######## design 1 ########
[src/rtl/bcd_conv_arbiter.sv]
// Round-robin arbiter sharing one fixed-latency hex_to_decimal converter among NUM_REQ requesters.
// Optional BCD_CONV_OVF_DETECT_EN: flags inputs above 9999 and saturates the result to 16'h9999.
module bcd_conv_arbiter #(
    parameter int unsigned NUM_REQ      = 4,
    parameter int unsigned ID_W         = 3,
    parameter int unsigned CONV_LATENCY = 16
) (
    input  logic                   CLK,
    input  logic                   RST,
    input  logic [NUM_REQ-1:0]     REQ_VALID,
    input  logic [16*NUM_REQ-1:0]  REQ_DATA,
    output logic [NUM_REQ-1:0]     REQ_ACK,
    output logic                   CONV_VALID,
    output logic [15:0]            CONV_DATA,
    input  logic [15:0]            CONV_RESULT,
    output logic                   RESP_VALID,
    output logic [ID_W-1:0]        RESP_ID,
    output logic [15:0]            RESP_DATA,
    output logic                   RESP_OVF,
    output logic                   BUSY
);
    localparam int unsigned DATA_W = 16;
    localparam int unsigned CNT_W  = $clog2(CONV_LATENCY);

    typedef enum logic [1:0] {
        ST_IDLE,
        ST_LAUNCH,
        ST_WAIT
    } state_t;

    state_t              state;
    logic [ID_W-1:0]     ptr;
    logic [CNT_W-1:0]    cnt;

    logic                hi_found, lo_found;
    logic [ID_W-1:0]     hi_idx, lo_idx;
    logic [DATA_W-1:0]   hi_data, lo_data;
    logic                gnt_any;
    logic [ID_W-1:0]     gnt_idx;
    logic [DATA_W-1:0]   gnt_data;

`ifdef BCD_CONV_OVF_DETECT_EN
    logic                ovf_q;
`endif

    // Lowest set request at/above the pointer wins; otherwise lowest set request below it.
    always_comb begin
        hi_found = 1'b0;
        lo_found = 1'b0;
        hi_idx   = '0;
        lo_idx   = '0;
        hi_data  = '0;
        lo_data  = '0;
        for (int i = NUM_REQ - 1; i >= 0; i--) begin
            if (REQ_VALID[i]) begin
                if (i >= int'(ptr)) begin
                    hi_found = 1'b1;
                    hi_idx   = ID_W'(i);
                    hi_data  = REQ_DATA[DATA_W*i +: DATA_W];
                end else begin
                    lo_found = 1'b1;
                    lo_idx   = ID_W'(i);
                    lo_data  = REQ_DATA[DATA_W*i +: DATA_W];
                end
            end
        end
        gnt_any  = hi_found | lo_found;
        gnt_idx  = hi_found ? hi_idx  : lo_idx;
        gnt_data = hi_found ? hi_data : lo_data;
    end

    always_ff @(posedge CLK) begin
        if (RST) begin
            state      <= ST_IDLE;
            ptr        <= '0;
            cnt        <= '0;
            REQ_ACK    <= '0;
            CONV_VALID <= 1'b0;
            CONV_DATA  <= '0;
            RESP_VALID <= 1'b0;
            RESP_ID    <= '0;
            RESP_DATA  <= '0;
            RESP_OVF   <= 1'b0;
            BUSY       <= 1'b0;
`ifdef BCD_CONV_OVF_DETECT_EN
            ovf_q      <= 1'b0;
`endif
        end else begin
            REQ_ACK    <= '0;
            CONV_VALID <= 1'b0;
            RESP_VALID <= 1'b0;
            case (state)
                ST_IDLE: begin
                    if (gnt_any) begin
                        CONV_DATA  <= gnt_data;
                        CONV_VALID <= 1'b1;
                        REQ_ACK    <= NUM_REQ'(1) << gnt_idx;
                        BUSY       <= 1'b1;
                        RESP_ID    <= gnt_idx;
                        ptr        <= (gnt_idx == ID_W'(NUM_REQ - 1)) ? '0 : gnt_idx + ID_W'(1);
`ifdef BCD_CONV_OVF_DETECT_EN
                        ovf_q      <= (gnt_data > 16'd9999);
`endif
                        state      <= ST_LAUNCH;
                    end
                end
                ST_LAUNCH: begin
                    cnt   <= CNT_W'(CONV_LATENCY - 1);
                    state <= ST_WAIT;
                end
                ST_WAIT: begin
                    if (cnt == '0) begin
`ifdef BCD_CONV_OVF_DETECT_EN
                        RESP_OVF  <= ovf_q;
                        RESP_DATA <= ovf_q ? 16'h9999 : CONV_RESULT;
`else
                        RESP_OVF  <= 1'b0;
                        RESP_DATA <= CONV_RESULT;
`endif
                        RESP_VALID <= 1'b1;
                        BUSY       <= 1'b0;
                        state      <= ST_IDLE;
                    end else begin
                        cnt <= cnt - CNT_W'(1);
                    end
                end
                default: state <= ST_IDLE;
            endcase
        end
    end
endmodule

[config.mk]
export PLATFORM = sky130hd
export DESIGN_NAME = bcd_conv_arbiter
export DESIGN_NICKNAME = d
export VERILOG_FILES = /design/src/rtl/bcd_conv_arbiter.sv
export SDC_FILE = /design/constraint.sdc
export NUM_CORES = 1
export LEC_CHECK = 0
export CORE_MARGIN = 5
export CORE_UTILIZATION = 39
export CTS_CLUSTER_DIAMETER = 200
export DETAILED_ROUTE_END_ITERATION = 10
export PLACE_DENSITY = 0.76
export SYNTH_ARGS = -nofsm -noshare
export SYNTH_HDL_FRONTEND = slang
export SYNTH_SLANG_ARGS = --single-unit
[constraint.sdc]
create_clock -name CLK -period 2.4 [get_ports CLK]
set_clock_uncertainty 0.15 [all_clocks]
set_input_delay 0.6 -clock CLK [delete_from_list [all_inputs] [get_ports CLK]]
set_output_delay 0.6 -clock CLK [all_outputs]
set_load 0.02 [all_outputs]
######## design 2 ########
<file path="config.mk">
export PLATFORM = sky130hd
export DESIGN_NAME = lifo_stack_flat
export DESIGN_NICKNAME = d
export VERILOG_FILES = /design/src/rtl/lifo_stack_if.sv /design/src/rtl/lifo_stack.sv /design/src/flat_wrapper.sv
export SDC_FILE = /design/constraint.sdc
export NUM_CORES = 1
export LEC_CHECK = 0
export CORE_MARGIN = 4
export CORE_UTILIZATION = 50
export CTS_BUF_LIST = sky130_fd_sc_hd__clkbuf_8
export DETAILED_ROUTE_END_ITERATION = 10
export PLACE_DENSITY = 0.7
export SLEW_MARGIN = 15
export SYNTH_ARGS = -nofsm -noshare
export SYNTH_HDL_FRONTEND = slang
export SYNTH_SLANG_ARGS = --single-unit
</file>
<file path="constraint.sdc">
create_clock -name i_clk -period 7.15 [get_ports i_clk]
set_clock_uncertainty 0.1 [all_clocks]
set_input_delay 1.7875 -clock i_clk [delete_from_list [all_inputs] [get_ports i_clk]]
set_output_delay 1.7875 -clock i_clk [all_outputs]
set_load 0.1 [all_outputs]
</file>
<file path="src/rtl/lifo_stack_if.sv">
// Handshake/data bundle for lifo_stack. Error signals (ovf, udf, clr_err)
// are present only when LIFO_ERR_EN is defined.
interface lifo_stack_if #(
    parameter int WIDTH = 8,
    parameter int DEPTH = 16
) ();
    logic                     push;
    logic                     pop;
    logic [WIDTH-1:0]         din;
    logic [WIDTH-1:0]         dout;
    logic                     dout_valid;
    logic [$clog2(DEPTH):0]   count;
    logic                     full;
    logic                     empty;
    logic                     almost_full;
`ifdef LIFO_ERR_EN
    logic                     ovf;
    logic                     udf;
    logic                     clr_err;
`endif

    modport master (
        output push, pop, din,
`ifdef LIFO_ERR_EN
        output clr_err,
        input  ovf, udf,
`endif
        input  dout, dout_valid, count, full, empty, almost_full
    );

    modport slave (
        input  push, pop, din,
`ifdef LIFO_ERR_EN
        input  clr_err,
        output ovf, udf,
`endif
        output dout, dout_valid, count, full, empty, almost_full
    );
endinterface

</file>
<file path="src/rtl/lifo_stack.sv">
// Register-based LIFO stack with one-cycle registered pop data.
// Optional sticky overflow/underflow flags when LIFO_ERR_EN is defined.
module lifo_stack #(
    parameter int WIDTH    = 8,
    parameter int DEPTH    = 16,
    parameter int AFULL_TH = DEPTH - 2
) (
    input  logic        i_clk,
    input  logic        i_rst,
    lifo_stack_if.slave bus
);
    localparam int AW = $clog2(DEPTH);
    localparam int CW = AW + 1;

    logic [WIDTH-1:0] r_mem [DEPTH];
    logic [CW-1:0]    r_count;
    logic [WIDTH-1:0] r_dout;
    logic             r_dout_valid;

    logic             w_full;
    logic             w_empty;
    logic             w_pop_ok;
    logic             w_push_ok;
    logic [AW-1:0]    w_top;
    logic [AW-1:0]    w_wr_idx;

    assign w_full    = (r_count == CW'(DEPTH));
    assign w_empty   = (r_count == '0);
    assign w_pop_ok  = bus.pop && !w_empty;
    // A push on a full stack is still taken when it pairs with a pop (top replace).
    assign w_push_ok = bus.push && (!w_full || w_pop_ok);
    // Low bits wrap so count==DEPTH still addresses DEPTH-1 correctly.
    assign w_top     = r_count[AW-1:0] - AW'(1);
    assign w_wr_idx  = w_pop_ok ? w_top : r_count[AW-1:0];

    always_ff @(posedge i_clk) begin
        if (!i_rst && w_push_ok)
            r_mem[w_wr_idx] <= bus.din;
    end

    always_ff @(posedge i_clk) begin
        if (i_rst) begin
            r_count      <= '0;
            r_dout       <= '0;
            r_dout_valid <= 1'b0;
        end else begin
            r_dout_valid <= w_pop_ok;
            if (w_pop_ok)
                r_dout <= r_mem[w_top];
            if (w_push_ok && !w_pop_ok)
                r_count <= r_count + CW'(1);
            else if (w_pop_ok && !w_push_ok)
                r_count <= r_count - CW'(1);
        end
    end

    assign bus.dout        = r_dout;
    assign bus.dout_valid  = r_dout_valid;
    assign bus.count       = r_count;
    assign bus.full        = w_full;
    assign bus.empty       = w_empty;
    assign bus.almost_full = (r_count >= CW'(AFULL_TH));

`ifdef LIFO_ERR_EN
    logic r_ovf;
    logic r_udf;

    // Setting beats clr_err so an error in the clearing cycle is not lost.
    always_ff @(posedge i_clk) begin
        if (i_rst) begin
            r_ovf <= 1'b0;
            r_udf <= 1'b0;
        end else begin
            if (bus.push && !w_push_ok)
                r_ovf <= 1'b1;
            else if (bus.clr_err)
                r_ovf <= 1'b0;
            if (bus.pop && w_empty)
                r_udf <= 1'b1;
            else if (bus.clr_err)
                r_udf <= 1'b0;
        end
    end

    assign bus.ovf = r_ovf;
    assign bus.udf = r_udf;
`endif
endmodule

</file>
<file path="src/flat_wrapper.sv">
// flat-port wrapper written by rule: the top's interface ports become plain ports
module lifo_stack_flat 
#(
    parameter int WIDTH    = 8,
    parameter int DEPTH    = 16,
    parameter int AFULL_TH = DEPTH - 2
)
  (i_clk, i_rst, bus_push, bus_pop, bus_din, bus_dout, bus_dout_valid, bus_count, bus_full, bus_empty, bus_almost_full);
  lifo_stack_if #(.WIDTH(WIDTH), .DEPTH(DEPTH)) bus_i ();
  input  logic i_clk;
  input  logic i_rst;
  input wire logic [$bits(bus_i.push)-1:0] bus_push;
  input wire logic [$bits(bus_i.pop)-1:0] bus_pop;
  input wire logic [$bits(bus_i.din)-1:0] bus_din;
  output wire logic [$bits(bus_i.dout)-1:0] bus_dout;
  output wire logic [$bits(bus_i.dout_valid)-1:0] bus_dout_valid;
  output wire logic [$bits(bus_i.count)-1:0] bus_count;
  output wire logic [$bits(bus_i.full)-1:0] bus_full;
  output wire logic [$bits(bus_i.empty)-1:0] bus_empty;
  output wire logic [$bits(bus_i.almost_full)-1:0] bus_almost_full;
  assign bus_i.push = bus_push;
  assign bus_i.pop = bus_pop;
  assign bus_i.din = bus_din;
  assign bus_dout = bus_i.dout;
  assign bus_dout_valid = bus_i.dout_valid;
  assign bus_count = bus_i.count;
  assign bus_full = bus_i.full;
  assign bus_empty = bus_i.empty;
  assign bus_almost_full = bus_i.almost_full;
  lifo_stack #(.WIDTH(WIDTH), .DEPTH(DEPTH), .AFULL_TH(AFULL_TH)) u_core (.i_clk(i_clk), .i_rst(i_rst), .bus(bus_i));
endmodule
</file>
######## design 3 ########
`config.mk`:
```
export PLATFORM = sky130hd
export DESIGN_NAME = apb_master_ctrl
export DESIGN_NICKNAME = d
export VERILOG_FILES = /design/src/rtl/apb_pkg.sv /design/src/rtl/apb_master_ctrl.sv
export SDC_FILE = /design/constraint.sdc
export NUM_CORES = 1
export LEC_CHECK = 0
export CORE_ASPECT_RATIO = 2
export CORE_MARGIN = 10
export CORE_UTILIZATION = 41
export DETAILED_ROUTE_END_ITERATION = 8
export GPL_TIMING_DRIVEN = 0
export PLACE_DENSITY = 0.8
export SKIP_CTS_REPAIR_TIMING = 1
export SLEW_MARGIN = 10
export SYNTH_ARGS = -nofsm -noshare
export SYNTH_HDL_FRONTEND = slang
export SYNTH_SLANG_ARGS = --single-unit
export TNS_END_PERCENT = 50
```
`constraint.sdc`:
```
create_clock -name PCLK -period 2.2 [get_ports PCLK]
set_clock_uncertainty 0.15 [all_clocks]
set_input_delay 0.44 -clock PCLK [delete_from_list [all_inputs] [get_ports PCLK]]
set_output_delay 0.44 -clock PCLK [all_outputs]
set_load 0.01 [all_outputs]
```
`src/rtl/apb_pkg.sv`:
```
// Shared definitions for the APB initiator: FSM state encoding, default bus
// widths and the read-data pattern returned when a transfer times out.
package apb_pkg;

    typedef enum logic [1:0] {
        IDLE   = 2'd0,
        SETUP  = 2'd1,
        ACCESS = 2'd2,
        RESP   = 2'd3
    } apb_state_e;

    localparam int          APB_ADDR_W       = 32;
    localparam int          APB_DATA_W       = 32;
    localparam logic [31:0] APB_TIMEOUT_DATA = 32'hDEAD_BEEF;

endpackage : apb_pkg

```
`src/rtl/apb_master_ctrl.sv`:
```
// APB3 initiator: valid/ready command in, SETUP/ACCESS on the bus, held response out.
// Optional ACCESS-phase timeout is enabled by defining APB_MASTER_TIMEOUT_EN.
module apb_master_ctrl
    import apb_pkg::*;
#(
    parameter int ADDR_W         = APB_ADDR_W,
    parameter int DATA_W         = APB_DATA_W,
    parameter int TIMEOUT_CYCLES = 255
) (
    input  logic              PCLK,
    input  logic              PRESETn,
    input  logic              cmd_valid,
    output logic              cmd_ready,
    input  logic              cmd_write,
    input  logic [ADDR_W-1:0] cmd_addr,
    input  logic [DATA_W-1:0] cmd_wdata,
    output logic              rsp_valid,
    input  logic              rsp_ready,
    output logic [DATA_W-1:0] rsp_rdata,
    output logic              rsp_err,
    output logic              M_PSELx,
    output logic              M_PENABLE,
    output logic [ADDR_W-1:0] M_PADDR,
    output logic [DATA_W-1:0] M_PWDATA,
    output logic              M_PWRITE,
    input  logic [DATA_W-1:0] M_PRDATA,
    input  logic              M_PREADY,
    input  logic              M_PSLVERR
);

    if (TIMEOUT_CYCLES < 1) begin : g_bad_timeout
        $error("apb_master_ctrl: TIMEOUT_CYCLES must be >= 1");
    end

    apb_state_e        state_r;
    apb_state_e        next_state_s;
    logic              accept_s;
    logic              done_s;
    logic              timeout_s;
    logic              timeout_hit_s;

    logic              cmd_ready_r;
    logic              rsp_valid_r;
    logic [DATA_W-1:0] rsp_rdata_r;
    logic              rsp_err_r;
    logic              psel_r;
    logic              penable_r;
    logic [ADDR_W-1:0] paddr_r;
    logic [DATA_W-1:0] pwdata_r;
    logic              pwrite_r;

`ifdef APB_MASTER_TIMEOUT_EN
    localparam int TO_W = ($clog2(TIMEOUT_CYCLES + 1) > 8) ? $clog2(TIMEOUT_CYCLES + 1) : 8;
    // The counter holds the number of wait cycles already spent, so the
    // TIMEOUT_CYCLES-th ACCESS cycle is the last one granted to the slave.
    localparam logic [TO_W-1:0] TO_LAST = TO_W'(TIMEOUT_CYCLES - 1);

    logic [TO_W-1:0] to_cnt_r;

    // Wait-state counter: cleared in SETUP, counts stalled ACCESS cycles.
    always_ff @(posedge PCLK or negedge PRESETn) begin
        if (!PRESETn) begin
            to_cnt_r <= {TO_W{1'b0}};
        end else if (state_r == SETUP) begin
            to_cnt_r <= {TO_W{1'b0}};
        end else if ((state_r == ACCESS) && !M_PREADY) begin
            to_cnt_r <= to_cnt_r + TO_W'(1);
        end else begin
            to_cnt_r <= to_cnt_r;
        end
    end

    assign timeout_hit_s = (to_cnt_r == TO_LAST);
`else
    assign timeout_hit_s = 1'b0;
`endif

    // Next-state decode; PREADY/PSLVERR only matter while in ACCESS.
    always_comb begin
        next_state_s = state_r;
        accept_s     = 1'b0;
        done_s       = 1'b0;
        timeout_s    = 1'b0;
        case (state_r)
            IDLE: begin
                if (cmd_valid && cmd_ready_r) begin
                    accept_s     = 1'b1;
                    next_state_s = SETUP;
                end else begin
                    next_state_s = IDLE;
                end
            end
            SETUP: begin
                next_state_s = ACCESS;
            end
            ACCESS: begin
                if (M_PREADY) begin
                    done_s       = 1'b1;
                    next_state_s = RESP;
                end else if (timeout_hit_s) begin
                    timeout_s    = 1'b1;
                    next_state_s = RESP;
                end else begin
                    next_state_s = ACCESS;
                end
            end
            RESP: begin
                if (rsp_ready) begin
                    next_state_s = IDLE;
                end else begin
                    next_state_s = RESP;
                end
            end
            default: begin
                next_state_s = IDLE;
            end
        endcase
    end

    // State register and state-derived control outputs, registered from next state.
    always_ff @(posedge PCLK or negedge PRESETn) begin
        if (!PRESETn) begin
            state_r     <= IDLE;
            cmd_ready_r <= 1'b0;
            psel_r      <= 1'b0;
            penable_r   <= 1'b0;
            rsp_valid_r <= 1'b0;
        end else begin
            state_r     <= next_state_s;
            cmd_ready_r <= (next_state_s == IDLE);
            psel_r      <= (next_state_s == SETUP) || (next_state_s == ACCESS);
            penable_r   <= (next_state_s == ACCESS);
            rsp_valid_r <= (next_state_s == RESP);
        end
    end

    // Address/data/direction are only updated on acceptance, keeping the idle bus quiet.
    always_ff @(posedge PCLK or negedge PRESETn) begin
        if (!PRESETn) begin
            paddr_r  <= {ADDR_W{1'b0}};
            pwdata_r <= {DATA_W{1'b0}};
            pwrite_r <= 1'b0;
        end else if (accept_s) begin
            paddr_r  <= cmd_addr;
            pwdata_r <= cmd_wdata;
            pwrite_r <= cmd_write;
        end else begin
            paddr_r  <= paddr_r;
            pwdata_r <= pwdata_r;
            pwrite_r <= pwrite_r;
        end
    end

    // Response capture on completion (or abort); held through RESP.
    always_ff @(posedge PCLK or negedge PRESETn) begin
        if (!PRESETn) begin
            rsp_rdata_r <= {DATA_W{1'b0}};
            rsp_err_r   <= 1'b0;
        end else if (done_s) begin
            rsp_rdata_r <= pwrite_r ? {DATA_W{1'b0}} : M_PRDATA;
            rsp_err_r   <= M_PSLVERR;
        end else if (timeout_s) begin
`ifdef APB_MASTER_TIMEOUT_EN
            rsp_rdata_r <= DATA_W'(APB_TIMEOUT_DATA);
`else
            rsp_rdata_r <= rsp_rdata_r;
`endif
            rsp_err_r   <= 1'b1;
        end else begin
            rsp_rdata_r <= rsp_rdata_r;
            rsp_err_r   <= rsp_err_r;
        end
    end

    assign cmd_ready = cmd_ready_r;
    assign rsp_valid = rsp_valid_r;
    assign rsp_rdata = rsp_rdata_r;
    assign rsp_err   = rsp_err_r;
    assign M_PSELx   = psel_r;
    assign M_PENABLE = penable_r;
    assign M_PADDR   = paddr_r;
    assign M_PWDATA  = pwdata_r;
    assign M_PWRITE  = pwrite_r;

endmodule : apb_master_ctrl

```
######## design 4 ########
**config.mk**
```make
export PLATFORM = sky130hd
export DESIGN_NAME = spi_reg_bank
export DESIGN_NICKNAME = d
export VERILOG_FILES = /design/src/rtl/spi_reg_bank.sv
export SDC_FILE = /design/constraint.sdc
export NUM_CORES = 1
export LEC_CHECK = 0
export CAP_MARGIN = 20
export CORE_MARGIN = 5
export CORE_UTILIZATION = 45
export DETAILED_ROUTE_END_ITERATION = 10
export GPL_TIMING_DRIVEN = 0
export PLACE_DENSITY_LB_ADDON = 0.05
export SETUP_SLACK_MARGIN = 0.5
export SYNTH_ARGS = -nofsm -noshare
export SYNTH_HDL_FRONTEND = slang
export SYNTH_SLANG_ARGS = --single-unit
```
**constraint.sdc**
```tcl
create_clock -name i_clk -period 17.56 [get_ports i_clk]
set_input_delay 3.512 -clock i_clk [delete_from_list [all_inputs] [get_ports i_clk]]
set_output_delay 3.512 -clock i_clk [all_outputs]
set_load 0.03 [all_outputs]
```
**src/rtl/spi_reg_bank.sv**
```systemverilog
// spi_reg_bank: SPI byte command decoder, register bank and LED driver; define SPI_REG_BANK_ERR_CNT_EN for an RO error-frame counter at address 4
module spi_reg_bank #(
  parameter int ADDR_W = 4,
  parameter logic [7:0] ID_VALUE = 8'hA5,
  parameter int PRESCALE_W = 16
) (
  input  logic       i_clk,
  input  logic       i_rst,
  input  logic       i_cs_n,
  input  logic       i_rx_valid,
  input  logic [7:0] i_rx_data,
  output logic [7:0] o_tx_data,
  output logic       o_busy,
  output logic       o_led,
  output logic       o_led_en
);
`ifdef SPI_REG_BANK_ERR_CNT_EN
  localparam int FIRST_SCRATCH = 5;
`else
  localparam int FIRST_SCRATCH = 4;
`endif
  localparam int NREG = 1 << ADDR_W;
  typedef enum logic [2:0] {IDLE, CMD, WR, RD, ERR} state_t;
  state_t state;
  logic [ADDR_W-1:0] ptr, rd_addr;
  logic [7:0] ctrl, blink_div, frame_cnt, rd_data;
  logic [7:0] scratch [NREG];
  logic cmd_bad, wr_ok;
  logic [PRESCALE_W-1:0] presc;
  logic [7:0] div;
  logic blink_q;
`ifdef SPI_REG_BANK_ERR_CNT_EN
  logic [7:0] err_cnt;
`endif
  assign o_led_en = 1'b1;
  assign o_busy = state != IDLE;
  assign cmd_bad = (i_rx_data[6:0] >> ADDR_W) != '0;
  assign rd_addr = (state == CMD) ? i_rx_data[ADDR_W-1:0] : ptr + 1'b1;
  assign wr_ok = ptr == ADDR_W'(1) || ptr == ADDR_W'(2) || ptr >= ADDR_W'(FIRST_SCRATCH);
  assign rd_data = (rd_addr == ADDR_W'(0)) ? ID_VALUE :
                   (rd_addr == ADDR_W'(1)) ? ctrl :
                   (rd_addr == ADDR_W'(2)) ? blink_div :
                   (rd_addr == ADDR_W'(3)) ? frame_cnt :
`ifdef SPI_REG_BANK_ERR_CNT_EN
                   (rd_addr == ADDR_W'(4)) ? err_cnt :
`endif
                   scratch[rd_addr];
  // command FSM: processes the byte first, then a CS rise ends the frame in the same cycle
  always_ff @(posedge i_clk or posedge i_rst) begin
    if (i_rst) begin
      state <= IDLE;
      ptr <= '0;
      o_tx_data <= ID_VALUE;
      ctrl <= 8'h00;
      blink_div <= 8'hFF;
      frame_cnt <= 8'h00;
      for (int i = 0; i < NREG; i++) scratch[i] <= 8'h00;
`ifdef SPI_REG_BANK_ERR_CNT_EN
      err_cnt <= 8'h00;
`endif
    end else begin
      if (i_rx_valid) begin
        case (state)
          CMD: begin
            if (cmd_bad) begin
              state <= ERR;
              o_tx_data <= 8'hEE;
`ifdef SPI_REG_BANK_ERR_CNT_EN
              err_cnt <= err_cnt + {7'd0, ~&err_cnt};
`endif
            end else begin
              ptr <= i_rx_data[ADDR_W-1:0];
              state <= i_rx_data[7] ? WR : RD;
              o_tx_data <= i_rx_data[7] ? 8'h00 : rd_data;
            end
          end
          WR: begin
            if (wr_ok) begin
              if (ptr == ADDR_W'(1)) ctrl <= i_rx_data;
              else if (ptr == ADDR_W'(2)) blink_div <= i_rx_data;
              else scratch[ptr] <= i_rx_data;
            end
            ptr <= ptr + 1'b1;
            o_tx_data <= 8'h00;
          end
          RD: begin
            ptr <= ptr + 1'b1;
            o_tx_data <= rd_data;
          end
          default: ;
        endcase
      end
      if (state == IDLE) begin
        if (!i_cs_n) state <= CMD;
      end else if (i_cs_n) begin
        state <= IDLE;
        o_tx_data <= ID_VALUE;
        if (state != CMD || i_rx_valid) frame_cnt <= frame_cnt + 8'd1;
      end
    end
  end
  // blink: free-running prescaler ticks a reloadable divider; blink off holds divider at reload
  always_ff @(posedge i_clk or posedge i_rst) begin
    if (i_rst) begin
      presc <= '0;
      div <= 8'h00;
      blink_q <= 1'b0;
      o_led <= 1'b0;
    end else begin
      presc <= presc + 1'b1;
      if (!ctrl[1]) begin
        blink_q <= 1'b0;
        div <= blink_div;
      end else if (&presc) begin
        div <= (div == 8'h00) ? blink_div : div - 8'd1;
        blink_q <= (div == 8'h00) ? ~blink_q : blink_q;
      end
      o_led <= ctrl[1] ? blink_q : ctrl[0];
    end
  end
endmodule

```
### Local utilization, design 4

15 x 15 tiles, from black (low) to pale yellow (high), 0 to 100% covered.
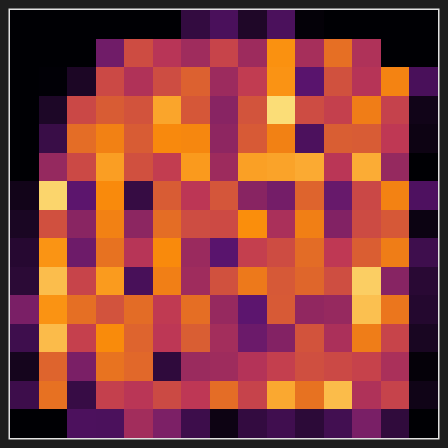
mean over tiles = 43%
tiles over 75% full = 9.3%
fullest tile = 93%
emptiest ninth of the die = top left
nearly empty tiles = 12%
densest ninth of the die = middle
Core Util at FP: 0.461
Core ar.: 19700 µm²
final core utilization: 0.520

==> metrics.cfg, design 4 <==
[power]
p_clk_frac=0.311
cellPowerDensity_nw_per_um2=121
combPwrFrac=0.301
pg_seq_mw=0.480
internal-power_mw=0.793

[global_routing]
antenna_found_initial=1
grt_pass1_wl_um=39000
grt_most_used_layer=met2

[logic_synthesis]
synthTopLogicFamily=multiplexers
netlist_top_cells_count=dfrtp_1 (176), mux2_2 (118), clkbuf_1 (57), nand2_1 (43), o21ai_0 (31)
post-synth-top-count-cell=dfrtp_1
synth_adder_area_share=0.0111
synth.cellmix.simpleShare=0.0892
compound_area_frac=0.132
ys_sh_xor=0.0222
synth_top_flop_cell=dfrtp_1
syn_nets=815

[route]
vias_per_cell=5.82
drc=0

[layout]
logic_gates=505
lay_top_count=dfrtp_1
regArea_um2=4720
lay_top_cells=dfrtp_1 (176), mux2_2 (118), clkbuf_1 (58), nand2_1 (43), o21ai_0 (31)
drive_gt1_frac=0.228
max_flop_register=scratch
seq_cells=188
sh_comb_area=0.383

[cts]
cts-root-buf=clkbuf_16
cts_sinks=188
cts_resized=0

[sta]
finalSetupViolCount=0
hold_viol=0
min_period_ns=5.82

[status]
status=complete, no violations

[placement]
placed_cells=1082

[critical_path]
worstPathBufferInverterCount=3
arrival_ns=6.17
cp-start-kind=primary input

[hold_path]
worstHoldStart=scratch[104]

[flow_run]
tool_warnings=30

[floorplanning]
die_w_um=152
io_pins=23

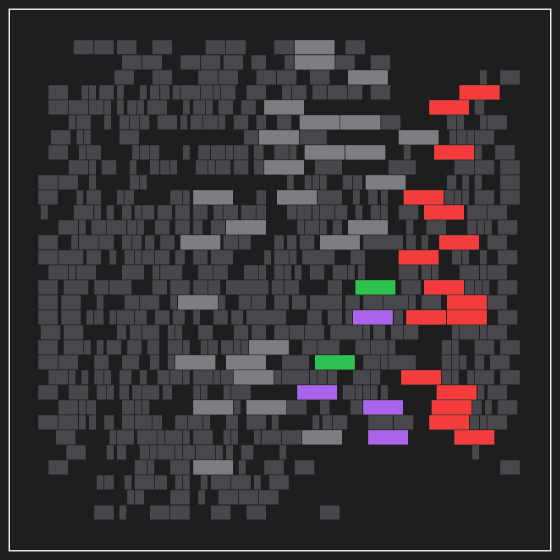
*Register map, names as in the netlist, design 1*
Other sequential cells in the stronger gray, the rest of the logic in the fainter gray.
red -> RESP_DATA  # flops 16
green -> state  # flops 2
purple -> cnt  # flops 4
not colored = 27
sequential share of cell area: 0.212
seq pwr: 1.00 mW
final core utilization: 0.608
Reg area: 981 µm²

==> metrics.cfg, design 1 <==
[critical_path]
crit_required_ns=2.48
cp_slowest_cell=clkdlybuf4s50_1
startpoint=REQ_VALID[2]
timing.rr.start=ptr[1]

[sta]
fin_tns_setup_ns=0
min_period_ns=2.29
fin_ws_ns=0.106

[logic_synthesis]
async_reset_ff_frac=0
top_cell_area_share=0.326
ys_cells=424
synth.area.mux_share=0
netlist_top_cells_count=nand2_1 (106), dfxtp_1 (49), a21oi_1 (45), nor2_1 (27), o211ai_1 (25)
ys_seq_share=0.326
ys_ff=49
edf_count=0
ys_area_um2=3010

[layout]
largestRegisters=CONV_DATA x16, RESP_DATA x16
num-nonclk-buffers=165
nClkBuffers=7

[hold_path]
hold_depth=2

[cts]
clk_pin_slew_ns=0.08

[placement]
dp.final_hpwl_um=7440
place_area_um2=4530

[route]
top_layer=met4
wl_per_cell_um=13.9
num_vias=3378
drc=0
drtIter0Drc=214

[floorplanning]
chip_area_um2=9580
fp.dieH_um=97.9
fp_util=0.396

[global_routing]
grt_usage=0.185
grt-ovfl-total=0
grt_use_met3=0.0321
grt_most_used_layer=met2

[flow_run]
tool_warnings=26
cap_violations=0

[power]
seqPwrFrac=0.380
power-top-group=combinational cells

[status]
status=complete, no violations

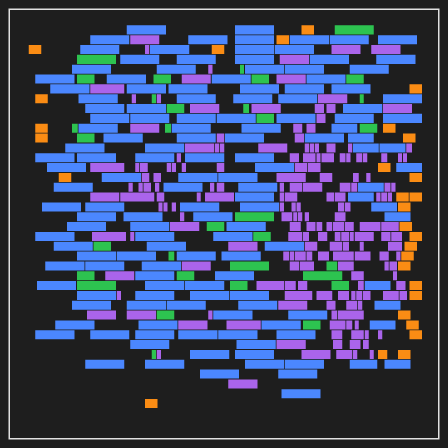
*Cell classes on the final placement, design 2*
green -> clock drivers and dummy loads  # cells 32
orange -> other buffers and delay cells  # cells 29
purple -> combinational and other logic  # cells 185
blue -> flops  # cells 142
sequential share of cell area: 0.605
Core ar.: 12000 µm²
row count: 40

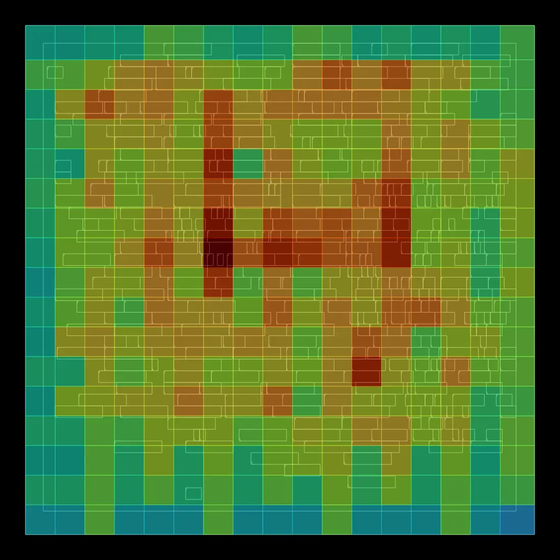
*Congestion heat map, design 2*
met2 Track Usage GR: 0.270
wire length per cell: 22.1 µm

==> metrics.cfg, design 2 <==
[status]
status=complete, no violations

[floorplanning]
tap_cells=147
die_w_um=118
io_pins=29

[logic_synthesis]
synth_adder_area_share=0.0177
syn_area_um2=6090
ys_area_um2=6090
edf_count=128
compound_area_frac=0.0602
synth.cellmix.simpleShare=0.0637
ys_sh_xor=0.00863

[route]
drt-met1-wl_um=4970
wl_met3_um=1010
dr.pass1.iters=5
met2_length_um=5700

[power]
p_clk_frac=0.246
ir_drop_uv=156
internal-power_mw=1.85
swShare=0.378

[layout]
fill_cells=910
largestClassByArea=flip-flops and latches
design_area_um2=6820
mi_logic_area_um2=1680
largest_register_ffs=128
seq_cells=142
stdcell_count=535
utilization=0.570

[global_routing]
grt_max_degree=45
grt_pass1_vias=3212

[critical_path]
slowest_delay_ns=1.12
crit_end=bus_empty
arrival_ns=3.06
timing.rr.start=u_core.bus.count[1]

[hold_path]
holdPathEnd=u_core.bus.dout[0]

[cts]
cts_setup_buffers=0
cts-root-buf=clkbuf_8
cts-buffers-inserted=17
clk_latency_ns=0.43
clock_path_buffers=2

[placement]
dp.final_hpwl_um=7530

[sta]
relSlewSlack=0.348

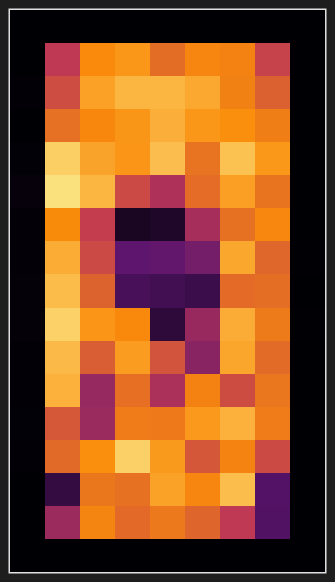
*Local utilization, design 3*
9 x 17 tiles, from black (low) to pale yellow (high), 0 to 100% covered.
tiles over 75% full = 23%
mean over tiles = 44%
fullest tile = 94%
nearly empty tiles = 31%
final core utilization: 0.660
Core ar.: 10400 µm²
Core Util at FP: 0.415

==> metrics.cfg, design 3 <==
[cts]
cts-buffers-inserted=9

[logic_synthesis]
ys_ff=104
ys_sh_xor=0
ys_cells=263
ys_seq_share=0.603
edf_count=0
synth_warnings=0
synth_top_flop_cell=dfrtp_1
post-synth-top-count-cell=dfrtp_1

[critical_path]
crit_required_ns=1.61
r2r_end=M_PADDR[11]
critPathTopFamily=buffers and inverters
worstSetupEndpointType=primary output

[power]
p_clk_mw=1.63
swShare=0.301
cellPowerDensity_nw_per_um2=1380
power-top-group=combinational cells
seqPwrFrac=0.354
switchingPower_mw=2.86

[sta]
relSlewSlack=0.684
fmax_mhz=492

[layout]
logic_gates=143
diodes=0
lay_top_cells=clkdlybuf4s50_1 (203), dfrtp_1 (104), mux2_2 (59), mux2_4 (39), nor2b_1 (32)
mi_logic_area_um2=1550
lay_top_count=clkdlybuf4s50_1

[hold_path]
holdPathEnd=rsp_rdata[6]

[global_routing]
antenna_found_initial=0
grt_pass1_vias=3363
grt_pass1_wl_um=19200

[route]
met2_length_um=7100
wl_per_cell_um=20.1
dr.pass1.iters=4

[floorplanning]
die_w_um=92.6

[status]
status=complete, no violations


######## design 5 ########
### Register map, names as in the netlist, design 5

Other sequential cells in the stronger gray, the rest of the logic in the fainter gray.
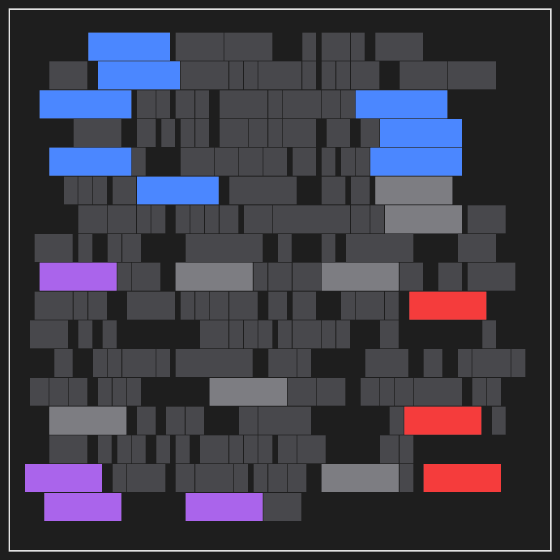

==> src/rtl/seq_detect_fsm_pkg.sv <==
// Shared types, limits and sizing helper for the serial pattern detector.
package seq_detect_pkg;

  localparam int unsigned N_MIN = 2;
  localparam int unsigned N_MAX = 16;

  typedef enum logic [1:0] {
    EMPTY = 2'b00,
    FILL  = 2'b01,
    ARMED = 2'b10
  } state_e;

  // Smallest r with 2**r >= v; used to size the valid-bit counter.
  function automatic int unsigned clog2(input int unsigned v);
    int unsigned r;
    r = 0;
    while ((32'd1 << r) < v) begin
      r = r + 1;
    end
    return r;
  endfunction

endpackage

==> src/rtl/seq_detect_fsm_if.sv <==
// Serial data, pattern load and status bundle of the pattern detector.
interface seq_detect_fsm_if #(
  parameter int unsigned N     = 4,
  parameter int unsigned CNT_W = 8
);

  logic             en;
  logic             x;
  logic             pat_load;
  logic [N-1:0]     pat_in;
  logic             match;
  logic [CNT_W-1:0] count;
  logic             armed;

  modport master (
    output en, x, pat_load, pat_in,
    input  match, count, armed
  );

  modport slave (
    input  en, x, pat_load, pat_in,
    output match, count, armed
  );

endinterface

==> src/rtl/seq_detect_fsm_shift_hist.sv <==
// N-bit history shift register; newest bit enters at the LSB.
module shift_hist #(
  parameter int unsigned N = 4
) (
  input  logic         clk,
  input  logic         reset,
  input  logic         clr_i,
  input  logic         en_i,
  input  logic         d_i,
  output logic [N-1:0] q_o
);

  logic [N-1:0] hist_q;

  // Clear has priority over shifting so a load or non-overlap match discards x.
  always_ff @(posedge clk) begin
    if (reset || clr_i) begin
      hist_q <= '0;
    end else if (en_i) begin
      hist_q <= {hist_q[N-2:0], d_i};
    end
  end

  assign q_o = hist_q;

endmodule

==> src/rtl/seq_detect_fsm.sv <==
// Serial pattern detector: fill/armed FSM, pattern comparator and saturating match counter.
module seq_detect_fsm
  import seq_detect_pkg::*;
#(
  parameter int unsigned    N        = 4,
  parameter int unsigned    CNT_W    = 8,
  parameter bit             OVERLAP  = 1'b1,
  parameter logic [N-1:0]   PAT_INIT = N'(4'b1011)
) (
  input logic            clk,
  input logic            reset,
  seq_detect_fsm_if.slave bus
);

  localparam int unsigned    FW        = clog2(N + 1);
  localparam logic [FW-1:0]  FILL_FULL = FW'(N);
  localparam logic [CNT_W-1:0] CNT_MAX = '1;

  if ((N < N_MIN) || (N > N_MAX)) begin : g_bad_n
    $fatal(1, "seq_detect_fsm: N=%0d outside legal range", N);
  end

  state_e           state_q, state_d;
  logic [FW-1:0]    fill_q, fill_d, fill_inc;
  logic [N-1:0]     pattern_q, pattern_d;
  logic [N-1:0]     hist_q, hist_next;
  logic             match_q, match_d;
  logic [CNT_W-1:0] count_q, count_d;
  logic             armed_q, armed_d;
  logic             accept, hit, hist_clr;
  logic             unused_hist_msb;

  // A bit is consumed only when valid and not colliding with a pattern load.
  assign accept    = bus.en && !bus.pat_load;
  assign hist_next = {hist_q[N-2:0], bus.x};
  assign fill_inc  = (fill_q == FILL_FULL) ? fill_q : fill_q + FW'(1);
  assign hit       = accept && (fill_inc == FILL_FULL) && (hist_next == pattern_q);
  assign hist_clr  = bus.pat_load || (hit && !OVERLAP);

  assign unused_hist_msb = hist_q[N-1];

  shift_hist #(.N(N)) u_hist (
    .clk   (clk),
    .reset (reset),
    .clr_i (hist_clr),
    .en_i  (accept),
    .d_i   (bus.x),
    .q_o   (hist_q)
  );

  // FSM state register.
  always_ff @(posedge clk) begin
    if (reset) begin
      state_q <= EMPTY;
    end else begin
      state_q <= state_d;
    end
  end

  // Next-state, fill and pattern selection.
  always_comb begin
    state_d   = state_q;
    fill_d    = fill_q;
    pattern_d = pattern_q;
    if (bus.pat_load) begin
      pattern_d = bus.pat_in;
      fill_d    = '0;
      state_d   = EMPTY;
    end else if (accept) begin
      if (hit && !OVERLAP) begin
        fill_d  = '0;
        state_d = EMPTY;
      end else begin
        fill_d = fill_inc;
        case (state_q)
          EMPTY:   state_d = (fill_inc == FILL_FULL) ? ARMED : FILL;
          FILL:    state_d = (fill_inc == FILL_FULL) ? ARMED : FILL;
          ARMED:   state_d = ARMED;
          default: state_d = EMPTY;
        endcase
      end
    end
  end

  // Output values for the next cycle: match pulse, saturating count, armed flag.
  always_comb begin
    match_d = hit;
    count_d = count_q;
    armed_d = (state_d == ARMED);
    if (hit && (count_q != CNT_MAX)) begin
      count_d = count_q + CNT_W'(1);
    end
  end

  // Datapath and output registers.
  always_ff @(posedge clk) begin
    if (reset) begin
      fill_q    <= '0;
      pattern_q <= PAT_INIT;
      match_q   <= 1'b0;
      count_q   <= '0;
      armed_q   <= 1'b0;
    end else begin
      fill_q    <= fill_d;
      pattern_q <= pattern_d;
      match_q   <= match_d;
      count_q   <= count_d;
      armed_q   <= armed_d;
    end
  end

  assign bus.match = match_q;
  assign bus.count = count_q;
  assign bus.armed = armed_q;

endmodule

==> src/flat_wrapper.sv <==
// flat-port wrapper written by rule: the top's interface ports become plain ports
module seq_detect_fsm_flat import seq_detect_pkg::*;
#(
  parameter int unsigned    N        = 4,
  parameter int unsigned    CNT_W    = 8,
  parameter bit             OVERLAP  = 1'b1,
  parameter logic [N-1:0]   PAT_INIT = N'(4'b1011)
)
  (clk, reset, bus_en, bus_x, bus_pat_load, bus_pat_in, bus_match, bus_count, bus_armed);
  seq_detect_fsm_if #(.N(N), .CNT_W(CNT_W)) bus_i ();
  input logic clk;
  input logic reset;
  input wire logic [$bits(bus_i.en)-1:0] bus_en;
  input wire logic [$bits(bus_i.x)-1:0] bus_x;
  input wire logic [$bits(bus_i.pat_load)-1:0] bus_pat_load;
  input wire logic [$bits(bus_i.pat_in)-1:0] bus_pat_in;
  output wire logic [$bits(bus_i.match)-1:0] bus_match;
  output wire logic [$bits(bus_i.count)-1:0] bus_count;
  output wire logic [$bits(bus_i.armed)-1:0] bus_armed;
  assign bus_i.en = bus_en;
  assign bus_i.x = bus_x;
  assign bus_i.pat_load = bus_pat_load;
  assign bus_i.pat_in = bus_pat_in;
  assign bus_match = bus_i.match;
  assign bus_count = bus_i.count;
  assign bus_armed = bus_i.armed;
  seq_detect_fsm #(.N(N), .CNT_W(CNT_W), .OVERLAP(OVERLAP), .PAT_INIT(PAT_INIT)) u_core (.clk(clk), .reset(reset), .bus(bus_i));
endmodule
==> config.mk <==
export PLATFORM = sky130hd
export DESIGN_NAME = seq_detect_fsm_flat
export DESIGN_NICKNAME = d
export VERILOG_FILES = /design/src/rtl/seq_detect_fsm_pkg.sv /design/src/rtl/seq_detect_fsm_if.sv /design/src/rtl/seq_detect_fsm_shift_hist.sv /design/src/rtl/seq_detect_fsm.sv /design/src/flat_wrapper.sv
export SDC_FILE = /design/constraint.sdc
export NUM_CORES = 1
export LEC_CHECK = 0
export ABC_AREA = 1
export CAP_MARGIN = 20
export CORE_UTILIZATION = 49
export DETAILED_ROUTE_END_ITERATION = 16
export PLACE_DENSITY = 0.74
export REMOVE_ABC_BUFFERS = 1
export SKIP_CTS_REPAIR_TIMING = 1
export SLEW_MARGIN = 40
export SYNTH_ARGS = -nofsm -noshare
export SYNTH_HDL_FRONTEND = slang
export SYNTH_SLANG_ARGS = --single-unit
==> constraint.sdc <==
create_clock -name clk -period 1.88 [get_ports clk]
set_clock_uncertainty 0.1 [all_clocks]
set_input_delay 0.564 -clock clk [delete_from_list [all_inputs] [get_ports clk]]
set_output_delay 0.564 -clock clk [all_outputs]
set_load 0.01 [all_outputs]
######## design 6 ########
<file path="config.mk">
export PLATFORM = sky130hd
export DESIGN_NAME = mod241_mul_seq_flat
export DESIGN_NICKNAME = d
export VERILOG_FILES = /design/src/rtl/mod241_mul_seq_if.sv /design/src/rtl/mod241_mul_seq.sv /design/src/flat_wrapper.sv
export SDC_FILE = /design/constraint.sdc
export NUM_CORES = 1
export LEC_CHECK = 0
export CAP_MARGIN = 10
export CORE_ASPECT_RATIO = 1.2
export CORE_MARGIN = 2
export CORE_UTILIZATION = 40
export CTS_CLUSTER_SIZE = 10
export DETAILED_ROUTE_END_ITERATION = 10
export GPL_ROUTABILITY_DRIVEN = 0
export PLACE_DENSITY = 0.58
export SLEW_MARGIN = 20
export SYNTH_ARGS = -nofsm -noshare
export SYNTH_HDL_FRONTEND = slang
export SYNTH_SLANG_ARGS = --single-unit
</file>
<file path="constraint.sdc">
create_clock -name clk -period 3.35 [get_ports clk]
set_input_delay 0.67 -clock clk [delete_from_list [all_inputs] [get_ports clk]]
set_output_delay 0.67 -clock clk [all_outputs]
set_load 0.02 [all_outputs]
</file>
<file path="src/rtl/mod241_mul_seq_if.sv">
// Operand/result handshake bundle for the sequential mod-241 multiplier.
interface mod241_mul_seq_if #(
  parameter int unsigned W = 8
);
  logic         in_valid;
  logic         in_ready;
  logic [W-1:0] a;
  logic [W-1:0] b;
  logic         out_valid;
  logic         out_ready;
  logic [W-1:0] result;
  logic         busy;

  modport slave (
    input  in_valid, a, b, out_ready,
    output in_ready, out_valid, result, busy
  );

  modport master (
    output in_valid, a, b, out_ready,
    input  in_ready, out_valid, result, busy
  );
endinterface

</file>
<file path="src/rtl/mod241_mul_seq.sv">
// Sequential (a*b) mod 241: MSB-first double-and-add over b, one bit per cycle,
// with every intermediate kept reduced below MOD.
module mod241_mul_seq #(
  parameter int unsigned MOD = 241,
  parameter int unsigned W   = 8
) (
  input logic            clk,
  input logic            rst,
  mod241_mul_seq_if.slave bus
);

  localparam int unsigned CW = $clog2(W);
  localparam int unsigned W1 = W + 1;
  localparam logic [W-1:0] MOD_W = W'(MOD);
  localparam logic [W:0]   MOD_X = W1'(MOD);
  localparam logic [CW-1:0] CNT_TOP = CW'(W - 1);

  typedef enum logic [1:0] {S_IDLE, S_RUN, S_DONE} state_t;

  state_t        r_state;
  logic [W-1:0]  r_a;
  logic [W-1:0]  r_b;
  logic [W-1:0]  r_acc;
  logic [CW-1:0] r_cnt;
  logic          r_in_ready;
  logic          r_out_valid;
  logic          r_busy;

  logic [W:0]    w_dbl;
  logic [W-1:0]  w_t;
  logic [W:0]    w_sum;
  logic [W-1:0]  w_sum_red;
  logic [W-1:0]  w_u;
  logic [W-1:0]  w_a_in;
  logic [W-1:0]  w_b_in;

  // Inputs may be up to 255; a single subtract brings them into 0..240.
  assign w_a_in = (bus.a >= MOD_W) ? W'(bus.a - MOD_W) : bus.a;
  assign w_b_in = (bus.b >= MOD_W) ? W'(bus.b - MOD_W) : bus.b;

  // One double-and-add step; both add operands are < MOD so one subtract suffices.
  assign w_dbl     = {r_acc, 1'b0};
  assign w_t       = (w_dbl >= MOD_X) ? W'(w_dbl - MOD_X) : w_dbl[W-1:0];
  assign w_sum     = {1'b0, w_t} + {1'b0, r_a};
  assign w_sum_red = (w_sum >= MOD_X) ? W'(w_sum - MOD_X) : w_sum[W-1:0];
  assign w_u       = r_b[r_cnt] ? w_sum_red : w_t;

  always_ff @(posedge clk or posedge rst) begin
    if (rst) begin
      r_state     <= S_IDLE;
      r_a         <= '0;
      r_b         <= '0;
      r_acc       <= '0;
      r_cnt       <= '0;
      r_in_ready  <= 1'b1;
      r_out_valid <= 1'b0;
      r_busy      <= 1'b0;
    end else begin
      case (r_state)
        S_IDLE: begin
          if (bus.in_valid) begin
            r_a        <= w_a_in;
            r_b        <= w_b_in;
            r_acc      <= '0;
            r_cnt      <= CNT_TOP;
            r_in_ready <= 1'b0;
            r_busy     <= 1'b1;
            r_state    <= S_RUN;
          end
        end
        S_RUN: begin
          r_acc <= w_u;
          if (r_cnt == '0) begin
            r_out_valid <= 1'b1;
            r_state     <= S_DONE;
          end else begin
            r_cnt <= r_cnt - CW'(1);
          end
        end
        S_DONE: begin
          if (bus.out_ready) begin
            r_out_valid <= 1'b0;
            r_busy      <= 1'b0;
            r_in_ready  <= 1'b1;
            r_state     <= S_IDLE;
          end
        end
        default: begin
          r_state     <= S_IDLE;
          r_in_ready  <= 1'b1;
          r_out_valid <= 1'b0;
          r_busy      <= 1'b0;
        end
      endcase
    end
  end

  assign bus.in_ready  = r_in_ready;
  assign bus.out_valid = r_out_valid;
  assign bus.busy      = r_busy;
  assign bus.result    = r_acc;

endmodule

</file>
<file path="src/flat_wrapper.sv">
// flat-port wrapper written by rule: the top's interface ports become plain ports
module mod241_mul_seq_flat 
#(
  parameter int unsigned MOD = 241,
  parameter int unsigned W   = 8
)
  (clk, rst, bus_in_valid, bus_a, bus_b, bus_out_ready, bus_in_ready, bus_out_valid, bus_result, bus_busy);
  mod241_mul_seq_if #(.W(W)) bus_i ();
  input logic clk;
  input logic rst;
  input wire logic [$bits(bus_i.in_valid)-1:0] bus_in_valid;
  input wire logic [$bits(bus_i.a)-1:0] bus_a;
  input wire logic [$bits(bus_i.b)-1:0] bus_b;
  input wire logic [$bits(bus_i.out_ready)-1:0] bus_out_ready;
  output wire logic [$bits(bus_i.in_ready)-1:0] bus_in_ready;
  output wire logic [$bits(bus_i.out_valid)-1:0] bus_out_valid;
  output wire logic [$bits(bus_i.result)-1:0] bus_result;
  output wire logic [$bits(bus_i.busy)-1:0] bus_busy;
  assign bus_i.in_valid = bus_in_valid;
  assign bus_i.a = bus_a;
  assign bus_i.b = bus_b;
  assign bus_i.out_ready = bus_out_ready;
  assign bus_in_ready = bus_i.in_ready;
  assign bus_out_valid = bus_i.out_valid;
  assign bus_result = bus_i.result;
  assign bus_busy = bus_i.busy;
  mod241_mul_seq #(.MOD(MOD), .W(W)) u_core (.clk(clk), .rst(rst), .bus(bus_i));
endmodule
</file>
######## design 7 ########
--- src/rtl/ascii_dec_parser.sv ---
//------------------------------------------------------------------------------
// Module   : ascii_dec_parser
// Brief    : Streams ASCII decimal text (optional '-', digits, CR/LF) into a
//            two's-complement value. Sign support selected by ASCII_PARSER_SIGN_EN.
// Revision : 1.0 - initial release
//------------------------------------------------------------------------------
`default_nettype none

module ascii_dec_parser #(
    parameter int WIDTH      = 32,
    parameter int MAX_DIGITS = 10
) (
    input  logic             clk,
    input  logic             reset,
    input  logic             char_valid,
    input  logic [7:0]       char_data,
    output logic             char_ready,
    output logic [WIDTH-1:0] value,
    output logic             value_valid,
    output logic             error,
    output logic             busy
);

    localparam int C_AW  = WIDTH + 4;
    localparam int C_NDW = $clog2(MAX_DIGITS + 2);
    localparam logic [C_NDW-1:0] C_MAXD = C_NDW'(MAX_DIGITS);

    typedef enum logic [1:0] {
        S_IDLE    = 2'd0,
        S_DIGITS  = 2'd1,
        S_OUT     = 2'd2,
        S_DISCARD = 2'd3
    } state_t;

    state_t             r_state, w_state_next;
    logic [C_AW-1:0]    r_acc, w_acc_next;
    logic [C_NDW-1:0]   r_ndig, w_ndig_next;
    logic               r_neg, w_neg_next;
    logic               r_seen, w_seen_next;
    logic [WIDTH-1:0]   r_value;
    logic               r_error, w_error_next;
    logic               w_load_value;

    logic               w_fire;
    logic               w_is_digit;
    logic               w_is_term;
    logic [C_AW-1:0]    w_digit;
    logic [C_AW-1:0]    w_acc_mac;
    logic [C_NDW-1:0]   w_ndig_inc;
    logic [C_AW-1:0]    w_limit;
    logic               w_ovf;
    logic [WIDTH-1:0]   w_acc_lo;

    assign w_fire     = char_valid && char_ready;
    assign w_is_digit = (char_data >= 8'h30) && (char_data <= 8'h39);
    assign w_is_term  = (char_data == 8'h0D) || (char_data == 8'h0A);
    assign w_digit    = {{WIDTH{1'b0}}, char_data[3:0]};
    assign w_acc_mac  = (r_acc << 3) + (r_acc << 1) + w_digit;
    // Leading zeros leave the accumulator at zero, so they do not bump ndig.
    assign w_ndig_inc = r_ndig + C_NDW'(w_acc_mac != '0);
    assign w_acc_lo   = r_acc[WIDTH-1:0];

`ifdef ASCII_PARSER_SIGN_EN
    localparam logic [C_AW-1:0] C_POS_LIM = {5'b0, {(WIDTH-1){1'b1}}};
    localparam logic [C_AW-1:0] C_NEG_LIM = {4'b0, 1'b1, {(WIDTH-1){1'b0}}};
    assign w_limit = r_neg ? C_NEG_LIM : C_POS_LIM;
`else
    localparam logic [C_AW-1:0] C_UNS_LIM = {4'b0, {WIDTH{1'b1}}};
    assign w_limit = C_UNS_LIM;
`endif

    assign w_ovf = (w_acc_mac > w_limit) || (w_ndig_inc > C_MAXD);

    always_comb begin
        w_state_next = r_state;
        w_acc_next   = r_acc;
        w_ndig_next  = r_ndig;
        w_neg_next   = r_neg;
        w_seen_next  = r_seen;
        w_error_next = 1'b0;
        w_load_value = 1'b0;
        case (r_state)
            S_IDLE: begin
                if (w_fire) begin
                    if (w_is_digit) begin
                        w_acc_next   = w_digit;
                        w_ndig_next  = C_NDW'(char_data[3:0] != 4'd0);
                        w_seen_next  = 1'b1;
                        w_state_next = S_DIGITS;
`ifdef ASCII_PARSER_SIGN_EN
                    end else if (char_data == 8'h2D) begin
                        w_neg_next   = 1'b1;
                        w_state_next = S_DIGITS;
`endif
                    end else if (!(w_is_term || char_data == 8'h20)) begin
                        w_state_next = S_DISCARD;
                    end
                end
            end
            S_DIGITS: begin
                if (w_fire) begin
                    if (w_is_digit) begin
                        if (w_ovf) begin
                            w_state_next = S_DISCARD;
                        end else begin
                            w_acc_next  = w_acc_mac;
                            w_ndig_next = w_ndig_inc;
                            w_seen_next = 1'b1;
                        end
                    end else if (w_is_term) begin
                        if (r_seen) begin
                            w_load_value = 1'b1;
                            w_state_next = S_OUT;
                        end else begin
                            w_error_next = 1'b1;
                            w_state_next = S_IDLE;
                        end
                    end else begin
                        w_state_next = S_DISCARD;
                    end
                end
            end
            S_OUT: begin
                w_state_next = S_IDLE;
            end
            default: begin
                if (w_fire && w_is_term) begin
                    w_error_next = 1'b1;
                    w_state_next = S_IDLE;
                end
            end
        endcase
        if (w_state_next == S_IDLE) begin
            w_acc_next  = '0;
            w_ndig_next = '0;
            w_neg_next  = 1'b0;
            w_seen_next = 1'b0;
        end
    end

    // value is captured on the terminator edge so it is stable throughout OUT.
    always_ff @(posedge clk or posedge reset) begin
        if (reset) begin
            r_state <= S_IDLE;
            r_acc   <= '0;
            r_ndig  <= '0;
            r_neg   <= 1'b0;
            r_seen  <= 1'b0;
            r_value <= '0;
            r_error <= 1'b0;
        end else begin
            r_state <= w_state_next;
            r_acc   <= w_acc_next;
            r_ndig  <= w_ndig_next;
            r_neg   <= w_neg_next;
            r_seen  <= w_seen_next;
            r_error <= w_error_next;
            if (w_load_value) begin
                r_value <= r_neg ? -w_acc_lo : w_acc_lo;
            end
        end
    end

    assign value       = r_value;
    assign error       = r_error;
    assign value_valid = (r_state == S_OUT);
    assign char_ready  = (r_state != S_OUT);
    assign busy        = (r_state == S_DIGITS) || (r_state == S_DISCARD);

endmodule

`default_nettype wire

--- config.mk ---
export PLATFORM = sky130hd
export DESIGN_NAME = ascii_dec_parser
export DESIGN_NICKNAME = d
export VERILOG_FILES = /design/src/rtl/ascii_dec_parser.sv
export SDC_FILE = /design/constraint.sdc
export NUM_CORES = 1
export LEC_CHECK = 0
export CORE_MARGIN = 2
export CORE_UTILIZATION = 54
export CTS_CLUSTER_SIZE = 10
export DETAILED_ROUTE_END_ITERATION = 10
export PLACE_DENSITY = 0.78
export SYNTH_ARGS = -nofsm -noshare
export SYNTH_HDL_FRONTEND = slang
export SYNTH_SLANG_ARGS = --single-unit
export TNS_END_PERCENT = 10
--- constraint.sdc ---
create_clock -name clk -period 5.23 [get_ports clk]
set_input_delay 1.046 -clock clk [delete_from_list [all_inputs] [get_ports clk]]
set_output_delay 1.046 -clock clk [all_outputs]
set_load 0.01 [all_outputs]
######## design 8 ########
[src/rtl/sdio_cdc_pkg.sv]
// Shared types and helpers for the SDIO -> AXI toggle-handshake receive side.
package sdio_cdc_pkg;

    localparam int DATA_W_DEF = 32;
    localparam int CNT_W_DEF  = 16;

    typedef enum logic {
        IDLE  = 1'b0,
        STALL = 1'b1
    } rx_state_t;

    // Even parity bit: makes the total number of ones (data + bit) even.
    function automatic logic even_par(input logic [63:0] d);
        return ^d;
    endfunction

endpackage

[src/rtl/sdio_cdc_fifo2.sv]
// Two-entry synchronous FIFO; head is the storage word at the read pointer.
// Latency: push visible at head one edge later; pop on empty ignored.
// Backpressure: push is dropped when full unless a pop happens in the same cycle.
module sdio_cdc_fifo2 #(
    parameter int W = 32
) (
    input  logic         clk_out,
    input  logic         rst_n,
    input  logic         push,
    input  logic [W-1:0] push_data,
    input  logic         pop,
    output logic [1:0]   count,
    output logic [W-1:0] head
);

    logic [W-1:0] mem [2];
    logic         wr_ptr;
    logic         rd_ptr;
    logic [1:0]   cnt;
    logic         do_pop;
    logic         do_push;

    assign do_pop  = pop && (cnt != 2'd0);
    assign do_push = push && ((cnt != 2'd2) || do_pop);

    always_ff @(posedge clk_out or negedge rst_n) begin
        if (!rst_n) begin
            mem[0] <= '0;
            mem[1] <= '0;
            wr_ptr <= 1'b0;
            rd_ptr <= 1'b0;
            cnt    <= 2'd0;
        end else begin
            if (do_push) begin
                mem[wr_ptr] <= push_data;
                wr_ptr      <= ~wr_ptr;
            end
            if (do_pop) begin
                rd_ptr <= ~rd_ptr;
            end
            case ({do_push, do_pop})
                2'b10:   cnt <= cnt + 2'd1;
                2'b01:   cnt <= cnt - 2'd1;
                default: cnt <= cnt;
            endcase
        end
    end

    assign count = cnt;
    assign head  = mem[rd_ptr];

endmodule

[src/rtl/sdio_cdc_req_rx.sv]
// Toggle-handshake receiver: captures data_in on a pending request into a 2-entry buffer, returns ack toggle.
// Latency: 1 cycle from synchronized request toggle to m_valid/ack_tgl. Optional SDIO_CDC_RX_PARITY_EN adds parity check + par_err.
// Backpressure: full buffer holds the request in STALL (no ack) until a pop frees a slot.
module sdio_cdc_req_rx
    import sdio_cdc_pkg::*;
#(
    parameter int DATA_W = DATA_W_DEF,
    parameter int CNT_W  = CNT_W_DEF
) (
    input  logic              clk_out,
    input  logic              rst_n,
    input  logic              req_tgl_sync,
`ifdef SDIO_CDC_RX_PARITY_EN
    input  logic [DATA_W:0]   data_in,
    output logic              par_err,
`else
    input  logic [DATA_W-1:0] data_in,
`endif
    output logic              m_valid,
    output logic [DATA_W-1:0] m_data,
    input  logic              m_ready,
    output logic              ack_tgl,
    output logic [CNT_W-1:0]  xfer_cnt,
    output logic              stall
);

    rx_state_t         state;
    rx_state_t         state_nxt;
    logic              req_seen;
    logic [1:0]        fifo_cnt;
    logic              pending;
    logic              pop;
    logic              space;
    logic              capture;
    logic              push;
    logic              par_ok;
    logic [DATA_W-1:0] data_word;

`ifdef SDIO_CDC_RX_PARITY_EN
    assign data_word = data_in[DATA_W-1:0];
    assign par_ok    = (data_in[DATA_W] == even_par(64'(data_word)));
`else
    assign data_word = data_in;
    assign par_ok    = 1'b1;
`endif

    assign pending = (req_tgl_sync != req_seen);
    assign m_valid = (fifo_cnt != 2'd0);
    assign pop     = m_valid && m_ready;
    // A full buffer still has room when the head leaves in the same cycle.
    assign space   = (fifo_cnt < 2'd2) || pop;
    assign push    = capture && par_ok;
    assign stall   = (state == STALL);

    always_comb begin
        state_nxt = state;
        capture   = 1'b0;
        case (state)
            IDLE: begin
                if (pending) begin
                    if (space) capture   = 1'b1;
                    else       state_nxt = STALL;
                end
            end
            STALL: begin
                if (!pending) begin
                    state_nxt = IDLE;
                end else if (space) begin
                    capture   = 1'b1;
                    state_nxt = IDLE;
                end
            end
            default: state_nxt = IDLE;
        endcase
    end

    always_ff @(posedge clk_out or negedge rst_n) begin
        if (!rst_n) begin
            state    <= IDLE;
            req_seen <= 1'b0;
            ack_tgl  <= 1'b0;
            xfer_cnt <= '0;
        end else begin
            state <= state_nxt;
            if (capture) begin
                req_seen <= ~req_seen;
                ack_tgl  <= ~ack_tgl;
            end
            if (push) begin
                xfer_cnt <= xfer_cnt + CNT_W'(1);
            end
        end
    end

`ifdef SDIO_CDC_RX_PARITY_EN
    always_ff @(posedge clk_out or negedge rst_n) begin
        if (!rst_n)                 par_err <= 1'b0;
        else if (capture && !par_ok) par_err <= 1'b1;
    end
`endif

    sdio_cdc_fifo2 #(
        .W (DATA_W)
    ) u_fifo (
        .clk_out   (clk_out),
        .rst_n     (rst_n),
        .push      (push),
        .push_data (data_word),
        .pop       (pop),
        .count     (fifo_cnt),
        .head      (m_data)
    );

endmodule

[config.mk]
export PLATFORM = sky130hd
export DESIGN_NAME = sdio_cdc_req_rx
export DESIGN_NICKNAME = d
export VERILOG_FILES = /design/src/rtl/sdio_cdc_pkg.sv /design/src/rtl/sdio_cdc_fifo2.sv /design/src/rtl/sdio_cdc_req_rx.sv
export SDC_FILE = /design/constraint.sdc
export NUM_CORES = 1
export LEC_CHECK = 0
export ABC_CLOCK_PERIOD_IN_PS = 2900
export CORE_MARGIN = 1
export CORE_UTILIZATION = 35
export CTS_BUF_LIST = sky130_fd_sc_hd__clkbuf_4 sky130_fd_sc_hd__clkbuf_8 sky130_fd_sc_hd__clkbuf_16
export CTS_CLUSTER_DIAMETER = 80
export DETAILED_ROUTE_END_ITERATION = 8
export PLACE_DENSITY = 0.7
export SLEW_MARGIN = 30
export SYNTH_ARGS = -nofsm -noshare
export SYNTH_HDL_FRONTEND = slang
export SYNTH_SLANG_ARGS = --single-unit
[constraint.sdc]
create_clock -name clk_out -period 2.9 [get_ports clk_out]
set_input_delay 0.58 -clock clk_out [delete_from_list [all_inputs] [get_ports clk_out]]
set_output_delay 0.58 -clock clk_out [all_outputs]
set_load 0.01 [all_outputs]

==> notes/layouts.md <==
Pictures saved along the way, in no particular order.

Cell classes on the final placement.
(a)
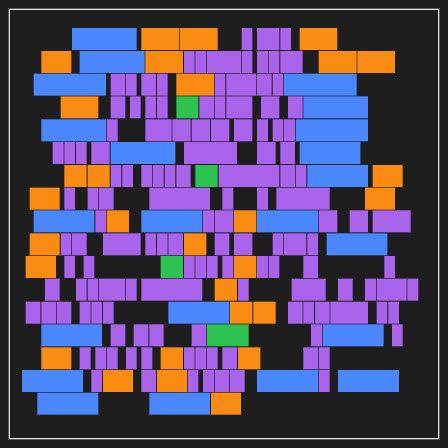
(b)
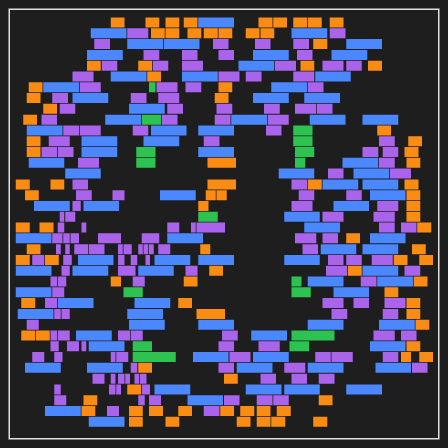
(c)
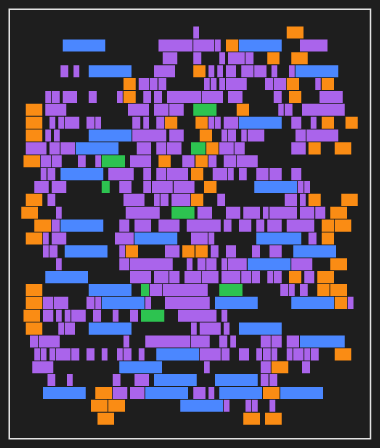
(d)
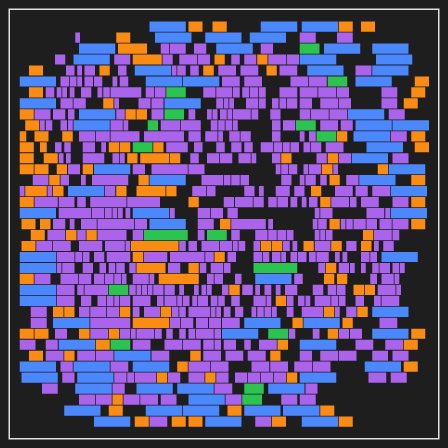
The one with the most cells is (d).
- (a) = design 5
- (c) = design 6
- (d) = design 7
- (b) = design 8

Key to (c):
green -> clock drivers and dummy loads  # cells 8
purple -> combinational and other logic  # cells 245
blue -> flops  # cells 32
orange -> other buffers and delay cells  # cells 60

### Congestion heat map, design 5

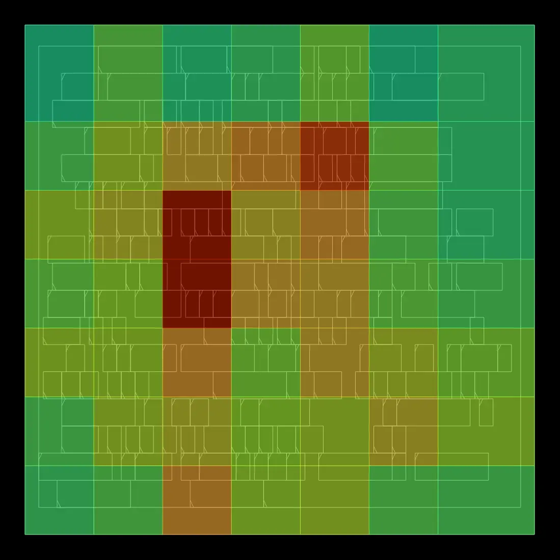
wire length per cell: 11.6 µm
met2 Track Usage GR: 0.373
met1 GRT Util: 0.284
final core utilization: 0.688

## Picture notes: 'Register map, names as in the netlist' of design 5
red -> u_core.fill_q  # flops 3
purple -> u_core.pattern_q  # flops 4, where bottom left
blue -> u_core.bus.count  # flops 8
not colored = 7
Reg area: 458 µm²
sequential share of cell area: 0.298

==> metrics.cfg, design 5 <==
[logic_synthesis]
ys_ff=22
synth_warnings=0
synth.area.mux_share=0
synth.cellmix.simpleShare=0.382
syn_area_per_cell_um2=7.47
ys_sh_xor=0.0223
syn_area_um2=1180
synth_top_flop_cell=dfxtp_1

[critical_path]
worstRegToRegCells=8
cp-start-kind=flip-flop
worstSetupEndpointType=primary output
arrival_ns=1.16
timing.rr.start=u_core.fill_q[0]
critPathMaxFanout=1
slowest_delay_ns=0.52

[route]
top_layer=met4
drtIter0Drc=27
vias_per_cell=5.03
dr.pass1.iters=4
wl_met3_um=63
drt-met1-wl_um=1220
drt_wl_total_um=2520

[layout]
lay_top_cells=nand2_1 (39), inv_1 (20), nor2_1 (14), dfxtp_1 (14), a21oi_1 (13)
num-nonclk-buffers=29
lay_top_count=nand2_1
largestClassByArea=logic gates
drive_gt1_frac=0.196
area_delta_synth_final_pct=30.2

[floorplanning]
tap_cells=28
die_w_um=51.1
core.rowCount=17
fp_util=0.528
fp.dieH_um=51.1

[global_routing]
grt_pass1_vias=1018
grt_usage=0.226

[sta]
tightest_slew_ns=0.239
hold_viol=0
hold_slack_ns=0.392
relSlewSlack=0.840

[status]
status=complete, no violations

[cts]
cts-buffers-inserted=3
cts-root-buf=clkbuf_4

[hold_path]
hold_path.class=reg2reg

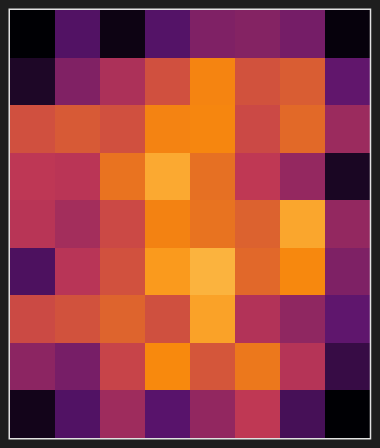
*Local utilization, design 6*
8 x 9 tiles, from black (low) to pale yellow (high), 0 to 100% covered.
nearly empty tiles = 4.2%
tiles over 75% full = 6.9%
densest ninth of the die = middle
final core utilization: 0.551
Core Util at FP: 0.414
Core ar.: 6010 µm²

==> metrics.cfg, design 6 <==
[sta]
fin_tns_setup_ns=0
clock_skew_ns=0.00544

[floorplanning]
chip_area_um2=6880

[critical_path]
cp_slowest_cell=or3b_4
worstSetupEndpointType=flip-flop
critical_path_class=reg2reg
worstRegToRegCells=14

[logic_synthesis]
ys_cells=284
synth_top_flop_cell=dfrtp_1
ys_area_um2=2490
ys_ff=32
syn_area_per_cell_um2=8.77
ys_sh_xor=0.0598
synth_adder_area_share=0.0984

[layout]
lay_top_count=nand2_1
mi_logic_area_um2=1730

[global_routing]
grt_pass1_vias=2086
use_met2=0.303

[status]
status=complete, no violations

[hold_path]
hold_depth=2

[placement]
place_area_um2=3000

[flow_run]
tool_warnings=31

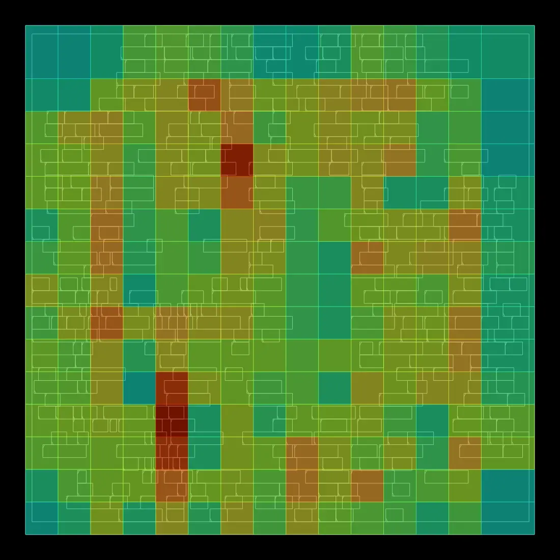
*Congestion heat map, design 8*
M3 GR Usage: 0.0357
met2 Track Usage GR: 0.220

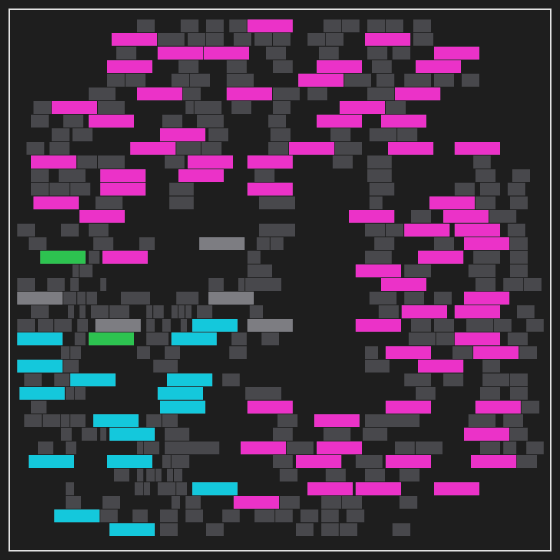
*Register map, names as in the netlist, design 8*
Other sequential cells in the stronger gray, the rest of the logic in the fainter gray.
magenta -> u_fifo.mem  # flops 64, where all over the die
green -> u_fifo.count  # flops 2
cyan -> xfer_cnt  # flops 16
sequential share of cell area: 0.420
final core utilization: 0.476
Reg area: 2180 µm²

==> metrics.cfg, design 8 <==
[global_routing]
grt_most_used_layer=met2
grt_max_degree=46

[logic_synthesis]
async_reset_ff_frac=1.00
ys_seq_share=0.555
synth.cellmix.simpleShare=0.0571
synth_cell_types=29
netlist_top_cells_count=dfrtp_1 (87), mux2_2 (67), mux2_4 (30), xnor2_1 (16), nand2_1 (11)
top_cell_area_share=0.555
synth_warnings=0
edf_count=0
syn_nets=297
synth_top_cell_by_area=dfrtp_1

[critical_path]
cp-start-kind=flip-flop
r2r_end=u_fifo.mem[63]
cp_cell_sequence=buf_4, mux2_2, clkdlybuf4s50_1

[layout]
drive_gt1_frac=0.354
max_flop_register=u_fifo.mem
nNetsFinal=391
sh_comb_area=0.317
num-nonclk-buffers=94
inverters=1
mi_logic_area_um2=1640
design_area_um2=5180

[sta]
min_period_ns=2.41
fin_ws_ns=0.493
hold_slack_ns=0.234
fin_tns_setup_ns=0

[floorplanning]
die_w_um=108
io_pins=87
fp.dieH_um=108

[status]
status=complete, no violations

[cts]
cts-buffers-inserted=9
cts_resized=0
tritoncts=done

[route]
drc=0
drt_wl_total_um=7560
ant_nets=0
met2_length_um=3660
dr.pass1.iters=4
top_layer=met4
drtIter0Drc=48

[placement]
place.port_buffers=86
routabilityCongestion=0.688
dp.final_hpwl_um=5130

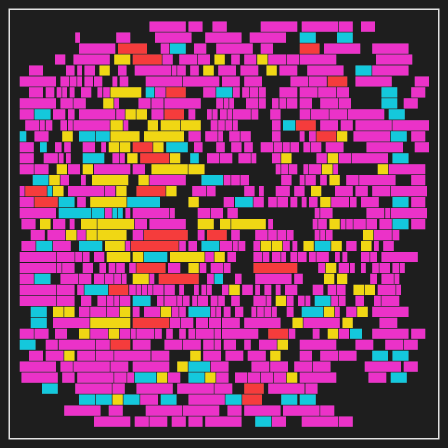
*Sizing map, design 7*
magenta -> _0 and _1 cells  # cells 512, share 74%
red -> _6 and larger  # cells 25, share 3.6%
yellow -> _3 and _4 cells  # cells 93, share 13%
cyan -> _2 cells  # cells 63, share 9.1%
setup ws final: -0.656 ns
P&R area growth vs syn: 30.7%
Buffers, non-clock: 125

==> metrics.cfg, design 7 <==
[logic_synthesis]
synth_top_cell_by_area=dfrtp_1
async_reset_ff_frac=1.00
ys_sh_xor=0.0342

[sta]
fin_ws_ns=-0.656
relSlewSlack=0.446
finalSetupViolCount=40

[critical_path]
worst-path-stages=21
crit_required_ns=5.48
worstSetupEndpointType=flip-flop
arrival_ns=6.14
r2r_end=r_acc[3]
r2r_slack_ns=-0.40

[floorplanning]
core.rowCount=37
chip_area_um2=11300
fp.dieH_um=106

[placement]
pre_cts_ws_ns=-1.55

[layout]
max_flop_register=r_acc
largestClassByArea=logic gates
stdcell_count=829
sh_comb_area=0.519
lay_top_cells=dfrtp_1 (75), buf_4 (71), ha_1 (62), nand2_1 (45), a21oi_1 (44)
inverters=17

[global_routing]
grt_most_used_layer=met2

[hold_path]
hold_depth=1
holdPathEnd=r_acc[33]

[status]
violations=setup timing
status=complete, but fails checks



==> screenshots <==
Local utilization.
image #1
10 x 10 tiles, from black (low) to pale yellow (high), 0 to 100% covered.
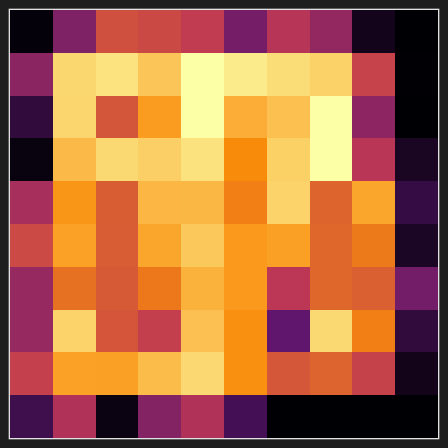
image #2
10 x 10 tiles, from black (low) to pale yellow (high), 0 to 100% covered.
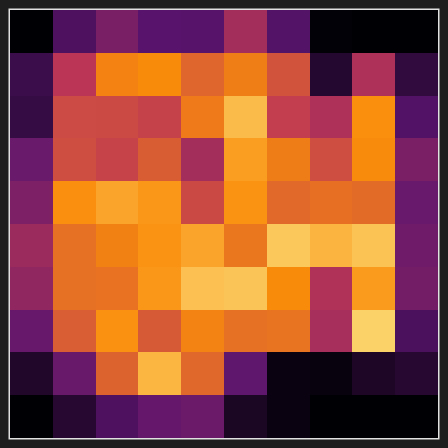
image #3
12 x 12 tiles, from black (low) to pale yellow (high), 0 to 100% covered.
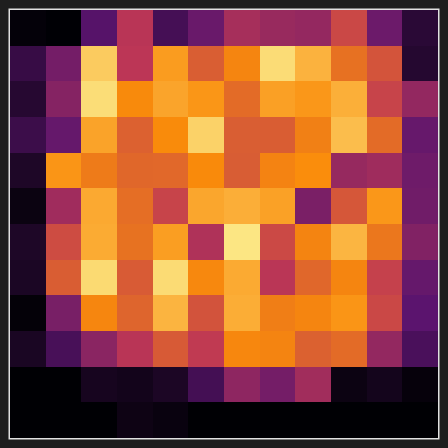
image #4
11 x 11 tiles, from black (low) to pale yellow (high), 0 to 100% covered.
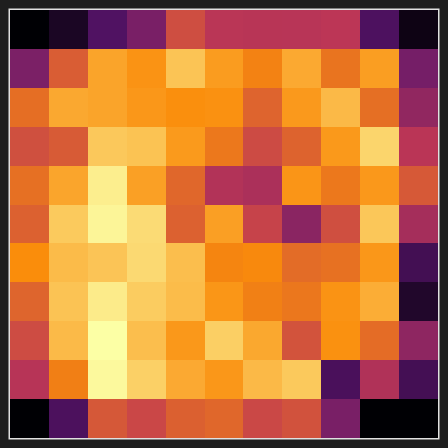
image #5
11 x 11 tiles, from black (low) to pale yellow (high), 0 to 100% covered.
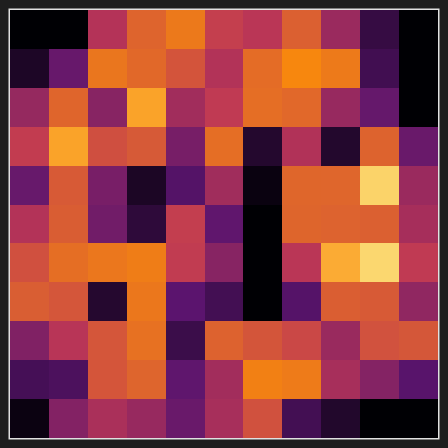
The one with the lowest utilization is image #5.
- image #1 = design 5
- image #5 = design 8
- image #4 = design 7
- image #3 = design 2
- image #2 = design 1

Key to image #1:
fullest tile = 100%
emptiest ninth of the die = bottom right
mean over tiles = 58%
tiles over 75% full = 40%


==> screenshots <==
Sizing map.
Plate I
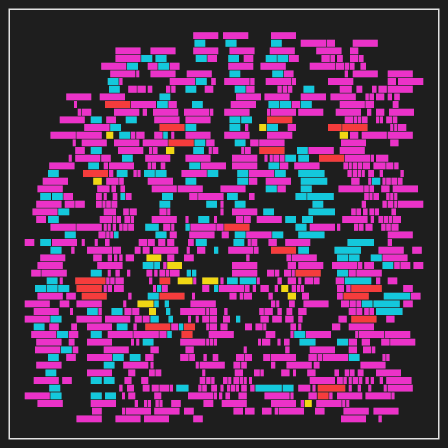
Plate II
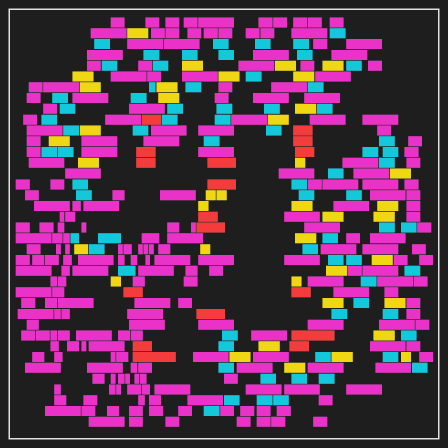
Plate III
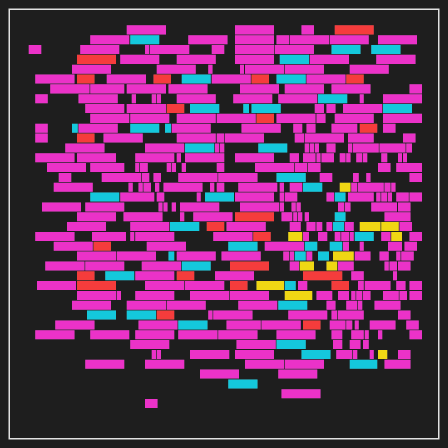
Plate IV
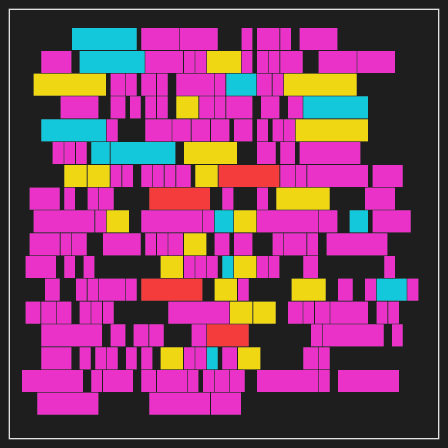
Plate V
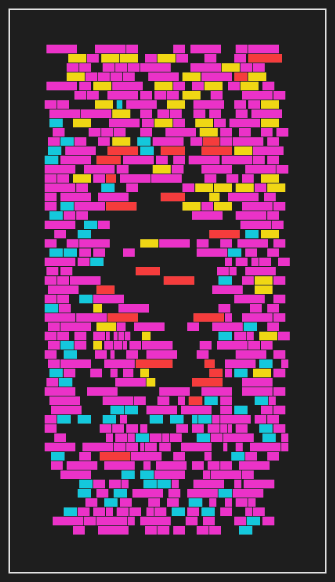
Plate VI
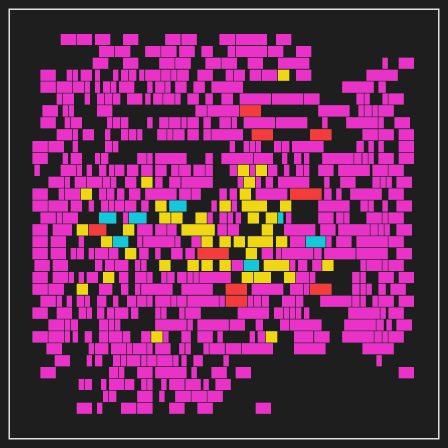
Plate I comes from design 4.
Plate III comes from design 2.
Plate V comes from design 3.
Plate IV comes from design 5.
Plate VI comes from design 1.
Plate II comes from design 8.

Key to Plate III:
magenta -> _0 and _1 cells  # cells 312, share 80%
cyan -> _2 cells  # cells 42, share 11%
yellow -> _3 and _4 cells  # cells 11, share 2.8%
red -> _6 and larger  # cells 23, share 5.9%

Power figures rest on the tool's default switching activity, not on a simulated workload.
